# ---- block 1 ----
Figure 1. Wires at chosen ports, followed through buffers (block 1).
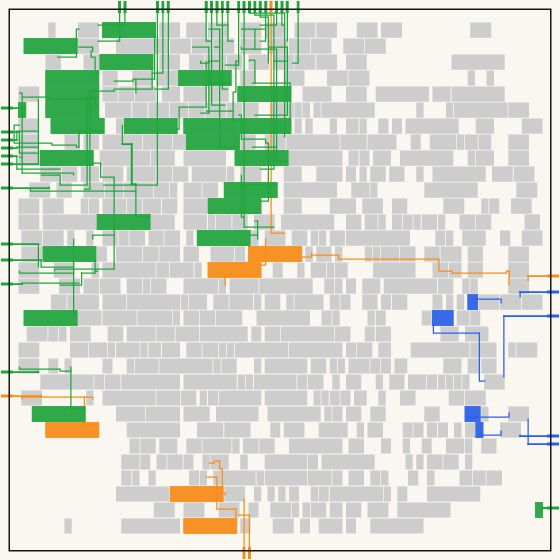
Figure 2. Cells colored by class (block 1).
Bar = 20 µm.
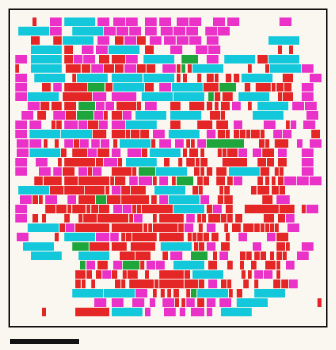
Figure 3. Sizing map (block 1).
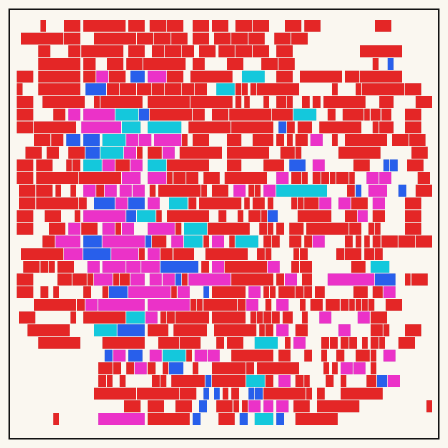
[config.mk]
export PLATFORM = sky130hd
export DESIGN_NAME = lsm_sequencer
export DESIGN_NICKNAME = d
export VERILOG_FILES = /design/src/rtl/lsm_sequencer.sv
export SDC_FILE = /design/constraint.sdc
export NUM_CORES = 1
export LEC_CHECK = 0
export CORE_UTILIZATION = 45
export DETAILED_ROUTE_END_ITERATION = 16
export PLACE_DENSITY = 0.76
export SLEW_MARGIN = 10
export SYNTH_ARGS = -nofsm -noshare
export SYNTH_HDL_FRONTEND = slang
export SYNTH_SLANG_ARGS = --single-unit
export TNS_END_PERCENT = 1
[constraint.sdc]
create_clock -name CLK -period 3.2 [get_ports CLK]
set_input_delay 0.64 -clock CLK [delete_from_list [all_inputs] [get_ports CLK]]
set_output_delay 0.64 -clock CLK [all_outputs]
set_load 0.005 [all_outputs]
[src/rtl/lsm_sequencer.sv]
// Register-list sequencer for ARM LDM/STM: walks the IR register list lowest-first,
// reports the current register, transfer index and count, and supplies start/writeback offsets.
module lsm_sequencer #(
    parameter int WORD_BYTES = 4,
    parameter int ADDR_W     = 32
) (
    input  logic              CLK,
    input  logic              RESET,
    input  logic [31:0]       IR,
    input  logic              LSM_EN,
    input  logic              LSM_STEP,
    output logic              LSM_DETECT,
    output logic              LSM_BUSY,
    output logic [3:0]        LSM_REG,
    output logic [4:0]        LSM_INDEX,
    output logic [4:0]        LSM_COUNT,
    output logic              LSM_END,
    output logic [ADDR_W-1:0] LSM_START_OFS,
    output logic [ADDR_W-1:0] LSM_WB_OFS
);

    typedef enum logic [1:0] {
        S_IDLE   = 2'd0,
        S_ACTIVE = 2'd1,
        S_EMPTY  = 2'd2
    } state_t;

    state_t             r_state;
    state_t             w_next;
    logic [15:0]        r_list;
    logic [4:0]         r_count;
    logic [4:0]         r_index;
    logic [ADDR_W-1:0]  r_start_ofs;
    logic [ADDR_W-1:0]  r_wb_ofs;

    logic [4:0]         w_pop;
    logic [ADDR_W-1:0]  w_stride;
    logic [ADDR_W-1:0]  w_start;
    logic [ADDR_W-1:0]  w_wb;
    logic               w_launch;
    logic               w_one_left;
    logic [3:0]         w_lowest;

    function automatic logic [4:0] popcount16(input logic [15:0] v);
        logic [4:0] c;
        c = '0;
        for (int i = 0; i < 16; i++) begin
            c = c + 5'(v[i]);
        end
        return c;
    endfunction

    function automatic logic [3:0] lowest_set(input logic [15:0] v);
        logic [3:0] idx;
        idx = '0;
        for (int i = 15; i >= 0; i--) begin
            if (v[i]) begin
                idx = 4'(i);
            end
        end
        return idx;
    endfunction

    assign LSM_DETECT = (IR[27:25] == 3'b100);
    assign w_launch   = LSM_EN & LSM_DETECT;
    assign w_pop      = popcount16(IR[15:0]);
    assign w_stride   = ADDR_W'(w_pop) * ADDR_W'(WORD_BYTES);
    assign w_wb       = IR[23] ? w_stride : (-w_stride);

    // P = IR[24], U = IR[23]; DA start works out to (-n*stride + stride).
    always_comb begin
        w_start = '0;
        case ({IR[24], IR[23]})
            2'b01:   w_start = '0;
            2'b11:   w_start = ADDR_W'(WORD_BYTES);
            2'b00:   w_start = (-w_stride) + ADDR_W'(WORD_BYTES);
            default: w_start = -w_stride;
        endcase
    end

    assign w_one_left = (r_list != 16'd0) && ((r_list & (r_list - 16'd1)) == 16'd0);
    assign w_lowest   = lowest_set(r_list);

    always_ff @(posedge CLK or posedge RESET) begin
        if (RESET) begin
            r_state <= S_IDLE;
        end else begin
            r_state <= w_next;
        end
    end

    always_comb begin
        w_next   = r_state;
        LSM_BUSY = 1'b0;
        LSM_REG  = 4'd0;
        LSM_END  = 1'b0;
        case (r_state)
            S_IDLE: begin
                if (w_launch) begin
                    w_next = (w_pop != 5'd0) ? S_ACTIVE : S_EMPTY;
                end
            end
            S_ACTIVE: begin
                LSM_BUSY = 1'b1;
                LSM_REG  = w_lowest;
                LSM_END  = w_one_left;
                if (LSM_STEP && w_one_left) begin
                    w_next = S_IDLE;
                end
            end
            S_EMPTY: begin
                LSM_BUSY = 1'b1;
                LSM_END  = 1'b1;
                w_next   = S_IDLE;
            end
            default: begin
                w_next = S_IDLE;
            end
        endcase
    end

    // Count and offsets only change on a launch, so they stay valid after the sequence ends.
    always_ff @(posedge CLK or posedge RESET) begin
        if (RESET) begin
            r_list      <= '0;
            r_count     <= '0;
            r_index     <= '0;
            r_start_ofs <= '0;
            r_wb_ofs    <= '0;
        end else if (r_state == S_IDLE) begin
            if (w_launch) begin
                r_list      <= IR[15:0];
                r_count     <= w_pop;
                r_index     <= '0;
                r_start_ofs <= w_start;
                r_wb_ofs    <= w_wb;
            end
        end else if (r_state == S_ACTIVE && LSM_STEP) begin
            r_list  <= r_list & (r_list - 16'd1);
            r_index <= r_index + 5'd1;
        end
    end

    assign LSM_INDEX     = r_index;
    assign LSM_COUNT     = r_count;
    assign LSM_START_OFS = r_start_ofs;
    assign LSM_WB_OFS    = r_wb_ofs;

endmodule

==> impl_metrics.ini <==
; generated from flow reports
[job]
warnings = 43
drv_cap = 0

[final_timing]
timing.final.ws_setup_ns = -1.524
final_hold_viol_count = 0
finalSetupViolCount = 38
worstMarginPinSlew_ns = 0.7090

[global_routing]
grt_max_degree = 61

[min_path]
hold_depth = 1
hold_path_class = register to register

[clock_tree]
clock_latency_ns = 0.34
hold_buffers = 0
clock-sinks = 58
cts_setup_buffers = 13

[yosys]
syn_avg_cell_area_um2 = 9.007
ys_sh_xor_pct = 2.896
synth_warnings = 0
synthAoiAreaFrac_pct = 17.65
synthTopCellsByCount = dfrtp_1, nand2_1, o21ai_0, buf_4, inv_1
yosys_most_used_dff = dfrtp_1
edf_count = 0
yosysMostFrequentCell = dfrtp_1

[cells_and_area]
drive_gt1_share_pct = 27.54
comb_share_pct = 36.97
sh_seq_area_pct = 26.47
logic_area_um2 = 2027
antennaDiodeCount = 0
syn_to_final_growth_pct = 51.05

[critical_path]
cp_slowest_cell = fa_1
startpoint = IR[0]
cp_num_cells = 18
path_class = primary input to register
endpoint_kind = register

[place]
pre_cts_slack_ns = -2.498
dpl-instance-area_um2 = 4911

[floorplanning]
die_h_um = 91.81
fp.dieArea_um2 = 8429
die_w_um = 91.81

[route]
antenna_left = 0
drt-total-wl_um = 10060

[run_status]
violations = setup timing
status = finished with violations

[pwr]
p_leak_uw = 0.002543
p_total_uw = 6293
## Picture notes: Figure 1
LSM_REG -> blue  # bits 4, direction output, edge right, end cells 4, buffers 4, wire 73.0 µm
LSM_START_OFS -> green  # bits 32, direction output, edge 20 top, 11 left, 1 right, end cells 24, buffers 30, wire 851 µm
LSM_COUNT -> orange  # bits 5, direction output, edge 2 bottom, 1 right, 1 top, 1 left, end cells 5, buffers 5, wire 160 µm
IO Port Bufs: 101
IO Count: 117

## Picture notes: Figure 2
remaining buffers and delay cells -> magenta  # cells 170
sequential cells -> cyan  # cells 58
clock drivers and dummy loads -> green  # cells 16
remaining logic cells -> red  # cells 297
Final Cell Area: 5483 µm²
FP Rows: 32

## Picture notes: Figure 3
x1 and smaller -> red  # cells 392, share 72%, most used clkdlybuf4s50_1
x2 -> blue  # cells 39, share 7.2%, most used inv_2
x6 and larger -> cyan  # cells 23, share 4.3%
x3 and x4 -> magenta  # cells 87, share 16%, most used buf_4
setup ws final: -1.524 ns
non-clock buffer total of the final layout: 170

==> where the power goes <==
| part | leakage (µW) | internal (µW) | total (µW) | switching, µW |
|---|---|---|---|---|
| Sequential | 0.000739 | 1050 | 1290 | 245 |
| Clock | 0.000103 | 378 | 681 | 303 |
| Combinational | 0.00170 | 2440 | 4320 | 1880 |
| Total | 0.00254 | 3860 | 6290 | 2430 |
==> flip-flops by register name, indices dropped and copies added (netlist names) <==
| signal | flops |
|---|---|
| r_state | 2 |
| LSM_COUNT | 5 |
| r_list | 16 |
| LSM_WB_OFS | 8 |
| LSM_INDEX | 5 |
| LSM_START_OFS | 22 |

# ---- block 2 ----
--- src/rtl/uart_pkg.sv ---
// rtl/uart_pkg.sv - shared types and helpers for the uart transmitter
// State encoding, parity codes and a constant-foldable clog2.
package uart_pkg;

  typedef enum logic [2:0] {IDLE, START, DATA, PAR, STOP} state_t;

  localparam int PAR_NONE = 0;
  localparam int PAR_ODD  = 1;
  localparam int PAR_EVEN = 2;

  function automatic int clog2(input int value);
    int r;
    r = 0;
    while ((1 << r) < value) r = r + 1;
    return r;
  endfunction

endpackage

--- src/rtl/sync_fifo.sv ---
// rtl/sync_fifo.sv - single-clock fifo with extra-msb pointers
// Head word is presented combinationally on rdata while not empty.
module sync_fifo
  import uart_pkg::*;
#(
  parameter int WIDTH = 8,
  parameter int DEPTH = 16
) (
  input  logic                    clk,
  input  logic                    reset,
  input  logic                    write,
  input  logic [WIDTH-1:0]        wdata,
  input  logic                    read,
  output logic [WIDTH-1:0]        rdata,
  output logic                    full,
  output logic                    empty,
  output logic [clog2(DEPTH):0]   count
);

  localparam int AW = clog2(DEPTH);

  logic [WIDTH-1:0] mem [DEPTH];
  logic [AW:0]      wptr;
  logic [AW:0]      rptr;
  logic             do_write;
  logic             do_read;

  assign do_write = write && !full;
  assign do_read  = read && !empty;

  // Same index with differing wrap bits means the writer lapped the reader.
  assign full  = (wptr[AW] != rptr[AW]) && (wptr[AW-1:0] == rptr[AW-1:0]);
  assign empty = (wptr == rptr);
  assign count = wptr - rptr;
  assign rdata = mem[rptr[AW-1:0]];

  always_ff @(posedge clk) begin
    if (reset) begin
      wptr <= '0;
      rptr <= '0;
    end else begin
      if (do_write) wptr <= wptr + (AW+1)'(1);
      if (do_read)  rptr <= rptr + (AW+1)'(1);
    end
  end

  always_ff @(posedge clk) begin
    if (do_write) mem[wptr[AW-1:0]] <= wdata;
  end

endmodule

--- src/rtl/uart_tx_fifo.sv ---
// rtl/uart_tx_fifo.sv - buffered serial transmitter, start/data/parity/stop framing
// txd is registered from the current state, so the line lags the fsm by one clock.
module uart_tx_fifo
  import uart_pkg::*;
#(
  parameter int DIVISOR    = 434,
  parameter int DATA_BITS  = 8,
  parameter int PARITY     = 0,
  parameter int STOP_BITS  = 1,
  parameter int FIFO_DEPTH = 16
) (
  input  logic                         clk,
  input  logic                         reset,
  input  logic [DATA_BITS-1:0]         data,
  input  logic                         wr,
  output logic                         full,
  output logic                         empty,
  output logic [clog2(FIFO_DEPTH):0]   count,
  output logic                         overrun,
  output logic                         busy,
  output logic                         txd
);

  localparam int BW = clog2(DIVISOR);
  localparam int CW = clog2(DATA_BITS + 1);
  localparam logic [BW-1:0] BAUD_LAST = BW'(DIVISOR - 1);
  localparam logic [CW-1:0] DATA_LAST = CW'(DATA_BITS - 1);
  localparam logic [CW-1:0] STOP_LAST = CW'(STOP_BITS - 1);

  state_t               state;
  logic [DATA_BITS-1:0] shift;
  logic [DATA_BITS-1:0] head;
  logic                 par_bit;
  logic [BW-1:0]        baud;
  logic [CW-1:0]        bit_cnt;
  logic                 pop;
  logic                 baud_wrap;

  assign pop       = (state == IDLE) && !empty;
  assign baud_wrap = (baud == BAUD_LAST);

  sync_fifo #(
    .WIDTH (DATA_BITS),
    .DEPTH (FIFO_DEPTH)
  ) u_fifo (
    .clk   (clk),
    .reset (reset),
    .write (wr),
    .wdata (data),
    .read  (pop),
    .rdata (head),
    .full  (full),
    .empty (empty),
    .count (count)
  );

  always_ff @(posedge clk) begin
    if (reset)          overrun <= 1'b0;
    else if (wr && full) overrun <= 1'b1;
  end

  always_ff @(posedge clk) begin
    if (reset) begin
      state   <= IDLE;
      shift   <= '0;
      par_bit <= 1'b0;
      baud    <= '0;
      bit_cnt <= '0;
      busy    <= 1'b0;
      txd     <= 1'b1;
    end else begin
      case (state)
        START:   txd <= 1'b0;
        DATA:    txd <= shift[0];
        PAR:     txd <= par_bit;
        default: txd <= 1'b1;
      endcase

      case (state)
        IDLE: begin
          if (pop) begin
            shift   <= head;
            par_bit <= (PARITY == PAR_ODD) ? ~^head : ^head;
            baud    <= '0;
            bit_cnt <= '0;
            busy    <= 1'b1;
            state   <= START;
          end
        end
        START: begin
          if (baud_wrap) begin
            baud    <= '0;
            bit_cnt <= '0;
            state   <= DATA;
          end else begin
            baud <= baud + BW'(1);
          end
        end
        DATA: begin
          if (baud_wrap) begin
            baud  <= '0;
            shift <= shift >> 1;
            if (bit_cnt == DATA_LAST) begin
              bit_cnt <= '0;
              state   <= (PARITY != PAR_NONE) ? PAR : STOP;
            end else begin
              bit_cnt <= bit_cnt + CW'(1);
            end
          end else begin
            baud <= baud + BW'(1);
          end
        end
        PAR: begin
          if (baud_wrap) begin
            baud    <= '0;
            bit_cnt <= '0;
            state   <= STOP;
          end else begin
            baud <= baud + BW'(1);
          end
        end
        STOP: begin
          // bit_cnt counts whole stop bits here
          if (baud_wrap) begin
            baud <= '0;
            if (bit_cnt == STOP_LAST) begin
              bit_cnt <= '0;
              busy    <= 1'b0;
              state   <= IDLE;
            end else begin
              bit_cnt <= bit_cnt + CW'(1);
            end
          end else begin
            baud <= baud + BW'(1);
          end
        end
        default: state <= IDLE;
      endcase
    end
  end

endmodule

--- config.mk ---
export PLATFORM = sky130hd
export DESIGN_NAME = uart_tx_fifo
export DESIGN_NICKNAME = d
export VERILOG_FILES = /design/src/rtl/uart_pkg.sv /design/src/rtl/sync_fifo.sv /design/src/rtl/uart_tx_fifo.sv
export SDC_FILE = /design/constraint.sdc
export NUM_CORES = 1
export LEC_CHECK = 0
export CORE_MARGIN = 1.5
export CORE_UTILIZATION = 60
export CTS_BUF_LIST = sky130_fd_sc_hd__clkbuf_2 sky130_fd_sc_hd__clkbuf_4 sky130_fd_sc_hd__clkbuf_8
export CTS_CLUSTER_DIAMETER = 50
export DETAILED_ROUTE_END_ITERATION = 8
export PLACE_DENSITY_LB_ADDON = 0.05
export SLEW_MARGIN = 10
export SYNTH_ARGS = -nofsm -noshare
export SYNTH_HDL_FRONTEND = slang
export SYNTH_HIERARCHICAL = 1
export SYNTH_SLANG_ARGS = --single-unit
--- constraint.sdc ---
create_clock -name clk -period 3.25 [get_ports clk]
set_clock_uncertainty 0.05 [all_clocks]
set_input_delay 0.325 -clock clk [delete_from_list [all_inputs] [get_ports clk]]
set_output_delay 0.325 -clock clk [all_outputs]
set_load 0.005 [all_outputs]
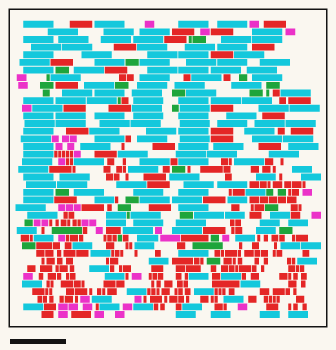
Figure 4: block 2, cells colored by class.
Bar = 20 µm.
remaining buffers and delay cells -> magenta  # cells 40
clock drivers and dummy loads -> green  # cells 32
remaining logic cells -> red  # cells 285
sequential cells -> cyan  # cells 170
Final Cell Area: 8015 µm²
final core occ: 69.31%
FP Rows: 39

==> impl_metrics.ini <==
; generated from flow reports
[critical_path]
cpPeakStageDelay_ns = 0.53
path_cells = inv_1, ha_1, inv_1, fa_1, a21o_1, a21oi_1, xnor2_1, clkdlybuf4s50_1
crit_buf_inv = 3

[pwr]
p_total_uw = 5282
pg_clk_uw = 1410
powerDensity_nw_per_um2 = 659.1
comb_power_share_pct = 25.5

[final_timing]
max_freq_ghz = 0.3346
slew_violations = 0

[yosys]
post_synth_fa_ha_maj_area_fraction_pct = 2.539
synth.distinct_cells = 54
syn_avg_cell_area_um2 = 15.18
synthAoiAreaFrac_pct = 6.713
ys_sh_xor_pct = 3.270
synth_top_area_share_pct = 53.43
yosysSeqAreaShare_pct = 65.11

[place]
gp_congestion = 0.8233
pre_cts_slack_ns = 0.4839

[route]
route.detailed.drc = 1
highest_layer = met4
met3_length_um = 623
wl_met1_um = 6012
post_drt_wl_per_cell_um = 19.97
drt-total-wl_um = 13380

[cells_and_area]
area_share_nonclk_buffers_pct = 4.527

[run_status]
status = finished with violations
violations = DRC

[floorplanning]
floorplan.core_util_pct = 62.21
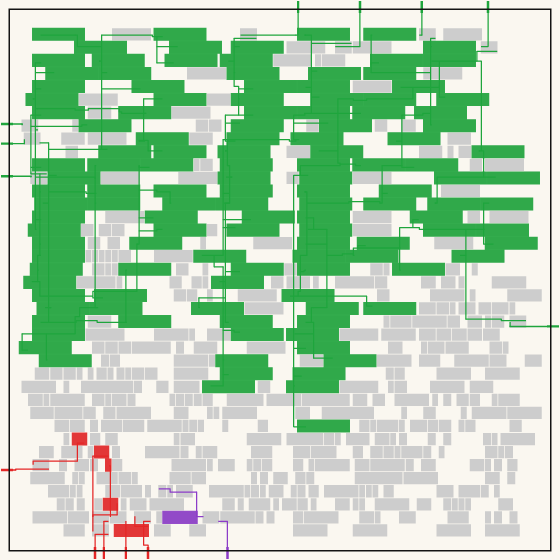
Figure 5: block 2, wires at chosen ports, followed through buffers.
count -> red  # bits 5, direction output, edge 4 bottom, 1 left, end cells 5, buffers 5, wire 90.7 µm
overrun -> purple  # bits 1, direction output, edge bottom, end cells 1, buffers 1, wire 22.4 µm
data -> green  # bits 8, direction input, edge 4 top, 3 left, 1 right, end cells 128, buffers 8, wire 1250 µm
IO Port Bufs: 20
IO Count: 21

synthesized netlist by cell type, drive strengths merged (2+ instances only):
cell type / n
nor2b: 6
nor3: 6
ha: 13
and2: 2
clkbuf: 6
or4b: 2
nand2: 23
nor3b: 3
dfxtp: 42
a21o: 3
nor2: 51
o21ai: 9
a2111oi: 3
a22oi: 18
nand3: 8
nand3b: 2
mux2i: 8
inv: 14
or3: 3
a21oi: 18
xnor2: 19
or3b: 2
edfxtp: 128
xor2: 7
nand4: 5
nand2b: 5
mux4: 32
a211oi: 10
and4: 2
buf: 13

# ---- block 3 ----
**src/rtl/game_state_sequencer_if.sv**
```systemverilog
// Bus between the Space Invaders game-flow sequencer and the rest of the VGA
// design: per-frame collision events in, game status and mover controls out.
interface game_state_sequencer_if #(
    parameter int SCORE_W = 14
);
    logic               startOfFrame;
    logic               startKey;
    logic               alienHitPulse;
    logic               playerHitByAlienPulse;
    logic               playerHitByRocketPulse;
    logic               rocketsCollisionPulse;
    logic               aliensReachedBorder;
    logic               game_active;
    logic               freeze;
    logic               rockets_clear;
    logic               level_up;
    logic [2:0]         lives;
    logic [SCORE_W-1:0] score;
    logic [2:0]         level;
    logic [5:0]         aliens_left;
    logic               game_over;
    logic [2:0]         state;

    modport master (
        output startOfFrame, startKey, alienHitPulse, playerHitByAlienPulse,
               playerHitByRocketPulse, rocketsCollisionPulse, aliensReachedBorder,
        input  game_active, freeze, rockets_clear, level_up, lives, score,
               level, aliens_left, game_over, state
    );

    modport slave (
        input  startOfFrame, startKey, alienHitPulse, playerHitByAlienPulse,
               playerHitByRocketPulse, rocketsCollisionPulse, aliensReachedBorder,
        output game_active, freeze, rockets_clear, level_up, lives, score,
               level, aliens_left, game_over, state
    );
endinterface

```
**src/rtl/game_state_sequencer.sv**
```systemverilog
// Top-level game flow for Space Invaders: integrates collision pulses once per
// frame and sequences IDLE / PLAY / PLAYER_HIT / LEVEL_CLEAR / GAME_OVER.
// Optional feature macro: GAME_BONUS_LIFE_EN (extra life per 1000 points).
module game_state_sequencer #(
    parameter int START_LIVES       = 3,
    parameter int NUM_ALIENS        = 24,
    parameter int ALIEN_POINTS      = 10,
    parameter int HIT_FREEZE_FRAMES = 60,
    parameter int CLEAR_FRAMES      = 90,
    parameter int MAX_LEVEL         = 7,
    parameter int SCORE_W           = 14
) (
    input logic                   clk,
    input logic                   reset,
    game_state_sequencer_if.slave gs
);
    typedef enum logic [2:0] {
        IDLE        = 3'd0,
        PLAY        = 3'd1,
        PLAYER_HIT  = 3'd2,
        LEVEL_CLEAR = 3'd3,
        GAME_OVER   = 3'd4
    } state_t;

    localparam int CNT_MAX = (HIT_FREEZE_FRAMES > CLEAR_FRAMES) ? HIT_FREEZE_FRAMES : CLEAR_FRAMES;
    localparam int CNT_W   = $clog2(CNT_MAX + 2);
    localparam int EXT_W   = SCORE_W + 16;
    localparam logic [SCORE_W-1:0] SCORE_MAX = '1;

    state_t             state_q, state_d;
    logic [2:0]         lives_q, lives_d, lives_b;
    logic [SCORE_W-1:0] score_q, score_d, score_new;
    logic [2:0]         level_q, level_d;
    logic [5:0]         aliens_q, aliens_d, aliens_new;
    logic [CNT_W-1:0]   cnt_q, cnt_d;
    logic [EXT_W-1:0]   score_sum;
    logic               key_q, start_edge, expire;
    logic               f_alien, f_dead, f_shot, f_rocket;
    logic               rc_q, rc_d, lu_q, lu_d;
    logic               active_q, active_d, freeze_q, freeze_d, over_q, over_d;
`ifdef GAME_BONUS_LIFE_EN
    logic               bonus;
`endif

    // Key is held as "previous = high" through reset so a key already down
    // when reset releases is not mistaken for a fresh press.
    assign start_edge = gs.startKey & ~key_q;
    assign expire     = (cnt_q <= CNT_W'(1));

    // State register plus all game counters, frame flags and registered outputs
    always_ff @(posedge clk) begin
        if (reset) begin
            state_q  <= IDLE;
            lives_q  <= '0;
            score_q  <= '0;
            level_q  <= 3'd1;
            aliens_q <= '0;
            cnt_q    <= '0;
            key_q    <= 1'b1;
            f_alien  <= 1'b0;
            f_dead   <= 1'b0;
            f_shot   <= 1'b0;
            f_rocket <= 1'b0;
            rc_q     <= 1'b0;
            lu_q     <= 1'b0;
            active_q <= 1'b0;
            freeze_q <= 1'b1;
            over_q   <= 1'b0;
        end else begin
            state_q  <= state_d;
            lives_q  <= lives_d;
            score_q  <= score_d;
            level_q  <= level_d;
            aliens_q <= aliens_d;
            cnt_q    <= cnt_d;
            key_q    <= gs.startKey;
            rc_q     <= rc_d;
            lu_q     <= lu_d;
            active_q <= active_d;
            freeze_q <= freeze_d;
            over_q   <= over_d;
            // Frame flags: a pulse on the evaluating cycle opens the new frame
            if (state_q != PLAY) begin
                f_alien  <= 1'b0;
                f_dead   <= 1'b0;
                f_shot   <= 1'b0;
                f_rocket <= 1'b0;
            end else if (gs.startOfFrame) begin
                f_alien  <= gs.alienHitPulse;
                f_dead   <= gs.playerHitByAlienPulse | gs.aliensReachedBorder;
                f_shot   <= gs.playerHitByRocketPulse;
                f_rocket <= gs.rocketsCollisionPulse;
            end else begin
                f_alien  <= f_alien  | gs.alienHitPulse;
                f_dead   <= f_dead   | gs.playerHitByAlienPulse | gs.aliensReachedBorder;
                f_shot   <= f_shot   | gs.playerHitByRocketPulse;
                f_rocket <= f_rocket | gs.rocketsCollisionPulse;
            end
        end
    end

    // Next-state and next-value logic for one frame evaluation
    always_comb begin
        state_d  = state_q;
        lives_d  = lives_q;
        score_d  = score_q;
        level_d  = level_q;
        aliens_d = aliens_q;
        cnt_d    = cnt_q;
        rc_d     = 1'b0;
        lu_d     = 1'b0;

        score_sum  = EXT_W'(score_q) + EXT_W'(f_rocket)
                   + (f_alien ? EXT_W'(ALIEN_POINTS) * EXT_W'(level_q) : '0);
        score_new  = (score_sum > EXT_W'(SCORE_MAX)) ? SCORE_MAX : score_sum[SCORE_W-1:0];
        aliens_new = (f_alien && aliens_q != 6'd0) ? aliens_q - 6'd1 : aliens_q;
`ifdef GAME_BONUS_LIFE_EN
        bonus   = (32'(score_q) / 1000) != (32'(score_new) / 1000);
        lives_b = (bonus && lives_q != 3'd7) ? lives_q + 3'd1 : lives_q;
`else
        lives_b = lives_q;
`endif

        case (state_q)
            IDLE, GAME_OVER: begin
                if (start_edge) begin
                    state_d  = PLAY;
                    lives_d  = 3'(START_LIVES);
                    score_d  = '0;
                    level_d  = 3'd1;
                    aliens_d = 6'(NUM_ALIENS);
                    rc_d     = 1'b1;
                    lu_d     = 1'b1;
                end
            end
            PLAY: begin
                if (gs.startOfFrame) begin
                    score_d  = score_new;
                    aliens_d = aliens_new;
                    lives_d  = lives_b;
                    if (f_dead) begin
                        lives_d = '0;
                        state_d = GAME_OVER;
                    end else if (f_shot) begin
                        if (lives_b <= 3'd1) begin
                            lives_d = '0;
                            state_d = GAME_OVER;
                        end else begin
                            lives_d = lives_b - 3'd1;
                            state_d = PLAYER_HIT;
                            cnt_d   = CNT_W'(HIT_FREEZE_FRAMES);
                        end
                    end else if (aliens_new == 6'd0) begin
                        state_d = LEVEL_CLEAR;
                        cnt_d   = CNT_W'(CLEAR_FRAMES);
                    end
                end
            end
            PLAYER_HIT: begin
                if (gs.startOfFrame) begin
                    cnt_d = (cnt_q != '0) ? cnt_q - CNT_W'(1) : '0;
                    if (expire) begin
                        rc_d = 1'b1;
                        if (aliens_q == 6'd0) begin
                            state_d = LEVEL_CLEAR;
                            cnt_d   = CNT_W'(CLEAR_FRAMES);
                        end else begin
                            state_d = PLAY;
                        end
                    end
                end
            end
            LEVEL_CLEAR: begin
                if (gs.startOfFrame) begin
                    cnt_d = (cnt_q != '0) ? cnt_q - CNT_W'(1) : '0;
                    if (expire) begin
                        level_d  = (level_q >= 3'(MAX_LEVEL)) ? 3'(MAX_LEVEL) : level_q + 3'd1;
                        aliens_d = 6'(NUM_ALIENS);
                        rc_d     = 1'b1;
                        lu_d     = 1'b1;
                        state_d  = PLAY;
                    end
                end
            end
            default: state_d = IDLE;
        endcase
    end

    // Status flags decoded from the upcoming state so they register with it
    always_comb begin
        active_d = (state_d == PLAY) || (state_d == PLAYER_HIT) || (state_d == LEVEL_CLEAR);
        freeze_d = (state_d != PLAY);
        over_d   = (state_d == GAME_OVER);
    end

    assign gs.state         = state_q;
    assign gs.lives         = lives_q;
    assign gs.score         = score_q;
    assign gs.level         = level_q;
    assign gs.aliens_left   = aliens_q;
    assign gs.rockets_clear = rc_q;
    assign gs.level_up      = lu_q;
    assign gs.game_active   = active_q;
    assign gs.freeze        = freeze_q;
    assign gs.game_over     = over_q;
endmodule

```
**src/flat_wrapper.sv**
```systemverilog
// flat-port wrapper written by rule: the top's interface ports become plain ports
module game_state_sequencer_flat 
#(
    parameter int START_LIVES       = 3,
    parameter int NUM_ALIENS        = 24,
    parameter int ALIEN_POINTS      = 10,
    parameter int HIT_FREEZE_FRAMES = 60,
    parameter int CLEAR_FRAMES      = 90,
    parameter int MAX_LEVEL         = 7,
    parameter int SCORE_W           = 14
)
  (clk, reset, gs_startOfFrame, gs_startKey, gs_alienHitPulse, gs_playerHitByAlienPulse, gs_playerHitByRocketPulse, gs_rocketsCollisionPulse, gs_aliensReachedBorder, gs_game_active, gs_freeze, gs_rockets_clear, gs_level_up, gs_lives, gs_score, gs_level, gs_aliens_left, gs_game_over, gs_state);
  game_state_sequencer_if #(.SCORE_W(SCORE_W)) gs_i ();
  input logic clk;
  input logic reset;
  input wire logic [$bits(gs_i.startOfFrame)-1:0] gs_startOfFrame;
  input wire logic [$bits(gs_i.startKey)-1:0] gs_startKey;
  input wire logic [$bits(gs_i.alienHitPulse)-1:0] gs_alienHitPulse;
  input wire logic [$bits(gs_i.playerHitByAlienPulse)-1:0] gs_playerHitByAlienPulse;
  input wire logic [$bits(gs_i.playerHitByRocketPulse)-1:0] gs_playerHitByRocketPulse;
  input wire logic [$bits(gs_i.rocketsCollisionPulse)-1:0] gs_rocketsCollisionPulse;
  input wire logic [$bits(gs_i.aliensReachedBorder)-1:0] gs_aliensReachedBorder;
  output wire logic [$bits(gs_i.game_active)-1:0] gs_game_active;
  output wire logic [$bits(gs_i.freeze)-1:0] gs_freeze;
  output wire logic [$bits(gs_i.rockets_clear)-1:0] gs_rockets_clear;
  output wire logic [$bits(gs_i.level_up)-1:0] gs_level_up;
  output wire logic [$bits(gs_i.lives)-1:0] gs_lives;
  output wire logic [$bits(gs_i.score)-1:0] gs_score;
  output wire logic [$bits(gs_i.level)-1:0] gs_level;
  output wire logic [$bits(gs_i.aliens_left)-1:0] gs_aliens_left;
  output wire logic [$bits(gs_i.game_over)-1:0] gs_game_over;
  output wire logic [$bits(gs_i.state)-1:0] gs_state;
  assign gs_i.startOfFrame = gs_startOfFrame;
  assign gs_i.startKey = gs_startKey;
  assign gs_i.alienHitPulse = gs_alienHitPulse;
  assign gs_i.playerHitByAlienPulse = gs_playerHitByAlienPulse;
  assign gs_i.playerHitByRocketPulse = gs_playerHitByRocketPulse;
  assign gs_i.rocketsCollisionPulse = gs_rocketsCollisionPulse;
  assign gs_i.aliensReachedBorder = gs_aliensReachedBorder;
  assign gs_game_active = gs_i.game_active;
  assign gs_freeze = gs_i.freeze;
  assign gs_rockets_clear = gs_i.rockets_clear;
  assign gs_level_up = gs_i.level_up;
  assign gs_lives = gs_i.lives;
  assign gs_score = gs_i.score;
  assign gs_level = gs_i.level;
  assign gs_aliens_left = gs_i.aliens_left;
  assign gs_game_over = gs_i.game_over;
  assign gs_state = gs_i.state;
  game_state_sequencer #(.START_LIVES(START_LIVES), .NUM_ALIENS(NUM_ALIENS), .ALIEN_POINTS(ALIEN_POINTS), .HIT_FREEZE_FRAMES(HIT_FREEZE_FRAMES), .CLEAR_FRAMES(CLEAR_FRAMES), .MAX_LEVEL(MAX_LEVEL), .SCORE_W(SCORE_W)) u_core (.clk(clk), .reset(reset), .gs(gs_i));
endmodule
```
**config.mk**
```make
export PLATFORM = sky130hd
export DESIGN_NAME = game_state_sequencer_flat
export DESIGN_NICKNAME = d
export VERILOG_FILES = /design/src/rtl/game_state_sequencer_if.sv /design/src/rtl/game_state_sequencer.sv /design/src/flat_wrapper.sv
export SDC_FILE = /design/constraint.sdc
export NUM_CORES = 1
export LEC_CHECK = 0
export ABC_AREA = 1
export CORE_UTILIZATION = 45
export DETAILED_ROUTE_END_ITERATION = 10
export HOLD_SLACK_MARGIN = 0.1
export PLACE_DENSITY = 0.78
export SYNTH_ARGS = -nofsm -noshare
export SYNTH_HDL_FRONTEND = slang
export SYNTH_SLANG_ARGS = --single-unit
```
**constraint.sdc**
```tcl
create_clock -name clk -period 6.2 [get_ports clk]
set_clock_uncertainty 0.1 [all_clocks]
set_input_delay 1.24 -clock clk [delete_from_list [all_inputs] [get_ports clk]]
set_output_delay 1.24 -clock clk [all_outputs]
set_load 0.01 [all_outputs]
```
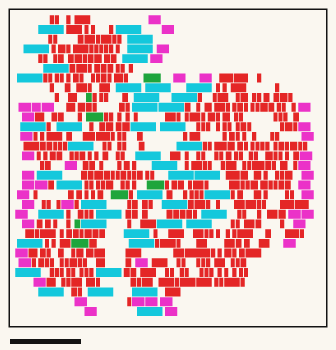
Figure 6: block 3, cells colored by class.
Bar = 20 µm.
remaining logic cells -> red  # cells 468
remaining buffers and delay cells -> magenta  # cells 43
clock drivers and dummy loads -> green  # cells 7
sequential cells -> cyan  # cells 46
Final Cell Area: 3951 µm²
FP Rows: 31
core box area: 7253 µm²
flop share of the area: 23.31%

==> impl_metrics.ini <==
; generated from flow reports
[yosys]
top_area_cell = dfxtp_1
synth_flop_count = 46
synthAoiAreaFrac_pct = 12.74
synthMuxAreaShare_pct = 0
yosysChipArea_um2 = 3359

[final_timing]
tns_ns = 0
slew_violations = 0
worstMarginPinSlew_ns = 0.7536
max_freq_ghz = 0.3259

[critical_path]
path_cells = ha_1, ha_1, nand3_1, nor2_1, xor2_1, ha_1, nand2_1, nor2_1, nand2_1, nand3_1, nand2_1, nor2_1, inv_1, nor2_1, nand2_1, nand2_1, nand2_1, nand2_1, a21oi_2
cp_top_family = simple AND/OR/NAND/NOR gates
startpoint = u_core.gs.score[0]
crit_required_ns = 6.28
cp_slowest_cell = dfxtp_1

[floorplanning]
die_w_um = 88.41

[route]
num_vias = 3431
route.detailed.drc = 2
antenna_left = 0

[clock_tree]
cts_resized = 0
clock_latency_ns = 0.30
clock-sinks = 46

[cells_and_area]
syn_to_final_growth_pct = 17.62
lay_top_count = nand2_1

[place]
dpl-instance-area_um2 = 3872

[run_status]
violations = DRC
status = finished with violations

[global_routing]
antenna_found_initial = 0
## metal layers
layer / up-vias / wire (µm) / track usage [%]
met4: 0 / 110 / 6.745
met2: 103 / 3919 / 39.93
met5: - / 0 / 0
met3: 10 / 438 / 3.265
li1: 1768 / - / -
met1: 1550 / 3441 / 25.59
## cell type report
type / instances / area share (%)
clock buffer: 5 / 1.742
clock inverter: 2 / 0.2533
inverter: 59 / 5.605
multi-input combinational: 409 / 55.13
sequential: 46 / 23.31
tap: 99 / 3.135
timing repair buffer: 43 / 10.83

# ---- block 4 ----
`config.mk`:
```
export PLATFORM = sky130hd
export DESIGN_NAME = sub_bytes_seq
export DESIGN_NICKNAME = d
export VERILOG_FILES = /design/src/rtl/sub_bytes_seq.sv
export SDC_FILE = /design/constraint.sdc
export NUM_CORES = 1
export LEC_CHECK = 0
export CAP_MARGIN = 20
export CORE_ASPECT_RATIO = 0.7
export CORE_UTILIZATION = 55
export DETAILED_ROUTE_END_ITERATION = 8
export GPL_TIMING_DRIVEN = 0
export PLACE_DENSITY_LB_ADDON = 0.08
export SYNTH_ARGS = -nofsm -noshare
export SYNTH_HDL_FRONTEND = slang
export SYNTH_SLANG_ARGS = --single-unit
```
`constraint.sdc`:
```
create_clock -name clk -period 3.8 [get_ports clk]
set_input_delay 1.14 -clock clk [delete_from_list [all_inputs] [get_ports clk]]
set_output_delay 1.14 -clock clk [all_outputs]
set_load 0.005 [all_outputs]
```
`src/rtl/sub_bytes_seq.sv`:
```
// Byte-serial SubBytes over a 128-bit state using one external combined S-box.
// One byte per BUSY cycle; the result register is updated only when a block completes.
module sub_bytes_seq (
    input  logic         clk,
    input  logic         reset,
    input  logic         in_valid,
    output logic         in_ready,
    input  logic         encrypt,
    input  logic [127:0] block_in,
    output logic         out_valid,
    input  logic         out_ready,
    output logic [127:0] block_out,
    output logic         sbox_encrypt,
    output logic [7:0]   sbox_byte_in,
    input  logic [7:0]   sbox_byte_out
);
    typedef enum logic [1:0] {IDLE, BUSY, DONE} state_t;

    state_t       state_reg, state_next;
    logic [3:0]   index_reg, index_next;
    logic         mode_reg, mode_next;
    logic [127:0] work_reg, work_next;
    logic [127:0] result_reg, result_next;

    logic [7:0]   work_bytes [16];
    logic [127:0] work_subst;

    // Substituted bytes are written back in place, so the working register
    // becomes the finished result once the last lane has been processed.
    generate
        for (genvar gi = 0; gi < 16; gi++) begin : g_lane
            assign work_bytes[gi] = work_reg[127-8*gi -: 8];
            assign work_subst[127-8*gi -: 8] =
                (index_reg == 4'(gi)) ? sbox_byte_out : work_reg[127-8*gi -: 8];
        end
    endgenerate

    assign sbox_encrypt = mode_reg;
    assign block_out    = result_reg;

    always_comb begin
        state_next   = state_reg;
        index_next   = index_reg;
        mode_next    = mode_reg;
        work_next    = work_reg;
        result_next  = result_reg;
        in_ready     = 1'b0;
        out_valid    = 1'b0;
        sbox_byte_in = 8'h00;
        case (state_reg)
            IDLE: begin
                in_ready = 1'b1;
                if (in_valid) begin
                    work_next  = block_in;
                    mode_next  = encrypt;
                    index_next = 4'd0;
                    state_next = BUSY;
                end
            end
            BUSY: begin
                sbox_byte_in = work_bytes[index_reg];
                work_next    = work_subst;
                index_next   = index_reg + 4'd1;   // wraps to 0 after byte 15
                if (index_reg == 4'd15) begin
                    result_next = work_subst;
                    state_next  = DONE;
                end
            end
            DONE: begin
                out_valid = 1'b1;
                if (out_ready) begin
                    state_next = IDLE;
                end
            end
            default: state_next = IDLE;
        endcase
    end

    always_ff @(posedge clk) begin
        if (reset) begin
            state_reg  <= IDLE;
            index_reg  <= 4'd0;
            mode_reg   <= 1'b1;
            work_reg   <= '0;
            result_reg <= '0;
        end else begin
            state_reg  <= state_next;
            index_reg  <= index_next;
            mode_reg   <= mode_next;
            work_reg   <= work_next;
            result_reg <= result_next;
        end
    end
endmodule

```
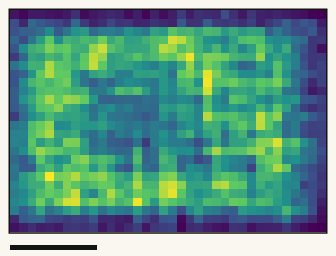
Figure 7: block 4, wire density map.
Bar = 50 µm. The die is cut into 36 by 26 equal tiles; dark purple is low, yellow is high, scaled to the fullest tile. Values are wire area over tile area, all layers added.
tiles over half the peak = 50%
nearly empty tiles = 0.70%
fullest tile = 0.97
mean over tiles = 0.46
total number of vias: 14010
DRT Wirelength: 58620 µm
Wirelength per Cell: 28.62 µm

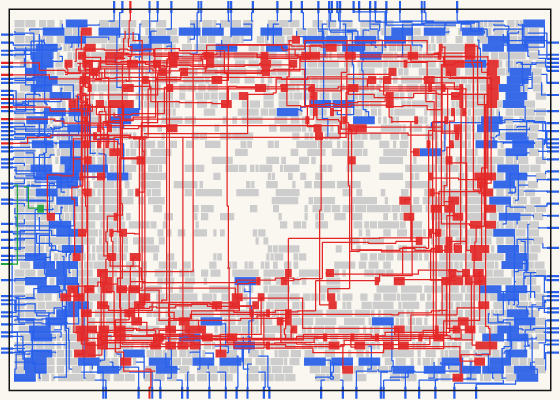
Figure 8: block 4, wires at chosen ports, followed through buffers.
block_out -> blue  # bits 128, direction output, edge 42 left, 36 right, 27 top, 23 bottom, end cells 128, buffers 128, wire 3770 µm
out_ready -> green  # bits 1, direction input, edge left, end cells 1, buffers 1, wire 41.4 µm
sbox_byte_out -> red  # bits 8, direction input, edge 6 left, 1 top, 1 bottom, end cells 226, buffers 26, wire 8150 µm
IO Count: 280
IO Port Bufs: 271

==> impl_metrics.ini <==
; generated from flow reports
[global_routing]
grt_remaining_overflow = 0
antenna_found_initial = 2
grt_pass1_vias = 13080
top_usage_layer = met2
grt_pass1_wl_um = 83060
grt.total_usage_pct = 48.41

[final_timing]
finalSetupViolCount = 0
period_minus_slack_ns = 3.718
worstMarginPinSlew_ns = 1.291

[critical_path]
cpPeakStageDelay_ns = 0.53
path_cells = buf_4, clkbuf_4, mux2i_1, a22oi_1, nand2_1, o21ai_2, clkdlybuf4s50_1
crit_required_ns = 2.66
cp_num_cells = 7

[cells_and_area]
nFillCells = 1416
logic_area_um2 = 6530
lay_top_cells = clkdlybuf4s50_1, dfxtp_1, nor2_1
logic_gates = 1012
comb_share_pct = 39.13
seq_area_um2 = 5266
num-clock-buffers = 37
final_cells = 2048

[yosys]
synthArstFlopShare_pct = 0
yosys_most_used_dff = dfxtp_1
edf_count = 0
yosysChipArea_um2 = 12540
synth_warnings = 0
synthTopCellsByCount = dfxtp_1, nor2_1, mux2i_1, nand2_1, a211oi_1
synth_top_area_share_pct = 41.98
synth_area_um2 = 12540

[place]
pre_cts_slack_ns = 0.3359

[pwr]
p_comb_uw = 915
intPower_uw = 4910
pg_clk_uw = 2830

[route]
route.detailed.drc = 9
highest_layer = met5
antenna_left = 0
drtIter0Drc = 2526

[floorplanning]
floorplan.core_util_pct = 56.97

[min_path]
hold_depth = 2

[run_status]
violations = DRC
status = finished with violations

[clock_tree]
h-tree-depth = 1
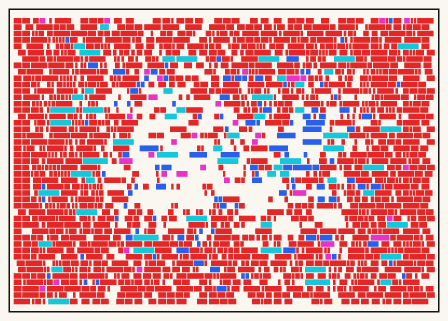
Figure 9: block 4, sizing map.
x3 and x4 -> magenta  # cells 33, share 1.9%, most used buf_4
x6 and larger -> cyan  # cells 55, share 3.2%, most used clkbuf_16
x1 and smaller -> red  # cells 1545, share 89%, most used clkdlybuf4s50_1
x2 -> blue  # cells 110, share 6.3%, most used buf_2
Final Cell Area: 16690 µm²
Area Overhead vs Synth: 33.04%
non-clock buffer total of the final layout: 420

-- cell families (layout without fill, tap and decap cells) --
logic type,Yosys count,after routing,synth area share (%)
flip-flops,263,263,41.98
buffers and inverters,149,468,6.255
AND/OR/NAND/NOR,513,513,18.89
multiplexers,143,143,12.21
adder cells (fa/ha/maj),4,4,0.3991
AND-OR/OR-AND,352,352,20.26
-- tightest hold or removal path, stage by stage, from the launching register on --
cell and delay (ns):
dfxtp_1 0.31, nand2_1 0.05, a21oi_1 0.05

# ---- block 5 ----
===== src/rtl/mem_port_arbiter_if.sv =====
// rtl/mem_port_arbiter_if.sv - fetch, data and memory handshake bundle for mem_port_arbiter
interface mem_port_arbiter_if #(
  parameter int ADDR_W = 32,
  parameter int DATA_W = 32
);
  logic              if_req;
  logic [ADDR_W-1:0] if_addr;
  logic              if_flush;
  logic [DATA_W-1:0] if_rdata;
  logic              if_valid;
  logic              if_stall;

  logic              dm_rd_en;
  logic              dm_wr_en;
  logic [ADDR_W-1:0] dm_addr;
  logic [DATA_W-1:0] dm_wdata;
  logic [DATA_W-1:0] dm_rdata;
  logic              dm_valid;
  logic              dm_stall;

  logic              mem_req;
  logic              mem_we;
  logic [ADDR_W-1:0] mem_addr;
  logic [DATA_W-1:0] mem_wdata;
  logic [DATA_W-1:0] mem_rdata;
  logic              mem_ready;

  modport slave (
    input  if_req, if_addr, if_flush,
    input  dm_rd_en, dm_wr_en, dm_addr, dm_wdata,
    input  mem_rdata, mem_ready,
    output if_rdata, if_valid, if_stall,
    output dm_rdata, dm_valid, dm_stall,
    output mem_req, mem_we, mem_addr, mem_wdata
  );

  modport master (
    output if_req, if_addr, if_flush,
    output dm_rd_en, dm_wr_en, dm_addr, dm_wdata,
    output mem_rdata, mem_ready,
    input  if_rdata, if_valid, if_stall,
    input  dm_rdata, dm_valid, dm_stall,
    input  mem_req, mem_we, mem_addr, mem_wdata
  );
endinterface


===== src/rtl/mem_port_arbiter.sv =====
// rtl/mem_port_arbiter.sv - shares one memory port between instruction fetch and data access
module mem_port_arbiter #(
  parameter int ADDR_W       = 32,
  parameter int DATA_W       = 32,
  parameter int STARVE_LIMIT = 4
) (
  input  logic         clock,
  input  logic         reset_n,
  mem_port_arbiter_if.slave bus
);

  localparam int CNT_W = (STARVE_LIMIT < 1) ? 1 : $clog2(STARVE_LIMIT + 1);
  localparam logic [CNT_W-1:0] CNT_MAX = CNT_W'(STARVE_LIMIT);

  typedef enum logic [1:0] {
    IDLE  = 2'd0,
    DATA  = 2'd1,
    FETCH = 2'd2,
    DRAIN = 2'd3
  } state_t;

  state_t            state;
  state_t            state_nxt;
  logic [CNT_W-1:0]  starve_cnt;
  logic [CNT_W-1:0]  starve_nxt;

  logic              mem_req_q,   mem_req_d;
  logic              mem_we_q,    mem_we_d;
  logic [ADDR_W-1:0] mem_addr_q,  mem_addr_d;
  logic [DATA_W-1:0] mem_wdata_q, mem_wdata_d;
  logic [DATA_W-1:0] if_rdata_q,  if_rdata_d;
  logic              if_valid_q,  if_valid_d;
  logic [DATA_W-1:0] dm_rdata_q,  dm_rdata_d;
  logic              dm_valid_q,  dm_valid_d;

  logic              dm_pend;
  logic              if_pend;
  logic              force_fetch;
  logic              grant_dm;
  logic              grant_if;

  // Data wins unless the fetch side has already lost STARVE_LIMIT times in a row.
  always_comb begin
    dm_pend     = bus.dm_rd_en | bus.dm_wr_en;
    if_pend     = bus.if_req & ~bus.if_flush;
    force_fetch = if_pend && (starve_cnt == CNT_MAX);
    grant_dm    = (state == IDLE) && dm_pend && !force_fetch;
    grant_if    = (state == IDLE) && if_pend && !grant_dm;
  end

  always_ff @(posedge clock or negedge reset_n) begin
    if (!reset_n) begin
      state <= IDLE;
    end else begin
      state <= state_nxt;
    end
  end

  always_comb begin
    state_nxt = state;
    case (state)
      IDLE: begin
        if (grant_dm) begin
          state_nxt = DATA;
        end else if (grant_if) begin
          state_nxt = FETCH;
        end
      end
      DATA: begin
        if (bus.mem_ready) begin
          state_nxt = IDLE;
        end
      end
      FETCH: begin
        if (bus.mem_ready) begin
          state_nxt = IDLE;
        end else if (bus.if_flush) begin
          state_nxt = DRAIN;
        end
      end
      DRAIN: begin
        if (bus.mem_ready) begin
          state_nxt = IDLE;
        end
      end
      default: state_nxt = IDLE;
    endcase
  end

  always_comb begin
    mem_req_d   = mem_req_q;
    mem_we_d    = mem_we_q;
    mem_addr_d  = mem_addr_q;
    mem_wdata_d = mem_wdata_q;
    if_rdata_d  = if_rdata_q;
    dm_rdata_d  = dm_rdata_q;
    if_valid_d  = 1'b0;
    dm_valid_d  = 1'b0;
    starve_nxt  = starve_cnt;
    case (state)
      IDLE: begin
        if (grant_dm) begin
          mem_req_d   = 1'b1;
          mem_we_d    = bus.dm_wr_en;
          mem_addr_d  = bus.dm_addr;
          mem_wdata_d = bus.dm_wdata;
          if (if_pend && (starve_cnt != CNT_MAX)) begin
            starve_nxt = starve_cnt + CNT_W'(1);
          end
        end else if (grant_if) begin
          mem_req_d  = 1'b1;
          mem_we_d   = 1'b0;
          mem_addr_d = bus.if_addr;
          starve_nxt = '0;
        end
      end
      DATA: begin
        if (bus.mem_ready) begin
          mem_req_d  = 1'b0;
          dm_valid_d = 1'b1;
          if (!mem_we_q) begin
            dm_rdata_d = bus.mem_rdata;
          end
        end
      end
      FETCH: begin
        // A flush landing on the completing cycle still swallows the instruction.
        if (bus.mem_ready) begin
          mem_req_d = 1'b0;
          if (!bus.if_flush) begin
            if_valid_d = 1'b1;
            if_rdata_d = bus.mem_rdata;
          end
        end
      end
      DRAIN: begin
        if (bus.mem_ready) begin
          mem_req_d = 1'b0;
        end
      end
      default: mem_req_d = 1'b0;
    endcase
  end

  always_ff @(posedge clock or negedge reset_n) begin
    if (!reset_n) begin
      mem_req_q   <= 1'b0;
      mem_we_q    <= 1'b0;
      mem_addr_q  <= '0;
      mem_wdata_q <= '0;
      if_rdata_q  <= '0;
      if_valid_q  <= 1'b0;
      dm_rdata_q  <= '0;
      dm_valid_q  <= 1'b0;
      starve_cnt  <= '0;
    end else begin
      mem_req_q   <= mem_req_d;
      mem_we_q    <= mem_we_d;
      mem_addr_q  <= mem_addr_d;
      mem_wdata_q <= mem_wdata_d;
      if_rdata_q  <= if_rdata_d;
      if_valid_q  <= if_valid_d;
      dm_rdata_q  <= dm_rdata_d;
      dm_valid_q  <= dm_valid_d;
      starve_cnt  <= starve_nxt;
    end
  end

  assign bus.mem_req   = mem_req_q;
  assign bus.mem_we    = mem_we_q;
  assign bus.mem_addr  = mem_addr_q;
  assign bus.mem_wdata = mem_wdata_q;
  assign bus.if_rdata  = if_rdata_q;
  assign bus.if_valid  = if_valid_q;
  assign bus.dm_rdata  = dm_rdata_q;
  assign bus.dm_valid  = dm_valid_q;
  assign bus.if_stall  = bus.if_req & ~bus.if_flush & ~if_valid_q;
  assign bus.dm_stall  = dm_pend & ~dm_valid_q;

endmodule

===== src/flat_wrapper.sv =====
// flat-port wrapper written by rule: the top's interface ports become plain ports
module mem_port_arbiter_flat 
#(
  parameter int ADDR_W       = 32,
  parameter int DATA_W       = 32,
  parameter int STARVE_LIMIT = 4
)
  (clock, reset_n, bus_if_req, bus_if_addr, bus_if_flush, bus_dm_rd_en, bus_dm_wr_en, bus_dm_addr, bus_dm_wdata, bus_mem_rdata, bus_mem_ready, bus_if_rdata, bus_if_valid, bus_if_stall, bus_dm_rdata, bus_dm_valid, bus_dm_stall, bus_mem_req, bus_mem_we, bus_mem_addr, bus_mem_wdata);
  mem_port_arbiter_if #(.ADDR_W(ADDR_W), .DATA_W(DATA_W)) bus_i ();
  input  logic clock;
  input  logic reset_n;
  input wire logic [$bits(bus_i.if_req)-1:0] bus_if_req;
  input wire logic [$bits(bus_i.if_addr)-1:0] bus_if_addr;
  input wire logic [$bits(bus_i.if_flush)-1:0] bus_if_flush;
  input wire logic [$bits(bus_i.dm_rd_en)-1:0] bus_dm_rd_en;
  input wire logic [$bits(bus_i.dm_wr_en)-1:0] bus_dm_wr_en;
  input wire logic [$bits(bus_i.dm_addr)-1:0] bus_dm_addr;
  input wire logic [$bits(bus_i.dm_wdata)-1:0] bus_dm_wdata;
  input wire logic [$bits(bus_i.mem_rdata)-1:0] bus_mem_rdata;
  input wire logic [$bits(bus_i.mem_ready)-1:0] bus_mem_ready;
  output wire logic [$bits(bus_i.if_rdata)-1:0] bus_if_rdata;
  output wire logic [$bits(bus_i.if_valid)-1:0] bus_if_valid;
  output wire logic [$bits(bus_i.if_stall)-1:0] bus_if_stall;
  output wire logic [$bits(bus_i.dm_rdata)-1:0] bus_dm_rdata;
  output wire logic [$bits(bus_i.dm_valid)-1:0] bus_dm_valid;
  output wire logic [$bits(bus_i.dm_stall)-1:0] bus_dm_stall;
  output wire logic [$bits(bus_i.mem_req)-1:0] bus_mem_req;
  output wire logic [$bits(bus_i.mem_we)-1:0] bus_mem_we;
  output wire logic [$bits(bus_i.mem_addr)-1:0] bus_mem_addr;
  output wire logic [$bits(bus_i.mem_wdata)-1:0] bus_mem_wdata;
  assign bus_i.if_req = bus_if_req;
  assign bus_i.if_addr = bus_if_addr;
  assign bus_i.if_flush = bus_if_flush;
  assign bus_i.dm_rd_en = bus_dm_rd_en;
  assign bus_i.dm_wr_en = bus_dm_wr_en;
  assign bus_i.dm_addr = bus_dm_addr;
  assign bus_i.dm_wdata = bus_dm_wdata;
  assign bus_i.mem_rdata = bus_mem_rdata;
  assign bus_i.mem_ready = bus_mem_ready;
  assign bus_if_rdata = bus_i.if_rdata;
  assign bus_if_valid = bus_i.if_valid;
  assign bus_if_stall = bus_i.if_stall;
  assign bus_dm_rdata = bus_i.dm_rdata;
  assign bus_dm_valid = bus_i.dm_valid;
  assign bus_dm_stall = bus_i.dm_stall;
  assign bus_mem_req = bus_i.mem_req;
  assign bus_mem_we = bus_i.mem_we;
  assign bus_mem_addr = bus_i.mem_addr;
  assign bus_mem_wdata = bus_i.mem_wdata;
  mem_port_arbiter #(.ADDR_W(ADDR_W), .DATA_W(DATA_W), .STARVE_LIMIT(STARVE_LIMIT)) u_core (.clock(clock), .reset_n(reset_n), .bus(bus_i));
endmodule

===== config.mk =====
export PLATFORM = sky130hd
export DESIGN_NAME = mem_port_arbiter_flat
export DESIGN_NICKNAME = d
export VERILOG_FILES = /design/src/rtl/mem_port_arbiter_if.sv /design/src/rtl/mem_port_arbiter.sv /design/src/flat_wrapper.sv
export SDC_FILE = /design/constraint.sdc
export NUM_CORES = 1
export LEC_CHECK = 0
export CORE_MARGIN = 2
export CORE_UTILIZATION = 42
export CTS_CLUSTER_SIZE = 25
export DETAILED_ROUTE_END_ITERATION = 10
export GPL_ROUTABILITY_DRIVEN = 0
export GPL_TIMING_DRIVEN = 0
export PLACE_DENSITY = 0.82
export SETUP_SLACK_MARGIN = 0.1
export SYNTH_ARGS = -nofsm -noshare
export SYNTH_HDL_FRONTEND = slang
export SYNTH_SLANG_ARGS = --single-unit

===== constraint.sdc =====
create_clock -name clock -period 3.89 [get_ports clock]
set_input_delay 0.5835 -clock clock [delete_from_list [all_inputs] [get_ports clock]]
set_output_delay 0.5835 -clock clock [all_outputs]
set_load 0.1 [all_outputs]

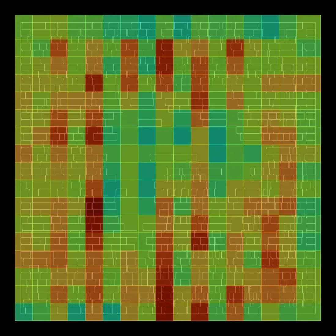
Figure 10: block 5, track usage over the die.
GRT Total Usage: 22.63%
M1 GR Usage: 23.78%
gr busiest metal: met2

## worst paths after layout
kind	startpoint	endpoint	slack [ns]
setup / recovery	bus_if_flush	bus_if_stall	0.52
hold / removal	reset_n	u_core.bus.dm_rdata[25]	0.12
setup reg to reg	u_core.starve_cnt[0]	u_core.bus.mem_wdata[30]	1.84
hold reg to reg	u_core.bus.dm_rdata[30]	u_core.bus.dm_rdata[30]	0.49
max in group asynchronous	reset_n	u_core.bus.mem_wdata[21]	2.99
min in group clock	u_core.bus.dm_rdata[30]	u_core.bus.dm_rdata[30]	0.49
==> impl_metrics.ini <==
; generated from flow reports
[yosys]
yosysMostFrequentCell = dfrtp_1
yosys_most_used_dff = dfrtp_1
logic_family = multiplexers
ys_sh_xor_pct = 0
synth_warnings = 0
yosysChipArea_um2 = 5637

[route]
num_vias = 4521
wl_met1_um = 5720
wl_met2_um = 8118
drtIter0Drc = 192

[cells_and_area]
num-clock-buffers = 22
logic_area_um2 = 1803
lay_top_count = clkdlybuf4s50_1
largest_class = flip-flops and latches
sh_seq_area_pct = 37.61

[critical_path]
cp_slowest_cell = clkdlybuf4s50_1
endpoint_kind = output port
crit_required_ns = 3.31
cp_num_cells = 4

[job]
warnings = 27

[clock_tree]
h-tree-depth = 4
clockBufferDepth = 2

[floorplanning]
core-area_um2 = 13190
floorplan.core_util_pct = 42.73
tap_cells = 176
fp.dieArea_um2 = 14360

[final_timing]
finalSetupViolCount = 0

[run_status]
status = finished clean

[place]
io_buffers = 268

# ---- block 6 ----
Figure 11. Track usage over the die (block 6).
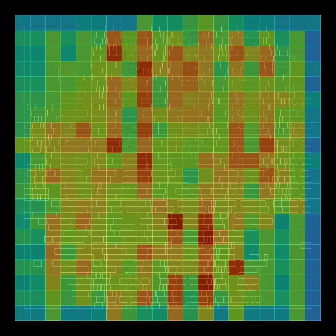
Figure 12. Sizing map (block 6).
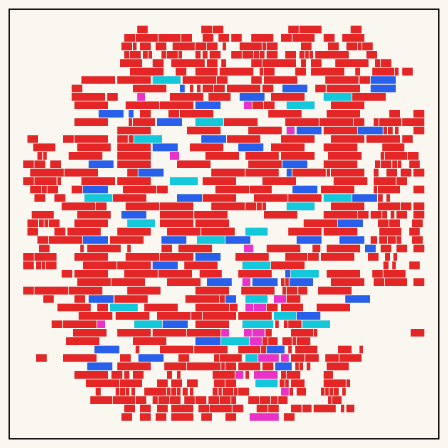
[config.mk]
export PLATFORM = sky130hd
export DESIGN_NAME = gpr_wb_arbiter
export DESIGN_NICKNAME = d
export VERILOG_FILES = /design/src/rtl/gpr_wb_arbiter.sv
export SDC_FILE = /design/constraint.sdc
export NUM_CORES = 1
export LEC_CHECK = 0
export CAP_MARGIN = 20
export CORE_MARGIN = 4
export CORE_UTILIZATION = 45
export DETAILED_ROUTE_END_ITERATION = 6
export PLACE_DENSITY = 0.71
export SLEW_MARGIN = 20
export SYNTH_ARGS = -nofsm -noshare
export SYNTH_HDL_FRONTEND = slang
export SYNTH_SLANG_ARGS = --single-unit
[constraint.sdc]
create_clock -name clk -period 3.1 [get_ports clk]
set_input_delay 0.62 -clock clk [delete_from_list [all_inputs] [get_ports clk]]
set_output_delay 0.62 -clock clk [all_outputs]
set_load 0.05 [all_outputs]
[src/rtl/gpr_wb_arbiter.sv]
// rtl/gpr_wb_arbiter.sv - GPR write-port arbiter: port A direct, port B via FIFO with starvation guard
// Optional WB_PEND_EN adds pending-write lookup ports q_rs1/q_rs2 -> pend_rs1/pend_rs2.
`ifndef XLEN
`define XLEN 32
`endif

module gpr_wb_arbiter #(
  parameter int XLEN       = `XLEN,
  parameter int DEPTH      = 4,
  parameter int STARVE_MAX = 8
) (
  input  logic                     clk,
  input  logic                     rst,
  input  logic                     a_valid,
  output logic                     a_ready,
  input  logic [4:0]               a_index,
  input  logic [XLEN-1:0]          a_data,
  input  logic                     b_valid,
  output logic                     b_ready,
  input  logic [4:0]               b_index,
  input  logic [XLEN-1:0]          b_data,
  output logic                     wen,
  output logic [4:0]               index_rd,
  output logic [XLEN-1:0]          data_rd,
`ifdef WB_PEND_EN
  input  logic [4:0]               q_rs1,
  input  logic [4:0]               q_rs2,
  output logic                     pend_rs1,
  output logic                     pend_rs2,
`endif
  output logic [$clog2(DEPTH):0]   pend_cnt
);

  localparam int PW = $clog2(DEPTH);
  localparam int SW = $clog2(STARVE_MAX + 1);

  logic [4:0]      mem_index [DEPTH];
  logic [XLEN-1:0] mem_data  [DEPTH];
  logic [PW:0]     wr_ptr;
  logic [PW:0]     rd_ptr;
  logic [SW-1:0]   starve_cnt;

  logic            empty;
  logic            full;
  logic            push;
  logic            force_b;
  logic            grant_a;
  logic            pop;
  logic            g_valid;
  logic [4:0]      g_index;
  logic [XLEN-1:0] g_data;

  assign empty    = (wr_ptr == rd_ptr);
  assign full     = (wr_ptr[PW] != rd_ptr[PW]) && (wr_ptr[PW-1:0] == rd_ptr[PW-1:0]);
  assign pend_cnt = wr_ptr - rd_ptr;
  assign b_ready  = !full;

  // Index-0 results complete their handshake but never occupy a FIFO slot.
  assign push = b_valid && b_ready && (b_index != 5'd0);

  always_comb begin
    force_b = (starve_cnt == SW'(STARVE_MAX)) && !empty;
    a_ready = !force_b;
    grant_a = !force_b && a_valid;
    pop     = force_b || (!a_valid && !empty);
    g_valid = grant_a || pop;
    g_index = a_index;
    g_data  = a_data;
    if (pop) begin
      g_index = mem_index[rd_ptr[PW-1:0]];
      g_data  = mem_data[rd_ptr[PW-1:0]];
    end
  end

  always_ff @(posedge clk) begin
    if (push) begin
      mem_index[wr_ptr[PW-1:0]] <= b_index;
      mem_data[wr_ptr[PW-1:0]]  <= b_data;
    end
  end

  always_ff @(posedge clk) begin
    if (rst) begin
      wr_ptr     <= '0;
      rd_ptr     <= '0;
      starve_cnt <= '0;
    end else begin
      if (push) wr_ptr <= wr_ptr + 1'b1;
      if (pop)  rd_ptr <= rd_ptr + 1'b1;
      if (pop || empty)
        starve_cnt <= '0;
      else if (grant_a && starve_cnt != SW'(STARVE_MAX))
        starve_cnt <= starve_cnt + 1'b1;
    end
  end

  always_ff @(posedge clk) begin
    if (rst) begin
      wen      <= 1'b0;
      index_rd <= 5'd0;
      data_rd  <= '0;
    end else begin
      wen <= g_valid && (g_index != 5'd0);
      if (g_valid) begin
        index_rd <= g_index;
        data_rd  <= g_data;
      end
    end
  end

`ifdef WB_PEND_EN
  // A register is pending if queued in the FIFO or being written by the output stage.
  always_comb begin
    pend_rs1 = wen && (index_rd == q_rs1);
    pend_rs2 = wen && (index_rd == q_rs2);
    for (int k = 0; k < DEPTH; k++) begin
      if ((PW+1)'(k) < pend_cnt) begin
        if (mem_index[rd_ptr[PW-1:0] + PW'(k)] == q_rs1) pend_rs1 = 1'b1;
        if (mem_index[rd_ptr[PW-1:0] + PW'(k)] == q_rs2) pend_rs2 = 1'b1;
      end
    end
    pend_rs1 = pend_rs1 && (q_rs1 != 5'd0);
    pend_rs2 = pend_rs2 && (q_rs2 != 5'd0);
  end
`endif

endmodule

==> impl_metrics.ini <==
; generated from flow reports
[clock_tree]
h-tree-depth = 4
root_buffer = clkbuf_16

[final_timing]
max_freq_ghz = 0.3356
max-slew-margin-rel_pct = 32.63
rsz0062_at_grt = no

[cells_and_area]
logic_gates = 203
logic_area_um2 = 2033
largest_class = flip-flops and latches
comb_share_pct = 21.00
lay_top_count = edfxtp_1
nFillCells = 1265
drive_gt1_share_pct = 15.60

[floorplanning]
fp.dieArea_um2 = 19100
tap_cells = 220

[yosys]
edf_count = 148
post_synth_fa_ha_maj_area_fraction_pct = 1.738
synthAoiAreaFrac_pct = 3.345
synth_area_um2 = 7630
synthArstFlopShare_pct = 0

[pwr]
powerDensity_nw_per_um2 = 715.7
p_leak_uw = 0.003186
ir_drop_mv = 0.3730
pg_clk_uw = 1950

[global_routing]
use_met1_pct = 19.23

[job]
warnings = 32

[critical_path]
r2r_start = wr_ptr[0]
cp_max_fo = 4
reg2reg_to = mem_data[3][5]
cp_num_cells = 5
arrival_ns = 2.36

[place]
dpl-instance-area_um2 = 9163

[route]
drtIter0Drc = 189
antenna_left = 0

[run_status]
status = finished clean

[min_path]
hold_path_startpoint = data_rd[30]
About Figure 11:
met3 Resource Use GR: 3.867%
gr busiest metal: met2
Wirelength per Cell: 19.45 µm
final core occ: 58.39%
routing usage on met2: 30.55%

About Figure 12:
x6 and larger -> cyan  # cells 23, share 4.0%, most used clkbuf_16
x2 -> blue  # cells 47, share 8.1%, most used mux4_2
x1 and smaller -> red  # cells 487, share 84%, most used edfxtp_1
x3 and x4 -> magenta  # cells 20, share 3.5%, most used buf_4
Area Overhead vs Synth: 26.91%
Final Cell Area: 9683 µm²
setup ws final: 0.1206 ns
non-clock buffer total of the final layout: 132

## cells by family after synthesis
kind of cell | after synthesis
simple gates | 65
mux | 76
buf+inv | 33
xor+xnor | 7
flops | 198
compound gates | 45
fa+ha+maj | 10
## cells in the mapped netlist (all sizes together), types with 3 or more instances
cell	number	area (µm²)
ha	9	112.6
buf	12	122.6
dfxtp	50	1001
mux2i	39	390.4
clkbuf	9	36.29
nor2	13	48.80
o21ai	38	190.2
inv	12	45.04
mux4	37	833.3
nand3	3	15.01
nand2	38	142.6
xnor2	5	43.79
edfxtp	148	4444

# ---- block 7 ----
### src/rtl/cpu_pipe_pkg.sv
// Shared definitions for the CPU inter-stage pipeline registers: control bit
// positions, default field widths and the default stage-entry layout.
package cpu_pipe_pkg;

  localparam int CTRL_REGWRITE = 0;
  localparam int CTRL_MEMTOREG = 1;

  localparam int DEF_DATA_W   = 32;
  localparam int DEF_ADDR_W   = 5;
  localparam int DEF_NUM_DATA = 2;
  localparam int DEF_CTRL_W   = 2;

  // Entry layout for the default EX/MEM and MEM/WB configuration.
  typedef struct packed {
    logic [DEF_CTRL_W-1:0]              ctrl;
    logic [DEF_NUM_DATA*DEF_DATA_W-1:0] data;
    logic [DEF_ADDR_W-1:0]              rdaddr;
  } stage_entry_t;

endpackage

### src/rtl/pipe_reg_slot.sv
// One pipeline register stage: clear, hold or load, with the payload forced
// to zero whenever the incoming entry is not valid.
module pipe_reg_slot
  import cpu_pipe_pkg::*;
#(
  parameter int PAY_W = 8
) (
  input  logic             clk_i,
  input  logic             rst_i,
  input  logic             clear_i,
  input  logic             hold_i,
  input  logic             valid_i,
  input  logic [PAY_W-1:0] payload_i,
  output logic             valid_o,
  output logic [PAY_W-1:0] payload_o
);

  logic             valid_q, valid_d;
  logic [PAY_W-1:0] payload_q, payload_d;

  // Clear beats hold, so a flush during a stall still produces a bubble.
  always_comb begin
    valid_d   = valid_q;
    payload_d = payload_q;
    if (clear_i) begin
      valid_d   = 1'b0;
      payload_d = '0;
    end else if (!hold_i) begin
      valid_d   = valid_i;
      payload_d = valid_i ? payload_i : '0;
    end
  end

  always_ff @(posedge clk_i) begin
    if (rst_i) begin
      valid_q   <= 1'b0;
      payload_q <= '0;
    end else begin
      valid_q   <= valid_d;
      payload_q <= payload_d;
    end
  end

  assign valid_o   = valid_q;
  assign payload_o = payload_q;

endmodule

### src/rtl/pipe_reg_n.sv
// Parametrised multi-stage pipeline register with stall, flush, per-entry
// valid, a registered occupancy counter and a saturating bubble counter.
module pipe_reg_n
  import cpu_pipe_pkg::*;
#(
  parameter int DATA_W   = DEF_DATA_W,
  parameter int NUM_DATA = DEF_NUM_DATA,
  parameter int CTRL_W   = DEF_CTRL_W,
  parameter int ADDR_W   = DEF_ADDR_W,
  parameter int DEPTH    = 1,
  parameter int CNT_W    = 16
) (
  input  logic                       clk_i,
  input  logic                       rst_i,
  input  logic                       stall_i,
  input  logic                       flush_i,
  input  logic                       valid_i,
  input  logic [CTRL_W-1:0]          ctrl_i,
  input  logic [NUM_DATA*DATA_W-1:0] data_i,
  input  logic [ADDR_W-1:0]          rdaddr_i,
  input  logic                       clr_cnt_i,
  output logic                       valid_o,
  output logic [CTRL_W-1:0]          ctrl_o,
  output logic [NUM_DATA*DATA_W-1:0] data_o,
  output logic [ADDR_W-1:0]          rdaddr_o,
  output logic [$clog2(DEPTH+1)-1:0] occ_o,
  output logic [CNT_W-1:0]           bubble_cnt_o
);

  localparam int OCC_W = $clog2(DEPTH + 1);

  typedef struct packed {
    logic [CTRL_W-1:0]          ctrl;
    logic [NUM_DATA*DATA_W-1:0] data;
    logic [ADDR_W-1:0]          rdaddr;
  } entry_t;

  localparam int PAY_W = $bits(entry_t);
  localparam logic [CNT_W-1:0] CNT_MAX = {CNT_W{1'b1}};

  entry_t           inEntry;
  entry_t           outEntry;
  logic [DEPTH-1:0] stageValid;
  logic [PAY_W-1:0] stagePay [DEPTH];

  assign inEntry = {ctrl_i, data_i, rdaddr_i};

  for (genvar s = 0; s < DEPTH; s++) begin : g_slot
    logic             srcValid;
    logic [PAY_W-1:0] srcPay;
    if (s == 0) begin : g_head
      assign srcValid = valid_i;
      assign srcPay   = inEntry;
    end else begin : g_tail
      assign srcValid = stageValid[s-1];
      assign srcPay   = stagePay[s-1];
    end

    pipe_reg_slot #(.PAY_W(PAY_W)) u_slot (
      .clk_i     (clk_i),
      .rst_i     (rst_i),
      .clear_i   (flush_i),
      .hold_i    (stall_i),
      .valid_i   (srcValid),
      .payload_i (srcPay),
      .valid_o   (stageValid[s]),
      .payload_o (stagePay[s])
    );

    assert property (@(posedge clk_i) !stageValid[s] |-> (stagePay[s] == '0));
  end

  assign outEntry = stagePay[DEPTH-1];
  assign valid_o  = stageValid[DEPTH-1];
  assign ctrl_o   = outEntry.ctrl;
  assign data_o   = outEntry.data;
  assign rdaddr_o = outEntry.rdaddr;

  logic [OCC_W-1:0] occ_q, occ_d;
  logic [CNT_W-1:0] bubble_q, bubble_d;

  // Occupancy tracks entries in and out rather than counting valid bits.
  always_comb begin
    occ_d = occ_q;
    if (flush_i) begin
      occ_d = '0;
    end else if (!stall_i) begin
      occ_d = occ_q + OCC_W'(valid_i) - OCC_W'(stageValid[DEPTH-1]);
    end
  end

  always_comb begin
    bubble_d = bubble_q;
    if (clr_cnt_i) begin
      bubble_d = '0;
    end else if (!stageValid[DEPTH-1] && (bubble_q != CNT_MAX)) begin
      bubble_d = bubble_q + CNT_W'(1);
    end
  end

  always_ff @(posedge clk_i) begin
    if (rst_i) begin
      occ_q    <= '0;
      bubble_q <= '0;
    end else begin
      occ_q    <= occ_d;
      bubble_q <= bubble_d;
    end
  end

  assign occ_o        = occ_q;
  assign bubble_cnt_o = bubble_q;

  assert property (@(posedge clk_i) disable iff (rst_i)
                   int'(occ_q) == $countones(stageValid));
  assert property (@(posedge clk_i)
                   !valid_o |-> (ctrl_o[CTRL_REGWRITE] == 1'b0 && ctrl_o[CTRL_MEMTOREG] == 1'b0));

endmodule

### config.mk
export PLATFORM = sky130hd
export DESIGN_NAME = pipe_reg_n
export DESIGN_NICKNAME = d
export VERILOG_FILES = /design/src/rtl/cpu_pipe_pkg.sv /design/src/rtl/pipe_reg_slot.sv /design/src/rtl/pipe_reg_n.sv
export SDC_FILE = /design/constraint.sdc
export NUM_CORES = 1
export LEC_CHECK = 0
export CORE_ASPECT_RATIO = 0.7
export CORE_UTILIZATION = 30
export DETAILED_ROUTE_END_ITERATION = 12
export DONT_BUFFER_PORTS = 1
export PLACE_DENSITY = 0.48
export SLEW_MARGIN = 20
export SYNTH_ARGS = -nofsm -noshare
export SYNTH_HDL_FRONTEND = slang
export SYNTH_SLANG_ARGS = --single-unit
export TNS_END_PERCENT = 5
### constraint.sdc
create_clock -name clk_i -period 2.3 [get_ports clk_i]
set_clock_uncertainty 0.15 [all_clocks]
set_input_delay 0.345 -clock clk_i [delete_from_list [all_inputs] [get_ports clk_i]]
set_output_delay 0.345 -clock clk_i [all_outputs]
set_load 0.05 [all_outputs]
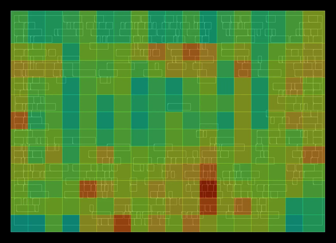
Figure 13: block 7, track usage over the die.
Wirelength per Cell: 16.18 µm
met3 Resource Use GR: 6.882%
M1 GR Usage: 19.37%

==> impl_metrics.ini <==
; generated from flow reports
[pwr]
switchingPower_uw = 793.5
pwr-share-seq_pct = 49.1
ir_drop_mv = 0.3968
intPower_uw = 2625
p_comb_uw = 207

[critical_path]
r2r_slack_ns = 0.34
cp_max_fo = 6
arrival_ns = 2.08

[yosys]
edf_count = 0
post_synth_fa_ha_maj_area_fraction_pct = 0.3864
yosysSeqAreaShare_pct = 55.02
synth_flop_count = 89
yosysMostFrequentCell = dfxtp_1
logic_family = AND-OR/OR-AND gates
synth_area_um2 = 3238
synth.distinct_cells = 32
ys_cells = 346
synth_warnings = 0

[route]
wl_met2_um = 3847
num_vias = 2831
route.detailed.drc = 0
first_pass_iters = 4

[final_timing]
final_hold_viol_count = 0
finalCritPeriodShare_pct = 85.38

[cells_and_area]
num-clock-buffers = 10
area_share_nonclk_buffers_pct = 16.86
seq_area_um2 = 1782
logic_area_um2 = 1354
comb_share_pct = 31.14
final_cells = 544
nFillCells = 999

[floorplanning]
fp.dieArea_um2 = 11220

[job]
warnings = 26
drv_cap = 0

[place]
dp_cells = 473
io_buffers = 0

[run_status]
status = finished clean

[clock_tree]
clock_latency_ns = 0.34
numCtsBuffers = 9
-- metrics by stage --
step | hold WS [ns] | util, % | setup slack, ns
after floorplan | 0.3391 | - | 0.02015
after global placement | 0.3408 | 33.33 | 0.4170
after detailed placement | 0.3483 | 33.33 | 0.3860
after CTS | 0.001509 | 41.67 | 0.3555
after global routing | 0.005898 | 41.67 | 0.2510
final | 0.01669 | 41.67 | 0.3364
-- worst max-delay path, cell delays in order (launching register included) --
cell     delay [ns]
dfxtp_1        0.34
ha_1           0.27
nand2_1        0.11
or3_4          0.37
or4_1          0.51
a21oi_1        0.16

# ---- block 8 ----
Figure 14. Wires at chosen ports, followed through buffers (block 8).
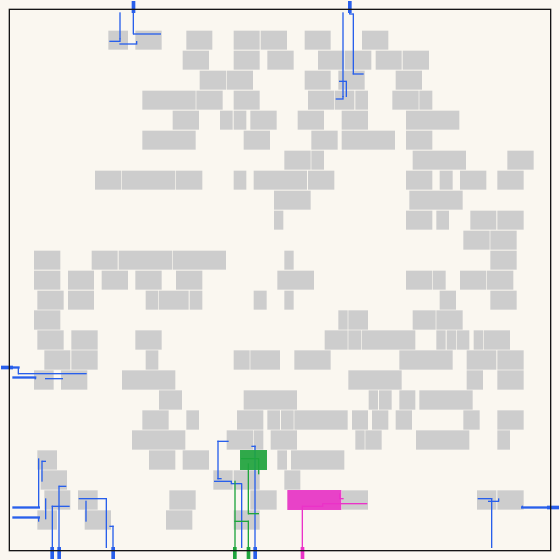
Figure 15. Sizing map (block 8).
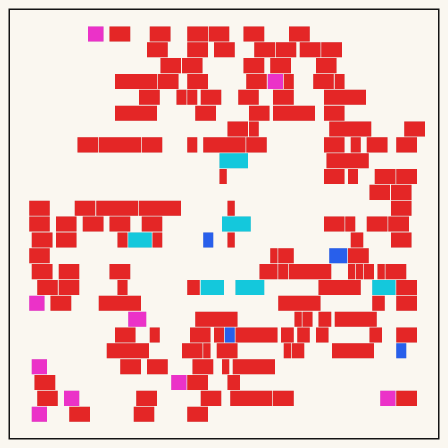
File: src/rtl/mem_arb_pkg.sv
// mem_arb_pkg: shared state encoding and default widths for the memory arbiter.
package mem_arb_pkg;
   localparam int DATA_WIDTH = 8;
   localparam int ADDR_WIDTH = 5;
   typedef enum logic [1:0] {IDLE, ACCESS, RESP} state_e;
endpackage

File: src/rtl/rr_arb2.sv
// rr_arb2: two-way round-robin decision; ptr selects the favoured requester on contention.
module rr_arb2 (
   input  logic [1:0] req,
   input  logic       ptr,
   input  logic       enable,
   output logic [1:0] grant
);
   assign grant = !enable ? 2'b00 : (&req) ? (ptr ? 2'b10 : 2'b01) : req;
endmodule

File: src/rtl/mem_arbiter.sv
// mem_arbiter: arbitrates two requesters onto one single-port memory, one access per two cycles.
module mem_arbiter #(
   parameter int DATA_WIDTH = mem_arb_pkg::DATA_WIDTH,
   parameter int ADDR_WIDTH = mem_arb_pkg::ADDR_WIDTH
) (
   input  logic                  clk,
   input  logic                  rst_,
   input  logic [1:0]            req,
   input  logic [1:0]            we,
   input  logic [ADDR_WIDTH-1:0] addr0,
   input  logic [ADDR_WIDTH-1:0] addr1,
   input  logic [DATA_WIDTH-1:0] wdata0,
   input  logic [DATA_WIDTH-1:0] wdata1,
   output logic [1:0]            gnt,
   output logic [1:0]            done,
   output logic [DATA_WIDTH-1:0] rdata,
   output logic                  mem_read,
   output logic                  mem_write,
   output logic [ADDR_WIDTH-1:0] mem_addr,
   output logic [DATA_WIDTH-1:0] mem_wdata,
   input  logic [DATA_WIDTH-1:0] mem_rdata
);
   import mem_arb_pkg::*;
   state_e                state_q, state_d;
   logic                  ptr_q, ptr_d, owner_q, owner_d, we_q, we_d;
   logic                  mem_read_q, mem_read_d, mem_write_q, mem_write_d;
   logic [1:0]            done_q, done_d, grant;
   logic [ADDR_WIDTH-1:0] addr_q, addr_d;
   logic [DATA_WIDTH-1:0] wdata_q, wdata_d;
   logic                  win;
   // A grant offered while reset is held would never be latched, so it is suppressed.
   rr_arb2 u_arb (
      .req    (req),
      .ptr    (ptr_q),
      .enable (rst_ && state_q != ACCESS),
      .grant  (grant)
   );
   assign win = grant[1];
   always_comb begin
      state_d     = IDLE;
      ptr_d       = ptr_q;
      owner_d     = owner_q;
      we_d        = we_q;
      addr_d      = addr_q;
      wdata_d     = wdata_q;
      mem_read_d  = 1'b0;
      mem_write_d = 1'b0;
      done_d      = 2'b00;
      if (state_q == ACCESS) begin
         state_d = RESP;
         done_d  = owner_q ? 2'b10 : 2'b01;
      end else if (|grant) begin
         state_d     = ACCESS;
         owner_d     = win;
         we_d        = win ? we[1] : we[0];
         addr_d      = win ? addr1 : addr0;
         wdata_d     = win ? wdata1 : wdata0;
         ptr_d       = !win;
         mem_read_d  = !we_d;
         mem_write_d = we_d;
      end
   end
   always_ff @(posedge clk) begin
      if (!rst_) begin
         state_q     <= IDLE;
         ptr_q       <= 1'b0;
         owner_q     <= 1'b0;
         we_q        <= 1'b0;
         addr_q      <= '0;
         wdata_q     <= '0;
         mem_read_q  <= 1'b0;
         mem_write_q <= 1'b0;
         done_q      <= 2'b00;
      end else begin
         state_q     <= state_d;
         ptr_q       <= ptr_d;
         owner_q     <= owner_d;
         we_q        <= we_d;
         addr_q      <= addr_d;
         wdata_q     <= wdata_d;
         mem_read_q  <= mem_read_d;
         mem_write_q <= mem_write_d;
         done_q      <= done_d;
      end
   end
   assign gnt       = grant;
   assign done      = rst_ ? done_q : 2'b00;
   assign rdata     = mem_rdata;
   assign mem_read  = mem_read_q;
   assign mem_write = mem_write_q;
   assign mem_addr  = addr_q;
   assign mem_wdata = wdata_q;
endmodule

File: config.mk
export PLATFORM = sky130hd
export DESIGN_NAME = mem_arbiter
export DESIGN_NICKNAME = d
export VERILOG_FILES = /design/src/rtl/mem_arb_pkg.sv /design/src/rtl/rr_arb2.sv /design/src/rtl/mem_arbiter.sv
export SDC_FILE = /design/constraint.sdc
export NUM_CORES = 1
export LEC_CHECK = 0
export CAP_MARGIN = 20
export CELL_PAD_IN_SITES_DETAIL_PLACEMENT = 0
export CELL_PAD_IN_SITES_GLOBAL_PLACEMENT = 2
export CORE_MARGIN = 2
export CORE_UTILIZATION = 21
export CTS_BUF_LIST = sky130_fd_sc_hd__clkbuf_8
export DETAILED_ROUTE_END_ITERATION = 12
export GPL_TIMING_DRIVEN = 0
export PLACE_DENSITY = 0.94
export SYNTH_ARGS = -nofsm -noshare
export SYNTH_HDL_FRONTEND = slang
export SYNTH_HIERARCHICAL = 1
export SYNTH_SLANG_ARGS = --single-unit
export TNS_END_PERCENT = 1
File: constraint.sdc
create_clock -name clk -period 4.1 [get_ports clk]
set_input_delay 1.025 -clock clk [delete_from_list [all_inputs] [get_ports clk]]
set_output_delay 1.025 -clock clk [all_outputs]
set_load 0.02 [all_outputs]
==> impl_metrics.ini <==
; generated from flow reports
[run_status]
status = finished clean

[cells_and_area]
fin_nets = 206
area_share_nonclk_buffers_pct = 40.94
lay_top_cells = clkdlybuf4s50_1, dfxtp_1, mux2i_1, nand3_1, o211a_1
final_cells = 219

[clock_tree]
cts.reportedPaths.clkPinSlew_ns = 0.08
cts_setup_buffers = 0
cts_resized = 1

[route]
highest_layer = met4
drtIter0Drc = 49
post_drt_wl_per_cell_um = 12.49
antenna_left = 0

[global_routing]
use_met2_pct = 15.87

[pwr]
p_leak_uw = 0.0007825

[critical_path]
cp_slowest_cell = clkdlybuf4s50_1

[yosys]
simple_gate_share_pct = 16.30
yosysSeqAreaShare_pct = 41.48
top_area_cell = dfxtp_1

[final_timing]
finalCritPeriodShare_pct = 94.67
About Figure 14:
rdata -> blue  # bits 8, direction output, edge 4 bottom, 2 top, 1 right, 1 left, end cells 0, buffers 16, wire 158 µm
we -> green  # bits 2, direction input, edge bottom, end cells 1, buffers 2, wire 26.9 µm
mem_read -> magenta  # bits 1, direction output, edge bottom, end cells 1, buffers 1, wire 15.8 µm
IO Count: 67
IO Port Bufs: 58

About Figure 15:
x3 and x4 -> magenta  # cells 9, share 5.5%, most used buf_4
x2 -> blue  # cells 4, share 2.4%, most used buf_2
x1 and smaller -> red  # cells 146, share 88%, most used clkdlybuf4s50_1
x6 and larger -> cyan  # cells 6, share 3.6%
Final Cell Area: 1712 µm²
setup ws final: 0.2184 ns

[report_power, final]
| group | internal, µW | switching [µW] | leakage (µW) |
|---|---|---|---|
| sequential | 222 | 9.12 | 0.000173 |
| combinational | 94.8 | 71.6 | 0.000583 |
| clock | 66.6 | 66.6 | 0.0000269 |
[state kept, by name, summed over array words and instances, names as in the netlist]
signal	cells
mem_wdata	8
mem_addr	5
done_q	2
state_q	2
mem_read	1
mem_write	1
owner_q	1
ptr_q	1
[critical path, delay by kind of cell]
family / cells / cell delay, ns
AOI/OAI and AO/OA: 1 / 0.20
and+or+nand+nor: 2 / 0.24
buffers and inverters: 3 / 1.38

# ---- block 9 ----
Figure 16. Sizing map (block 9).
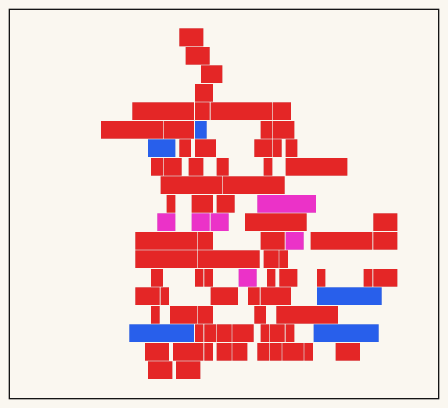
Figure 17. Wire density map (block 9).
Bar = 20 µm. The die is cut into 13 by 11 equal tiles; dark purple is low, yellow is high, scaled to the fullest tile. Values are wire area over tile area, all layers added.
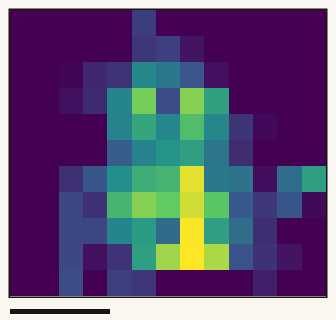
**src/rtl/frame_status_leds_if.sv**
```systemverilog
// frame_status_leds_if: frame/mode/brightness inputs and tick/LED outputs of the status-LED driver.
// Latency: none, plain signal grouping.
// Backpressure: none, frame pulses are fire-and-forget and outputs are always valid.
interface frame_status_leds_if #(
  parameter int NUM_LEDS = 3,
  parameter int PWM_BITS = 4
);
  logic                new_frame;
  logic                hold;
  logic [1:0]          mode;
  logic [PWM_BITS-1:0] brightness;
  logic                tick;
  logic [NUM_LEDS-1:0] leds_out;

  modport master (
    output new_frame, hold, mode, brightness,
    input  tick, leds_out
  );

  modport slave (
    input  new_frame, hold, mode, brightness,
    output tick, leds_out
  );
endinterface

```
**src/rtl/frame_status_leds.sv**
```systemverilog
// frame_status_leds: counts frames, steps a 4-mode LED pattern every FRAMES_PER_TICK frames.
// Latency: counted frame -> tick one cycle later -> leds_out shows new pattern one cycle after tick.
// Backpressure: none; frames seen while hold=1 are dropped. Optional PWM dimming under LED_PWM_EN.
module frame_status_leds #(
  parameter int NUM_LEDS        = 3,
  parameter int FRAMES_PER_TICK = 60,
  parameter int PWM_BITS        = 4,
  parameter int ACTIVE_LOW      = 1
) (
  input  logic               clk,
  input  logic               reset,
  frame_status_leds_if.slave bus
);
  localparam int                  CW        = (FRAMES_PER_TICK > 1) ? $clog2(FRAMES_PER_TICK) : 1;
  localparam logic [CW-1:0]       LAST_CNT  = CW'(FRAMES_PER_TICK - 1);
  localparam logic [NUM_LEDS-1:0] ALL_ONES  = {NUM_LEDS{1'b1}};
  localparam logic [NUM_LEDS-1:0] LEDS_DARK = (ACTIVE_LOW != 0) ? ALL_ONES : '0;

  logic [CW-1:0]       r_frame_cnt;
  logic [NUM_LEDS-1:0] r_pattern;
  logic [NUM_LEDS-1:0] r_leds;
  logic [1:0]          r_cur_mode;
  logic                r_tick;

  logic                w_counted;
  logic                w_wrap;
  logic                w_pwm_on;
  logic [NUM_LEDS-1:0] w_pattern_nxt;
  logic [NUM_LEDS-1:0] w_lit;

  // hold wins over new_frame: a coincident frame is simply lost
  assign w_counted = bus.new_frame & ~bus.hold;
  assign w_wrap    = w_counted & (r_frame_cnt == LAST_CNT);

  // Frame counter; tick is a one-cycle pulse registered on the wrapping frame
  always_ff @(posedge clk or posedge reset) begin
    if (reset) begin
      r_frame_cnt <= '0;
      r_tick      <= 1'b0;
    end else begin
      r_tick <= w_wrap;
      if (w_wrap) begin
        r_frame_cnt <= '0;
      end else if (w_counted) begin
        r_frame_cnt <= r_frame_cnt + CW'(1);
      end
    end
  end

  // Next pattern for a tick: load the mode's seed on a mode change, else advance
  always_comb begin
    w_pattern_nxt = r_pattern;
    if (bus.mode != r_cur_mode) begin
      case (bus.mode)
        2'b01:   w_pattern_nxt = NUM_LEDS'(1);
        2'b10:   w_pattern_nxt = ALL_ONES;
        default: w_pattern_nxt = '0;
      endcase
    end else begin
      case (r_cur_mode)
        2'b00:   w_pattern_nxt = r_pattern + NUM_LEDS'(1);
        2'b01:   w_pattern_nxt = (r_pattern << 1) | (r_pattern >> (NUM_LEDS - 1));
        2'b10:   w_pattern_nxt = ~r_pattern;
        default: w_pattern_nxt = '0;
      endcase
    end
  end

  // Pattern and active mode change only on the edge that raises tick
  always_ff @(posedge clk or posedge reset) begin
    if (reset) begin
      r_pattern  <= '0;
      r_cur_mode <= 2'b00;
    end else if (w_wrap) begin
      r_pattern  <= w_pattern_nxt;
      r_cur_mode <= bus.mode;
    end
  end

`ifdef LED_PWM_EN
  logic [PWM_BITS-1:0] r_pwm_cnt;

  // Free-running PWM phase counter
  always_ff @(posedge clk or posedge reset) begin
    if (reset) begin
      r_pwm_cnt <= '0;
    end else begin
      r_pwm_cnt <= r_pwm_cnt + PWM_BITS'(1);
    end
  end

  // Full-scale brightness forces steady on; otherwise duty = brightness / 2^PWM_BITS
  assign w_pwm_on = (&bus.brightness) | (r_pwm_cnt < bus.brightness);
`else
  assign w_pwm_on = 1'b1;
`endif

  assign w_lit = r_pattern & {NUM_LEDS{w_pwm_on}};

  // Registered pin drive with LED polarity applied
  always_ff @(posedge clk or posedge reset) begin
    if (reset) begin
      r_leds <= LEDS_DARK;
    end else begin
      r_leds <= (ACTIVE_LOW != 0) ? ~w_lit : w_lit;
    end
  end

  assign bus.tick     = r_tick;
  assign bus.leds_out = r_leds;
endmodule

```
**src/flat_wrapper.sv**
```systemverilog
// flat-port wrapper written by rule: the top's interface ports become plain ports
module frame_status_leds_flat 
#(
  parameter int NUM_LEDS        = 3,
  parameter int FRAMES_PER_TICK = 60,
  parameter int PWM_BITS        = 4,
  parameter int ACTIVE_LOW      = 1
)
  (clk, reset, bus_new_frame, bus_hold, bus_mode, bus_brightness, bus_tick, bus_leds_out);
  frame_status_leds_if #(.NUM_LEDS(NUM_LEDS), .PWM_BITS(PWM_BITS)) bus_i ();
  input  logic clk;
  input  logic reset;
  input wire logic [$bits(bus_i.new_frame)-1:0] bus_new_frame;
  input wire logic [$bits(bus_i.hold)-1:0] bus_hold;
  input wire logic [$bits(bus_i.mode)-1:0] bus_mode;
  input wire logic [$bits(bus_i.brightness)-1:0] bus_brightness;
  output wire logic [$bits(bus_i.tick)-1:0] bus_tick;
  output wire logic [$bits(bus_i.leds_out)-1:0] bus_leds_out;
  assign bus_i.new_frame = bus_new_frame;
  assign bus_i.hold = bus_hold;
  assign bus_i.mode = bus_mode;
  assign bus_i.brightness = bus_brightness;
  assign bus_tick = bus_i.tick;
  assign bus_leds_out = bus_i.leds_out;
  frame_status_leds #(.NUM_LEDS(NUM_LEDS), .FRAMES_PER_TICK(FRAMES_PER_TICK), .PWM_BITS(PWM_BITS), .ACTIVE_LOW(ACTIVE_LOW)) u_core (.clk(clk), .reset(reset), .bus(bus_i));
endmodule
```
**config.mk**
```make
export PLATFORM = sky130hd
export DESIGN_NAME = frame_status_leds_flat
export DESIGN_NICKNAME = d
export VERILOG_FILES = /design/src/rtl/frame_status_leds_if.sv /design/src/rtl/frame_status_leds.sv /design/src/flat_wrapper.sv
export SDC_FILE = /design/constraint.sdc
export NUM_CORES = 1
export LEC_CHECK = 0
export CORE_ASPECT_RATIO = 0.9
export CORE_MARGIN = 2
export CORE_UTILIZATION = 25
export CTS_CLUSTER_SIZE = 25
export DETAILED_ROUTE_END_ITERATION = 6
export SYNTH_ARGS = -nofsm -noshare
export SYNTH_HDL_FRONTEND = slang
export SYNTH_SLANG_ARGS = --single-unit
```
**constraint.sdc**
```tcl
create_clock -name clk -period 2.2 [get_ports clk]
set_input_delay 0.44 -clock clk [delete_from_list [all_inputs] [get_ports clk]]
set_output_delay 0.44 -clock clk [all_outputs]
set_load 0.05 [all_outputs]
```
==> impl_metrics.ini <==
; generated from flow reports
[run_status]
status = finished clean

[yosys]
synthArstFlopShare_pct = 100.0
simple_gate_share_pct = 18.08
edf_count = 0
ys_cells = 74

[clock_tree]
clock_latency_ns = 0.27
h-tree-depth = 1

[final_timing]
finalCritPeriodShare_pct = 92.33

[pwr]
switching_share_pct = 31.98
switchingPower_uw = 216.8
p_comb_uw = 135
top_power_group = sequential cells

[critical_path]
crit_required_ns = 1.76
endpoint_kind = output port
path_cells = clkdlybuf4s50_1

[cells_and_area]
largest_reg_flops = 6
fin_nets = 101

[global_routing]
use_met1_pct = 9.738
grt_remaining_overflow = 0

[route]
wl_met2_um = 631

[floorplanning]
io_pins = 14

[place]
io_buffers = 9
Notes on Figure 16 above:
x2 -> blue  # cells 5, share 5.7%, most used dfstp_2
x1 and smaller -> red  # cells 76, share 87%, most used dfrtp_1
x3 and x4 -> magenta  # cells 6, share 6.9%, most used clkbuf_4
Area Overhead vs Synth: 21.28%
setup ws final: 0.1687 ns

Notes on Figure 17 above:
fullest tile = 0.29
nearly empty tiles = 48%
mean over tiles = 0.058
densest ninth of the die = center
tiles over half the peak = 16%
Wirelength per Cell: 10.43 µm
DRT Wirelength: 1346 µm
GRT Total Usage: 8.032%

==> area by class of cell <==
cell class	instances	area [µm²]
Clock buffer	3	22.52
Clock inverter	1	5.005
Fill cell	322	2071
Inverter	6	22.52
Multi-Input combinational cell	51	361.6
Sequential cell	15	379.1
Tap cell	42	52.55
Timing Repair Buffer	11	105.1
==> worst register-to-register path: cells and delay by family (launching register included) <==
kind | cells | cell delay, ns
simple gates | 2 | 0.61
flops | 1 | 0.40
mux | 1 | 0.36
fa+ha+maj | 1 | 0.18

# ---- block 10 ----
Figure 18. Wire density map (block 10).
Bar = 50 µm. The die is cut into 25 by 25 equal tiles; dark purple is low, yellow is high, scaled to the fullest tile. Values are wire area over tile area, all layers added.
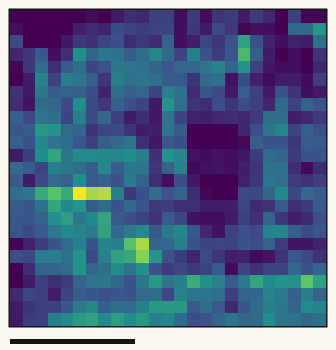
## src/rtl/ahb_mem_arbiter.sv

```systemverilog
// Two-master to one-slave AHB-Lite arbiter for a shared memory.
// A master that loses arbitration is parked in a one-deep pending register and replayed on a later grant.
module ahb_mem_arbiter #(
  parameter int PRIORITY_MODE = 0
) (
  input  logic        HCLK,
  input  logic        HRESET,
  input  logic [1:0]  HTRANS_M0,
  input  logic [31:0] HADDR_M0,
  input  logic        HWRITE_M0,
  input  logic [2:0]  HSIZE_M0,
  input  logic [31:0] HWDATA_M0,
  output logic        HREADY_M0,
  output logic [31:0] HRDATA_M0,
  output logic        HRESP_M0,
  input  logic [1:0]  HTRANS_M1,
  input  logic [31:0] HADDR_M1,
  input  logic        HWRITE_M1,
  input  logic [2:0]  HSIZE_M1,
  input  logic [31:0] HWDATA_M1,
  output logic        HREADY_M1,
  output logic [31:0] HRDATA_M1,
  output logic        HRESP_M1,
  output logic        HSEL_S,
  output logic [31:0] HADDR_S,
  output logic [1:0]  HTRANS_S,
  output logic        HWRITE_S,
  output logic [2:0]  HSIZE_S,
  output logic [31:0] HWDATA_S,
  output logic        HREADY_S,
  input  logic        HREADYOUT_S,
  input  logic [31:0] HRDATA_S
);

  localparam bit FIXED_PRIO = (PRIORITY_MODE != 0);

  logic        pend_0, pend_1;
  logic [31:0] paddr_0, paddr_1;
  logic        pwrite_0, pwrite_1;
  logic [2:0]  psize_0, psize_1;
  logic        data_valid;
  logic        data_owner;   // 0 = M0, 1 = M1
  logic        last_grant;   // 0 = M0, 1 = M1
  logic        live_0, live_1;
  logic        req_0, req_1;
  logic        grant_0, grant_1, issue;

  // A master is stalled while parked, or while its own data phase is being held by the slave.
  assign HREADY_M0 = ~(pend_0 | (data_valid & ~data_owner & ~HREADYOUT_S));
  assign HREADY_M1 = ~(pend_1 | (data_valid &  data_owner & ~HREADYOUT_S));

  // Only NONSEQ/SEQ count; IDLE and BUSY are never forwarded or captured.
  assign live_0 = (HTRANS_M0 inside {2'b10, 2'b11}) & HREADY_M0;
  assign live_1 = (HTRANS_M1 inside {2'b10, 2'b11}) & HREADY_M1;
  assign req_0  = pend_0 | live_0;
  assign req_1  = pend_1 | live_1;

  // Reset gates the grant so nothing reaches the slave while HRESET is high.
  assign grant_0 = ~HRESET & HREADYOUT_S & req_0 & (~req_1 | FIXED_PRIO | last_grant);
  assign grant_1 = ~HRESET & HREADYOUT_S & req_1 & ~grant_0;
  assign issue   = grant_0 | grant_1;

  always_comb begin
    HSEL_S   = 1'b0;
    HTRANS_S = 2'b00;
    HADDR_S  = HADDR_M0;
    HWRITE_S = HWRITE_M0;
    HSIZE_S  = HSIZE_M0;
    if (grant_0) begin
      HSEL_S   = 1'b1;
      HTRANS_S = 2'b10;
      if (pend_0) begin
        HADDR_S  = paddr_0;
        HWRITE_S = pwrite_0;
        HSIZE_S  = psize_0;
      end
    end else if (grant_1) begin
      HSEL_S   = 1'b1;
      HTRANS_S = 2'b10;
      if (pend_1) begin
        HADDR_S  = paddr_1;
        HWRITE_S = pwrite_1;
        HSIZE_S  = psize_1;
      end else begin
        HADDR_S  = HADDR_M1;
        HWRITE_S = HWRITE_M1;
        HSIZE_S  = HSIZE_M1;
      end
    end
  end

  always_ff @(posedge HCLK) begin
    if (HRESET) begin
      pend_0     <= 1'b0;
      pend_1     <= 1'b0;
      paddr_0    <= '0;
      paddr_1    <= '0;
      pwrite_0   <= 1'b0;
      pwrite_1   <= 1'b0;
      psize_0    <= '0;
      psize_1    <= '0;
      data_valid <= 1'b0;
      data_owner <= 1'b0;
      last_grant <= 1'b1;
    end else begin
      if (issue) last_grant <= grant_1;

      if (grant_0 && pend_0) begin
        pend_0 <= 1'b0;
      end else if (live_0 && !grant_0) begin
        pend_0   <= 1'b1;
        paddr_0  <= HADDR_M0;
        pwrite_0 <= HWRITE_M0;
        psize_0  <= HSIZE_M0;
      end

      if (grant_1 && pend_1) begin
        pend_1 <= 1'b0;
      end else if (live_1 && !grant_1) begin
        pend_1   <= 1'b1;
        paddr_1  <= HADDR_M1;
        pwrite_1 <= HWRITE_M1;
        psize_1  <= HSIZE_M1;
      end

      if (HREADYOUT_S) begin
        data_owner <= grant_1;
        data_valid <= issue;
      end
    end
  end

  assign HWDATA_S  = data_owner ? HWDATA_M1 : HWDATA_M0;
  assign HRDATA_M0 = HRDATA_S;
  assign HRDATA_M1 = HRDATA_S;
  assign HRESP_M0  = 1'b0;
  assign HRESP_M1  = 1'b0;
  assign HREADY_S  = HREADYOUT_S;

endmodule

```

## config.mk

```make
export PLATFORM = sky130hd
export DESIGN_NAME = ahb_mem_arbiter
export DESIGN_NICKNAME = d
export VERILOG_FILES = /design/src/rtl/ahb_mem_arbiter.sv
export SDC_FILE = /design/constraint.sdc
export NUM_CORES = 1
export LEC_CHECK = 0
export CORE_MARGIN = 5
export CORE_UTILIZATION = 40
export DETAILED_ROUTE_END_ITERATION = 7
export PLACE_DENSITY_LB_ADDON = 0.25
export SYNTH_ARGS = -nofsm -noshare
export SYNTH_HDL_FRONTEND = slang
export SYNTH_SLANG_ARGS = --single-unit
```

## constraint.sdc

```tcl
create_clock -name HCLK -period 3.45 [get_ports HCLK]
set_input_delay 0.69 -clock HCLK [delete_from_list [all_inputs] [get_ports HCLK]]
set_output_delay 0.69 -clock HCLK [all_outputs]
set_load 0.05 [all_outputs]
```

==> impl_metrics.ini <==
; generated from flow reports
[job]
drv_cap = 0
warnings = 30

[cells_and_area]
fin_nets = 883
fin_util_pct = 57.63
lay_top_count = clkdlybuf4s50_1
largest_class = logic gates

[place]
dp_cells = 873
dpl-instance-area_um2 = 7400
gp_congestion = 0.8543

[min_path]
hold_path_startpoint = paddr_1[4]
hold_path_class = register to register

[yosys]
yosys_most_used_dff = dfxtp_1
synthAoiAreaFrac_pct = 8.542
synthArstFlopShare_pct = 0
synthMuxAreaShare_pct = 26.53

[route]
post_drt_via_cell_ratio = 5.088
num_vias = 4523
drtIter0Drc = 258

[critical_path]
crit_path_end = HADDR_S[23]
r2r_slack_ns = 1.03
cp_max_fo = 33
arrival_ns = 2.66
critPathLaunchType = primary input
path_class = primary input to output port
endpoint_kind = output port

[global_routing]
grt_pass1_vias = 4832
use_met2_pct = 35.27
antenna_found_initial = 1
use_met3_pct = 7.482

[pwr]
powerDensity_nw_per_um2 = 389.5
p_leak_uw = 0.002969
switching_share_pct = 33.26

[run_status]
status = finished clean

[clock_tree]
clockBufferDepth = 2
root_buffer = clkbuf_16

[final_timing]
slew_violations = 0
max-slew-margin-rel_pct = 50.78

[floorplanning]
die_w_um = 126.6
fp.dieArea_um2 = 16020
About Figure 18:
fullest tile = 0.67
tiles over half the peak = 6.9%
mean over tiles = 0.17
nearly empty tiles = 6.4%
Wirelength per Cell: 19.20 µm
DRT Wirelength: 17070 µm
GRT Total Usage: 20.95%

[power groups by stage]
stage | combinational, µW | clock [µW] | sequential [µW]
global route | 1200 | 914 | 1000
detailed placement | 1140 | 0 | 1010
floorplan | 865 | 0 | 1000
finish | 1140 | 849 | 994
global placement | 1130 | 0 | 1010
CTS | 1150 | 874 | 993
[critical path: cells and delay by family]
family,cells,cell delay (ns)
AOI/OAI and AO/OA,2,0.42
and+or+nand+nor,2,0.38
buffers and inverters,3,1.15
[timing repair]
item | in CTS | in global routing
setup endpoints to repair | 0 | 7
gates resized | 0 | 1
setup buffers | 0 | 0

# ---- block 11 ----
Figure 19. Wire density map (block 11).
Bar = 20 µm. The die is cut into 24 by 24 equal tiles; dark purple is low, yellow is high, scaled to the fullest tile. Values are wire area over tile area, all layers added.
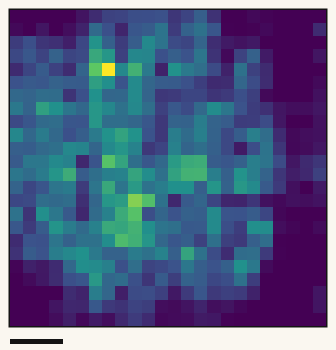
Figure 20. Track usage over the die (block 11).
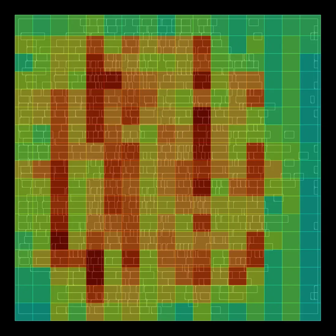
## src/rtl/niu32_mmio.sv

```systemverilog
// Memory-mapped I/O block for the Niu32 core: HEX/LEDR/LEDG registers, debounced KEY/SWITCH status.
// Latency: request sampled in IDLE completes with a one-cycle registered ack on the next cycle.
// Backpressure: one access at a time; req is held until ack, and no new request is taken during ACK.
module niu32_mmio #(
    parameter int          WORD_SIZE       = 32,
    parameter logic [31:0] ADDR_HEX        = 32'hFFFF0000,
    parameter logic [31:0] ADDR_LEDR       = 32'hFFFF0020,
    parameter logic [31:0] ADDR_LEDG       = 32'hFFFF0040,
    parameter logic [31:0] ADDR_KEY        = 32'hFFFF0100,
    parameter logic [31:0] ADDR_SWITCH     = 32'hFFFF0120,
    parameter int          DEBOUNCE_CYCLES = 16
) (
    input  logic                 clk,
    input  logic                 reset,
    input  logic                 req,
    input  logic                 we,
    input  logic [WORD_SIZE-1:0] addr,
    input  logic [WORD_SIZE-1:0] wdata,
    output logic                 hit,
    output logic                 ack,
    output logic [WORD_SIZE-1:0] rdata,
    input  logic [3:0]           KEY,
    input  logic [9:0]           SWITCH,
    output logic [15:0]          hex_value,
    output logic [9:0]           LEDR,
    output logic [7:0]           LEDG
);

    localparam int              NIN     = 14;   // 4 keys + 10 switches debounced together
    localparam int              CW      = $clog2(DEBOUNCE_CYCLES);
    localparam logic [CW-1:0]   CNT_MAX = CW'(DEBOUNCE_CYCLES - 1);

    typedef enum logic {S_IDLE, S_ACK} state_t;

    state_t             state, state_nxt;
    logic [3:0]         key_meta, key_sync;
    logic [9:0]         sw_meta, sw_sync;
    logic [NIN-1:0]     synced, stable, accept;
    logic [CW-1:0]      cnt [NIN];
    logic [3:0]         key_stable, key_edge, key_rise;
    logic [9:0]         sw_stable;
    logic               sel_hex, sel_ledr, sel_ledg, sel_key, sel_sw;
    logic               do_wr, do_rd;
    logic [WORD_SIZE-1:0] rd_mux;
    logic               unused_wdata;

    assign unused_wdata = ^wdata[WORD_SIZE-1:16];

    // Two-flop synchronizers; keys idle high (released) so their flops reset to 1.
    always_ff @(posedge clk or posedge reset) begin
        if (reset) begin
            key_meta <= '1;
            key_sync <= '1;
            sw_meta  <= '0;
            sw_sync  <= '0;
        end else begin
            key_meta <= KEY;
            key_sync <= key_meta;
            sw_meta  <= SWITCH;
            sw_sync  <= sw_meta;
        end
    end

    // Keys are inverted here so every debounced bit reads 1 = active.
    assign synced     = {sw_sync, ~key_sync};
    assign key_stable = stable[3:0];
    assign sw_stable  = stable[NIN-1:4];

    // A bit is accepted once it has disagreed with the stable value for DEBOUNCE_CYCLES edges.
    always_comb begin
        accept = '0;
        for (int i = 0; i < NIN; i++)
            accept[i] = (synced[i] != stable[i]) && (cnt[i] == CNT_MAX);
    end

    assign key_rise = accept[3:0] & synced[3:0] & ~stable[3:0];

    // Per-bit debounce counters and accepted (stable) values.
    always_ff @(posedge clk or posedge reset) begin
        if (reset) begin
            stable <= '0;
            for (int i = 0; i < NIN; i++) cnt[i] <= '0;
        end else begin
            for (int i = 0; i < NIN; i++) begin
                if (synced[i] == stable[i]) begin
                    cnt[i] <= '0;
                end else if (accept[i]) begin
                    stable[i] <= synced[i];
                    cnt[i]    <= '0;
                end else begin
                    cnt[i] <= cnt[i] + CW'(1);
                end
            end
        end
    end

    // Exact address decode, no aliasing.
    assign sel_hex  = (addr == ADDR_HEX);
    assign sel_ledr = (addr == ADDR_LEDR);
    assign sel_ledg = (addr == ADDR_LEDG);
    assign sel_key  = (addr == ADDR_KEY);
    assign sel_sw   = (addr == ADDR_SWITCH);
    assign hit      = sel_hex | sel_ledr | sel_ledg | sel_key | sel_sw;

    assign do_wr = (state == S_IDLE) && req && we;
    assign do_rd = (state == S_IDLE) && req && !we;
    assign ack   = (state == S_ACK);

    // State register; reset aborts any access in flight.
    always_ff @(posedge clk or posedge reset) begin
        if (reset) state <= S_IDLE;
        else       state <= state_nxt;
    end

    // IDLE takes a request on the edge it is seen; ACK always lasts exactly one cycle.
    always_comb begin
        state_nxt = state;
        case (state)
            S_IDLE:  if (req) state_nxt = S_ACK;
            S_ACK:   state_nxt = S_IDLE;
            default: state_nxt = S_IDLE;
        endcase
    end

    // Read data selection; unmapped addresses read as zero.
    always_comb begin
        rd_mux = '0;
        if (sel_hex)       rd_mux = {16'b0, hex_value};
        else if (sel_ledr) rd_mux = {22'b0, LEDR};
        else if (sel_ledg) rd_mux = {24'b0, LEDG};
        else if (sel_key)  rd_mux = {24'b0, key_edge, key_stable};
        else if (sel_sw)   rd_mux = {22'b0, sw_stable};
    end

    // Output registers, read data capture, and sticky key-press flags.
    // A press landing on the same edge as a KEY read survives the clear.
    always_ff @(posedge clk or posedge reset) begin
        if (reset) begin
            hex_value <= '0;
            LEDR      <= '0;
            LEDG      <= '0;
            rdata     <= '0;
            key_edge  <= '0;
        end else begin
            if (do_wr && sel_hex)  hex_value <= wdata[15:0];
            if (do_wr && sel_ledr) LEDR      <= wdata[9:0];
            if (do_wr && sel_ledg) LEDG      <= wdata[7:0];
            if (do_rd)             rdata     <= rd_mux;
            key_edge <= ((do_rd && sel_key) ? 4'b0 : key_edge) | key_rise;
        end
    end

endmodule

```

## config.mk

```make
export PLATFORM = sky130hd
export DESIGN_NAME = niu32_mmio
export DESIGN_NICKNAME = d
export VERILOG_FILES = /design/src/rtl/niu32_mmio.sv
export SDC_FILE = /design/constraint.sdc
export NUM_CORES = 1
export LEC_CHECK = 0
export CAP_MARGIN = 20
export CORE_UTILIZATION = 50
export CTS_CLUSTER_DIAMETER = 150
export DETAILED_ROUTE_END_ITERATION = 12
export PLACE_DENSITY = 0.89
export SLEW_MARGIN = 0
export SYNTH_ARGS = -nofsm -noshare
export SYNTH_HDL_FRONTEND = slang
export SYNTH_SLANG_ARGS = --single-unit
```

## constraint.sdc

```tcl
create_clock -name clk -period 8.1 [get_ports clk]
set_input_delay 1.62 -clock clk [delete_from_list [all_inputs] [get_ports clk]]
set_output_delay 1.62 -clock clk [all_outputs]
set_load 0.02 [all_outputs]
```

==> impl_metrics.ini <==
; generated from flow reports
[run_status]
status = finished clean

[critical_path]
cp_max_fo = 21

[pwr]
pwr-share-seq_pct = 48.8
pwr-share-clk_pct = 43.9
powerDensity_nw_per_um2 = 194.0
comb_power_share_pct = 7.3

[job]
warnings = 42

[clock_tree]
h-tree-depth = 4
cts_resized = 0

[cells_and_area]
num-clock-buffers = 23
drive_gt1_share_pct = 13.42
inverters = 31

[final_timing]
finalSetupViolCount = 0
skew_ns = 0.006252
finalCritPeriodShare_pct = 70.80

[yosys]
synthArstFlopShare_pct = 100.0
synth_area_um2 = 6778

[route]
drtIter0Drc = 404

[global_routing]
grt_pass1_vias = 5201
Notes on Figure 19 above:
mean over tiles = 0.18
nearly empty tiles = 16%
fullest tile = 0.73
tiles over half the peak = 8.2%
densest ninth of the die = center
emptiest ninth of the die = upper right
GRT Total Usage: 23.46%
Wirelength per Cell: 17.37 µm
total number of vias: 4946
DRT Wirelength: 15360 µm

Notes on Figure 20 above:
met3 Resource Use GR: 5.454%
M1 GR Usage: 28.09%

==> per-layer routing <==
layer | up-vias | global-route usage [%] | share of wire (%)
met5 | - | 0 | 0
met2 | 204 | 40.51 | 52
li1 | 2283 | - | -
met1 | 2431 | 28.09 | 40
met3 | 28 | 5.454 | 6.2
met4 | 0 | 10.05 | 2.0
==> stage by stage <==
step	hold slack (ns)	util (%)
floorplan	0.3312	-
global placement	0.3323	60.77
detailed placement	0.3386	60.77
CTS	0.3512	64.93
global route	0.3527	64.93
finish	0.3481	64.93

# ---- block 12 ----
Figure 21. Wires at chosen ports, followed through buffers (block 12).
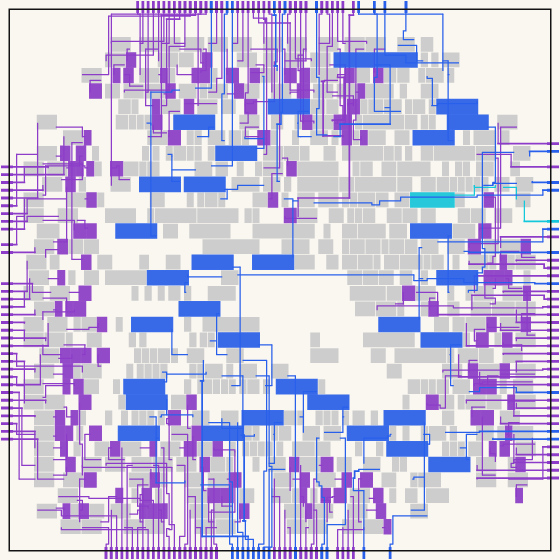
Figure 22. Cells colored by class (block 12).
Bar = 20 µm.
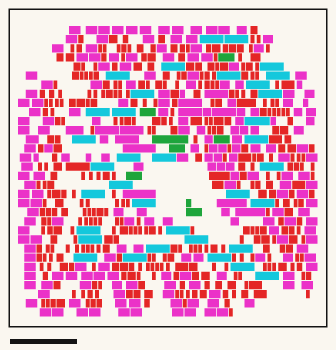
[src/rtl/mux_arb_nx1.sv]
// N-to-1 arbitrating multiplexer with valid/ready channels and a one-entry output register.
// Define MUX_ARB_RR_EN for round-robin arbitration; otherwise fixed priority (lowest index wins).
module mux_arb_nx1 #(
    parameter  int WIDTH = 32,
    parameter  int N     = 4,
    localparam int SELW  = (N > 1) ? $clog2(N) : 1
) (
    input  logic               clk,
    input  logic               reset,
    input  logic [N*WIDTH-1:0] e,
    input  logic [N-1:0]       e_valid,
    output logic [N-1:0]       e_ready,
    output logic [WIDTH-1:0]   sal,
    output logic [SELW-1:0]    sal_sel,
    output logic               sal_valid,
    input  logic               sal_ready
);

    logic [N-1:0]     grant;
    logic [SELW-1:0]  win_idx;
    logic [WIDTH-1:0] win_data;
    logic             found;
    logic             room;
    logic             take;

    // Stage p0: combinational arbitration over the current requests
`ifdef MUX_ARB_RR_EN
    logic [SELW-1:0] ptr;
    logic            found_hi;

    // First pass picks the lowest requester (the wrap-around candidate); the second
    // pass overrides it with the lowest requester at or above ptr when one exists.
    always_comb begin
        win_idx  = '0;
        win_data = '0;
        found    = 1'b0;
        found_hi = 1'b0;
        if (!reset) begin
            for (int i = 0; i < N; i++) begin
                if (e_valid[i] && !found) begin
                    found    = 1'b1;
                    win_idx  = SELW'(i);
                    win_data = e[i*WIDTH +: WIDTH];
                end
            end
            for (int i = 0; i < N; i++) begin
                if (e_valid[i] && (i >= int'(ptr)) && !found_hi) begin
                    found_hi = 1'b1;
                    win_idx  = SELW'(i);
                    win_data = e[i*WIDTH +: WIDTH];
                end
            end
        end
    end

    always_ff @(posedge clk) begin
        if (reset) begin
            ptr <= '0;
        end else if (take) begin
            ptr <= (win_idx == SELW'(N - 1)) ? '0 : win_idx + SELW'(1);
        end
    end
`else
    always_comb begin
        win_idx  = '0;
        win_data = '0;
        found    = 1'b0;
        if (!reset) begin
            for (int i = 0; i < N; i++) begin
                if (e_valid[i] && !found) begin
                    found    = 1'b1;
                    win_idx  = SELW'(i);
                    win_data = e[i*WIDTH +: WIDTH];
                end
            end
        end
    end
`endif

    always_comb begin
        grant = '0;
        for (int i = 0; i < N; i++) begin
            grant[i] = found && (win_idx == SELW'(i));
        end
    end

    assign room    = !sal_valid || sal_ready;
    assign e_ready = grant & {N{room}};
    assign take    = |e_ready;

    // Stage p1: output register; a simultaneous accept and drain keeps sal_valid high
    always_ff @(posedge clk) begin
        if (reset) begin
            sal_valid <= 1'b0;
            sal       <= '0;
            sal_sel   <= '0;
        end else if (take) begin
            sal_valid <= 1'b1;
            sal       <= win_data;
            sal_sel   <= win_idx;
        end else if (sal_valid && sal_ready) begin
            sal_valid <= 1'b0;
        end
    end

endmodule
[config.mk]
export PLATFORM = sky130hd
export DESIGN_NAME = mux_arb_nx1
export DESIGN_NICKNAME = d
export VERILOG_FILES = /design/src/rtl/mux_arb_nx1.sv
export SDC_FILE = /design/constraint.sdc
export NUM_CORES = 1
export LEC_CHECK = 0
export ABC_AREA = 1
export CORE_MARGIN = 2
export CORE_UTILIZATION = 33
export DETAILED_ROUTE_END_ITERATION = 10
export PLACE_DENSITY = 0.8
export SYNTH_ARGS = -nofsm -noshare
export SYNTH_HDL_FRONTEND = slang
export SYNTH_SLANG_ARGS = --single-unit
export TNS_END_PERCENT = 30
[constraint.sdc]
create_clock -name clk -period 1.2 [get_ports clk]
set_input_delay 0.18 -clock clk [delete_from_list [all_inputs] [get_ports clk]]
set_output_delay 0.18 -clock clk [all_outputs]
set_load 0.01 [all_outputs]
==> impl_metrics.ini <==
; generated from flow reports
[global_routing]
use_met3_pct = 4.709
grt_pass1_wl_um = 16280
use_met1_pct = 27.33
use_met2_pct = 42.02

[clock_tree]
clockBufferDepth = 2
numCtsBuffers = 5
cts_tree = done

[pwr]
switching_share_pct = 30.32
pwr-share-seq_pct = 32.3
pwr-share-clk_pct = 27.9

[yosys]
synth_top_area_share_pct = 25.97
ys_sh_xor_pct = 0
synth_area_um2 = 2698
synth_flop_count = 35

[final_timing]
timing.final.ws_setup_ns = -0.1777
finalSetupViolCount = 38
max_freq_ghz = 0.7258
max-slew-margin-rel_pct = 79.48
tns_ns = -3.410

[place]
dp_hpwl_um = 7765
pre_cts_slack_ns = -0.9458

[floorplanning]
rows = 32

[critical_path]
reg2reg_to = sal[24]
crit_buf_inv = 2

[route]
wl_met1_um = 4409
drtIter0Drc = 193
drt-total-wl_um = 11090
first_pass_iters = 5

[min_path]
hold_depth = 3
hold_path_end = sal_valid

[run_status]
violations = setup timing
status = finished with violations

[cells_and_area]
drive_gt1_share_pct = 17.81
## Picture notes: Figure 21
sal -> blue  # bits 32, direction output, edge 13 bottom, 10 top, 9 right, end cells 32, buffers 32, wire 1160 µm
sal_valid -> cyan  # bits 1, direction output, edge right, end cells 1, buffers 2, wire 22.2 µm
e -> purple  # bits 128, direction input, edge 34 bottom, 34 top, 32 left, 28 right, end cells 128, buffers 128, wire 2370 µm
IO Port Bufs: 173
IO Count: 174

## Picture notes: Figure 22
clock drivers and dummy loads -> green  # cells 8
remaining buffers and delay cells -> magenta  # cells 215
remaining logic cells -> red  # cells 382
sequential cells -> cyan  # cells 35
final core occ: 64.25%
flop share of the area: 13.99%

[registers in the layout, indices dropped and copies added (netlist names)]
signal     count
sal           32
sal_sel        2
sal_valid      1
[cell type report]
type                            count  share of cell area (%)
Clock inverter                      2                  0.6984
Timing Repair Buffer              215                   42.68
Sequential cell                    35                   13.99
Multi-Input combinational cell    343                   35.47
Inverter                           39                   2.968
Clock buffer                        6                   1.646
Tap cell                          102                   2.544
[power groups by stage]
stage	combinational [µW]	clock (µW)	sequential, µW
floorplan	594	0	1390
detailed placement	1450	0	1340
CTS	1480	1150	1310
finish	1610	1130	1310
global route	1750	1220	1320
global placement	1430	0	1330

# ---- block 13 ----
`src/rtl/phase_sequencer.sv`:
```
// phase_sequencer: one-hot five-phase instruction cycle controller
// (FETCH, DECODE, EXECUTE, MEMORY, WRITEBACK) with handshake stalls,
// stall timeout into a sticky ERROR state, and halt at instruction boundaries.
// Optional feature macro: RETIRE_COUNTER_EN adds the instret retire counter.
// Reset rst_n is asynchronous and active-high.

module phase_sequencer #(
    parameter int unsigned XLEN        = 32,
    parameter int unsigned MEM_TIMEOUT = 16
) (
    input  logic            clk,
    input  logic            rst_n,
    input  logic            start,
    input  logic            halt_req,
    input  logic            imem_ready,
    input  logic            mem_access,
    input  logic            dmem_ready,
    output logic            phase_fetch,
    output logic            phase_decode,
    output logic            phase_execute,
    output logic            phase_memory,
    output logic            phase_writeback,
    output logic            busy,
    output logic            timeout_err
`ifdef RETIRE_COUNTER_EN
    ,
    output logic [XLEN-1:0] instret
`endif
);

    // Reject parameter values the 8-bit stall counter cannot honour.
    if (XLEN < 1 || MEM_TIMEOUT < 2 || MEM_TIMEOUT > 255) begin : g_bad_params
        $error("phase_sequencer: XLEN must be >= 1 and MEM_TIMEOUT in 2..255");
    end

    // One-hot state encoding: each phase output is a bit of the state register.
    localparam int unsigned S_IDLE_BIT      = 0;
    localparam int unsigned S_FETCH_BIT     = 1;
    localparam int unsigned S_DECODE_BIT    = 2;
    localparam int unsigned S_EXECUTE_BIT   = 3;
    localparam int unsigned S_MEMORY_BIT    = 4;
    localparam int unsigned S_WRITEBACK_BIT = 5;
    localparam int unsigned S_ERROR_BIT     = 6;

    typedef enum logic [6:0] {
        S_IDLE      = 7'b000_0001,
        S_FETCH     = 7'b000_0010,
        S_DECODE    = 7'b000_0100,
        S_EXECUTE   = 7'b000_1000,
        S_MEMORY    = 7'b001_0000,
        S_WRITEBACK = 7'b010_0000,
        S_ERROR     = 7'b100_0000
    } state_t;

    // Stall count value during the MEM_TIMEOUT-th consecutive stalled cycle.
    localparam logic [7:0] STALL_LAST = 8'(MEM_TIMEOUT - 1);

    state_t     state_q;
    state_t     state_d;
    logic [7:0] stall_cnt_q;
    logic       stalled;
    logic       timeout_hit;

    // Current cycle is waiting on a handshake in FETCH or MEMORY.
    always_comb begin
        stalled = ((state_q == S_FETCH) && !imem_ready) ||
                  ((state_q == S_MEMORY) && mem_access && !dmem_ready);
        timeout_hit = stalled && (stall_cnt_q == STALL_LAST);
    end

    // State register with asynchronous reset into IDLE.
    // NOTE: sequential state uses non-blocking assignments so every flop
    // samples the pre-edge values, independent of block evaluation order.
    always_ff @(posedge clk or posedge rst_n) begin
        if (rst_n) begin
            state_q <= S_IDLE;
        end else begin
            state_q <= state_d;
        end
    end

    // Next-state logic: handshakes advance, timeouts divert to ERROR.
    always_comb begin
        // NOTE: default assignment first so no path leaves state_d unassigned,
        // which would otherwise infer a latch.
        state_d = state_q;
        unique case (state_q)
            S_IDLE: begin
                if (start) begin
                    state_d = S_FETCH;
                end
            end
            S_FETCH: begin
                // A ready handshake wins over a coincident timeout.
                if (imem_ready) begin
                    state_d = S_DECODE;
                end else if (timeout_hit) begin
                    state_d = S_ERROR;
                end
            end
            S_DECODE: begin
                state_d = S_EXECUTE;
            end
            S_EXECUTE: begin
                state_d = S_MEMORY;
            end
            S_MEMORY: begin
                if (!mem_access || dmem_ready) begin
                    state_d = S_WRITEBACK;
                end else if (timeout_hit) begin
                    state_d = S_ERROR;
                end
            end
            S_WRITEBACK: begin
                state_d = halt_req ? S_IDLE : S_FETCH;
            end
            S_ERROR: begin
                state_d = S_ERROR;
            end
            default: begin
                state_d = S_IDLE;
            end
        endcase
    end

    // Stall counter: clears on any state change, counts stalled cycles.
    always_ff @(posedge clk or posedge rst_n) begin
        if (rst_n) begin
            stall_cnt_q <= '0;
        end else if (state_d != state_q) begin
            stall_cnt_q <= '0;
        end else if (stalled) begin
            stall_cnt_q <= stall_cnt_q + 8'd1;
        end
    end

    // Output decode: phase strobes come straight from state register bits.
    always_comb begin
        phase_fetch     = state_q[S_FETCH_BIT];
        phase_decode    = state_q[S_DECODE_BIT];
        phase_execute   = state_q[S_EXECUTE_BIT];
        phase_memory    = state_q[S_MEMORY_BIT];
        phase_writeback = state_q[S_WRITEBACK_BIT];
        busy            = !(state_q[S_IDLE_BIT] || state_q[S_ERROR_BIT]);
        // ERROR is left only through reset, so the flag is sticky by construction.
        timeout_err     = state_q[S_ERROR_BIT];
    end

`ifdef RETIRE_COUNTER_EN
    // Retire counter: every WRITEBACK cycle is an exit from WRITEBACK.
    always_ff @(posedge clk or posedge rst_n) begin
        if (rst_n) begin
            instret <= '0;
        end else if (state_q == S_WRITEBACK) begin
            instret <= instret + 1'b1;
        end
    end
`endif

endmodule

```
`config.mk`:
```
export PLATFORM = sky130hd
export DESIGN_NAME = phase_sequencer
export DESIGN_NICKNAME = d
export VERILOG_FILES = /design/src/rtl/phase_sequencer.sv
export SDC_FILE = /design/constraint.sdc
export NUM_CORES = 1
export LEC_CHECK = 0
export CORE_ASPECT_RATIO = 1.2
export CORE_UTILIZATION = 53
export DETAILED_ROUTE_END_ITERATION = 10
export PLACE_DENSITY = 0.78
export SLEW_MARGIN = 20
export SYNTH_ARGS = -nofsm -noshare
export SYNTH_HDL_FRONTEND = slang
export SYNTH_SLANG_ARGS = --single-unit
```
`constraint.sdc`:
```
create_clock -name clk -period 2.5 [get_ports clk]
set_input_delay 0.375 -clock clk [delete_from_list [all_inputs] [get_ports clk]]
set_output_delay 0.375 -clock clk [all_outputs]
set_load 0.02 [all_outputs]
```
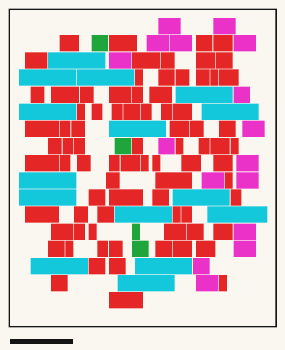
Figure 23: block 13, cells colored by class.
Bar = 10 µm.
clock drivers and dummy loads -> green  # cells 4
remaining buffers and delay cells -> magenta  # cells 16
remaining logic cells -> red  # cells 81
sequential cells -> cyan  # cells 15
flop share of the area: 31.99%
FP Rows: 17
Final Cell Area: 1177 µm²
core box area: 1829 µm²
final core occ: 64.36%

==> impl_metrics.ini <==
; generated from flow reports
[clock_tree]
hold_buffers = 0
cts_setup_buffers = 0
cts.reportedPaths.clkPinSlew_ns = 0.09
cts_tree = done

[route]
post_drt_wl_per_cell_um = 15.69
route.detailed.drc = 0

[global_routing]
top_usage_layer = met2

[final_timing]
finalSetupViolCount = 0
max-slew-margin-rel_pct = 37.41

[cells_and_area]
largest_class = logic gates
num-clock-buffers = 4

[floorplanning]
die_w_um = 42.14
io_pins = 14
tap_cells = 19

[pwr]
powerDensity_nw_per_um2 = 749.8

[yosys]
synth_flop_count = 15
yosysSeqAreaShare_pct = 36.75

[run_status]
status = finished clean
per-stage QoR:
step           utilization (%)  hold slack (ns)
2_1_floorplan                -           0.2758
3_3_place_gp             62.93           0.5677
3_5_place_dp             62.93           0.5851
4_1_cts                  64.36           0.4559
5_1_grt                  64.36           0.5146
6_report                 64.36           0.4308
logic make-up after synthesis:
kind of cell,after synthesis,synth area share (%)
xor gates and xnor gates,4,3.419
adders and majority gates,1,1.221
muxes,1,0.9768
AOI/OAI and AO/OA,28,24.05
and+or+nand+nor,42,26.86
DFF,15,36.75
buffers and inverters,13,6.716


==> screenshots <==
Wires at chosen ports, followed through buffers.
(a)
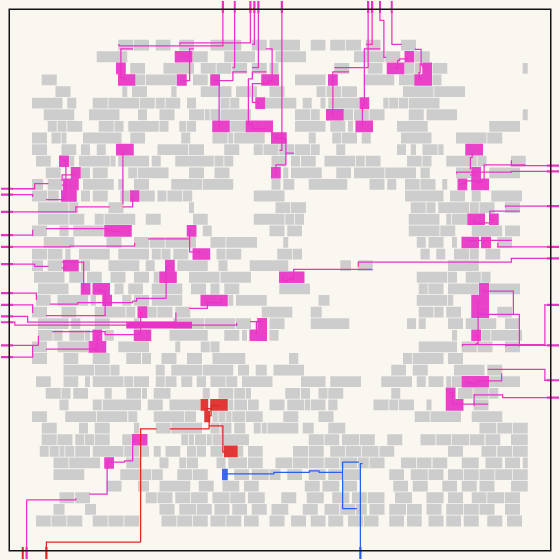
(b)
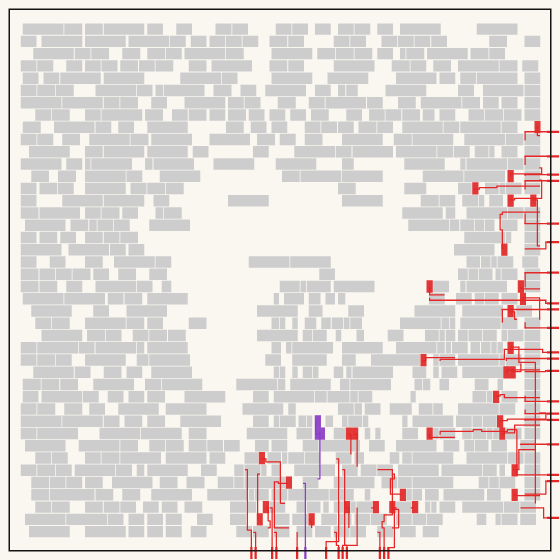
(c)
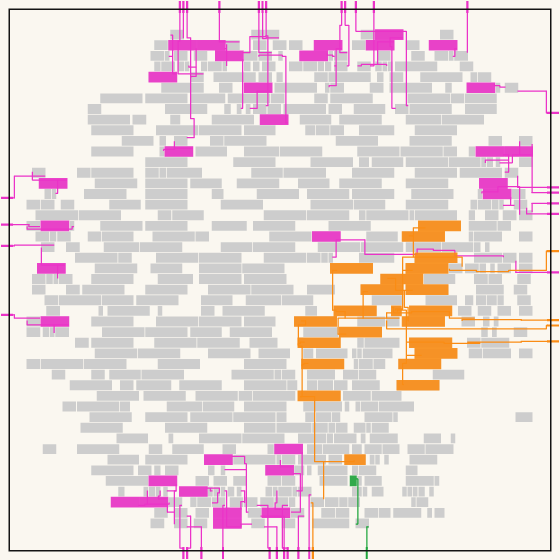
(d)
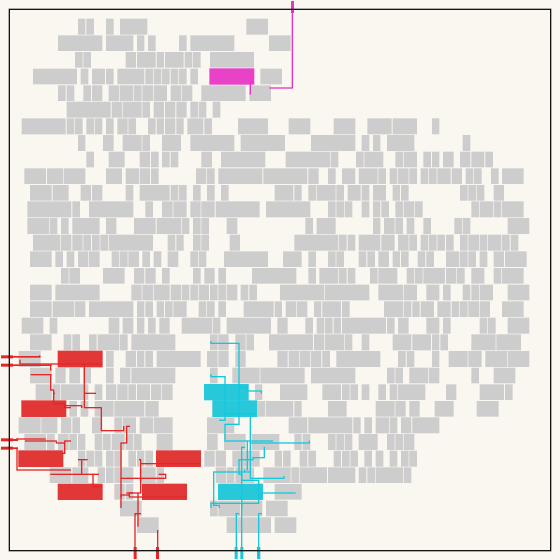
(e)
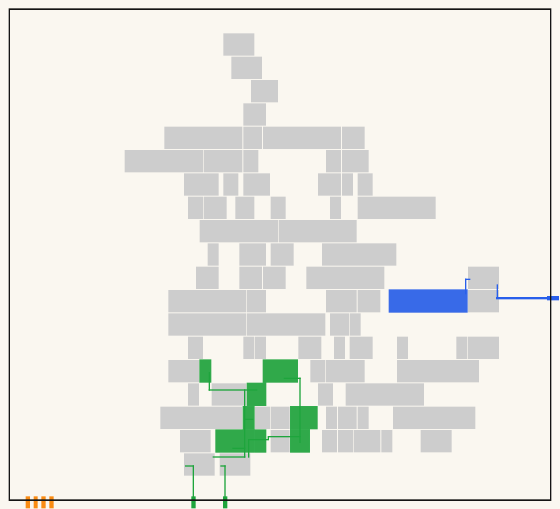
(f)
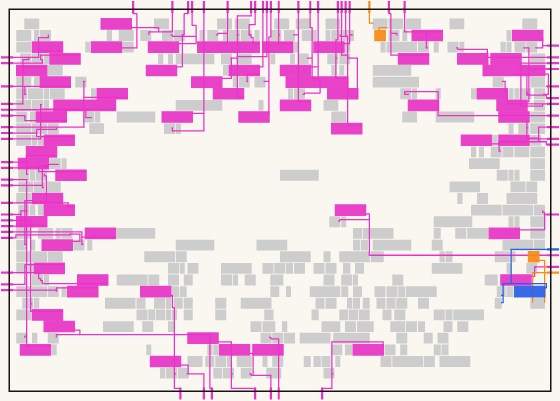
Of these, fewest cells: (e)
(d) comes from block 3.
(c) comes from block 6.
(b) comes from block 5.
(a) comes from block 10.
(e) comes from block 9.
(f) comes from block 7.


==> notes/layouts.md <==
Pictures saved along the way, in no particular order.

Cells colored by class.
image #1
Bar = 20 µm.
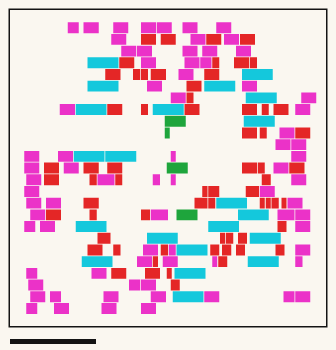
image #2
Bar = 50 µm.
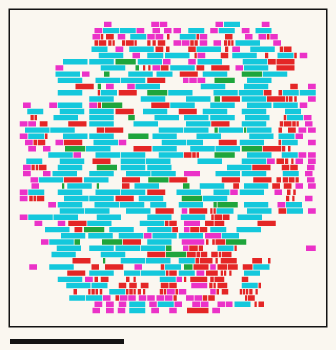
image #3
Bar = 20 µm.
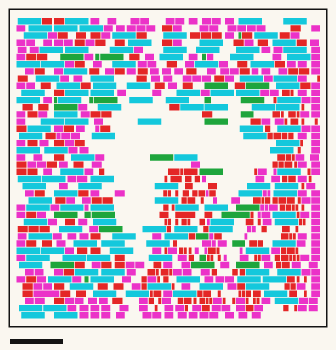
image #4
Bar = 20 µm.
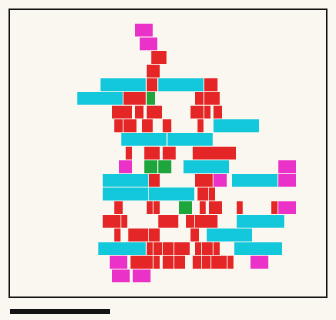
image #5
Bar = 50 µm.
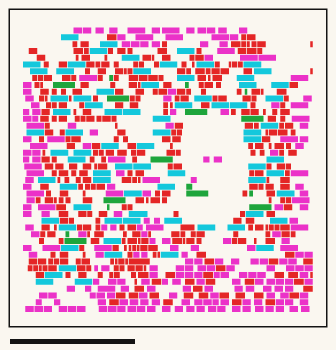
image #6
Bar = 50 µm.
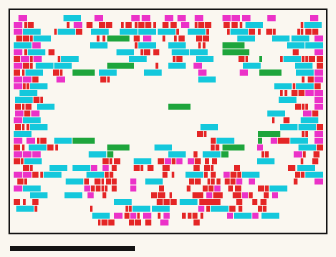
- block 7 = image #6
- block 9 = image #4
- block 10 = image #5
- block 5 = image #3
- block 8 = image #1
- block 6 = image #2

Key to image #1:
clock drivers and dummy loads -> green  # cells 4
sequential cells -> cyan  # cells 21
remaining buffers and delay cells -> magenta  # cells 75
remaining logic cells -> red  # cells 65

No activity file was given, so power comes from the tool's default toggle rates.
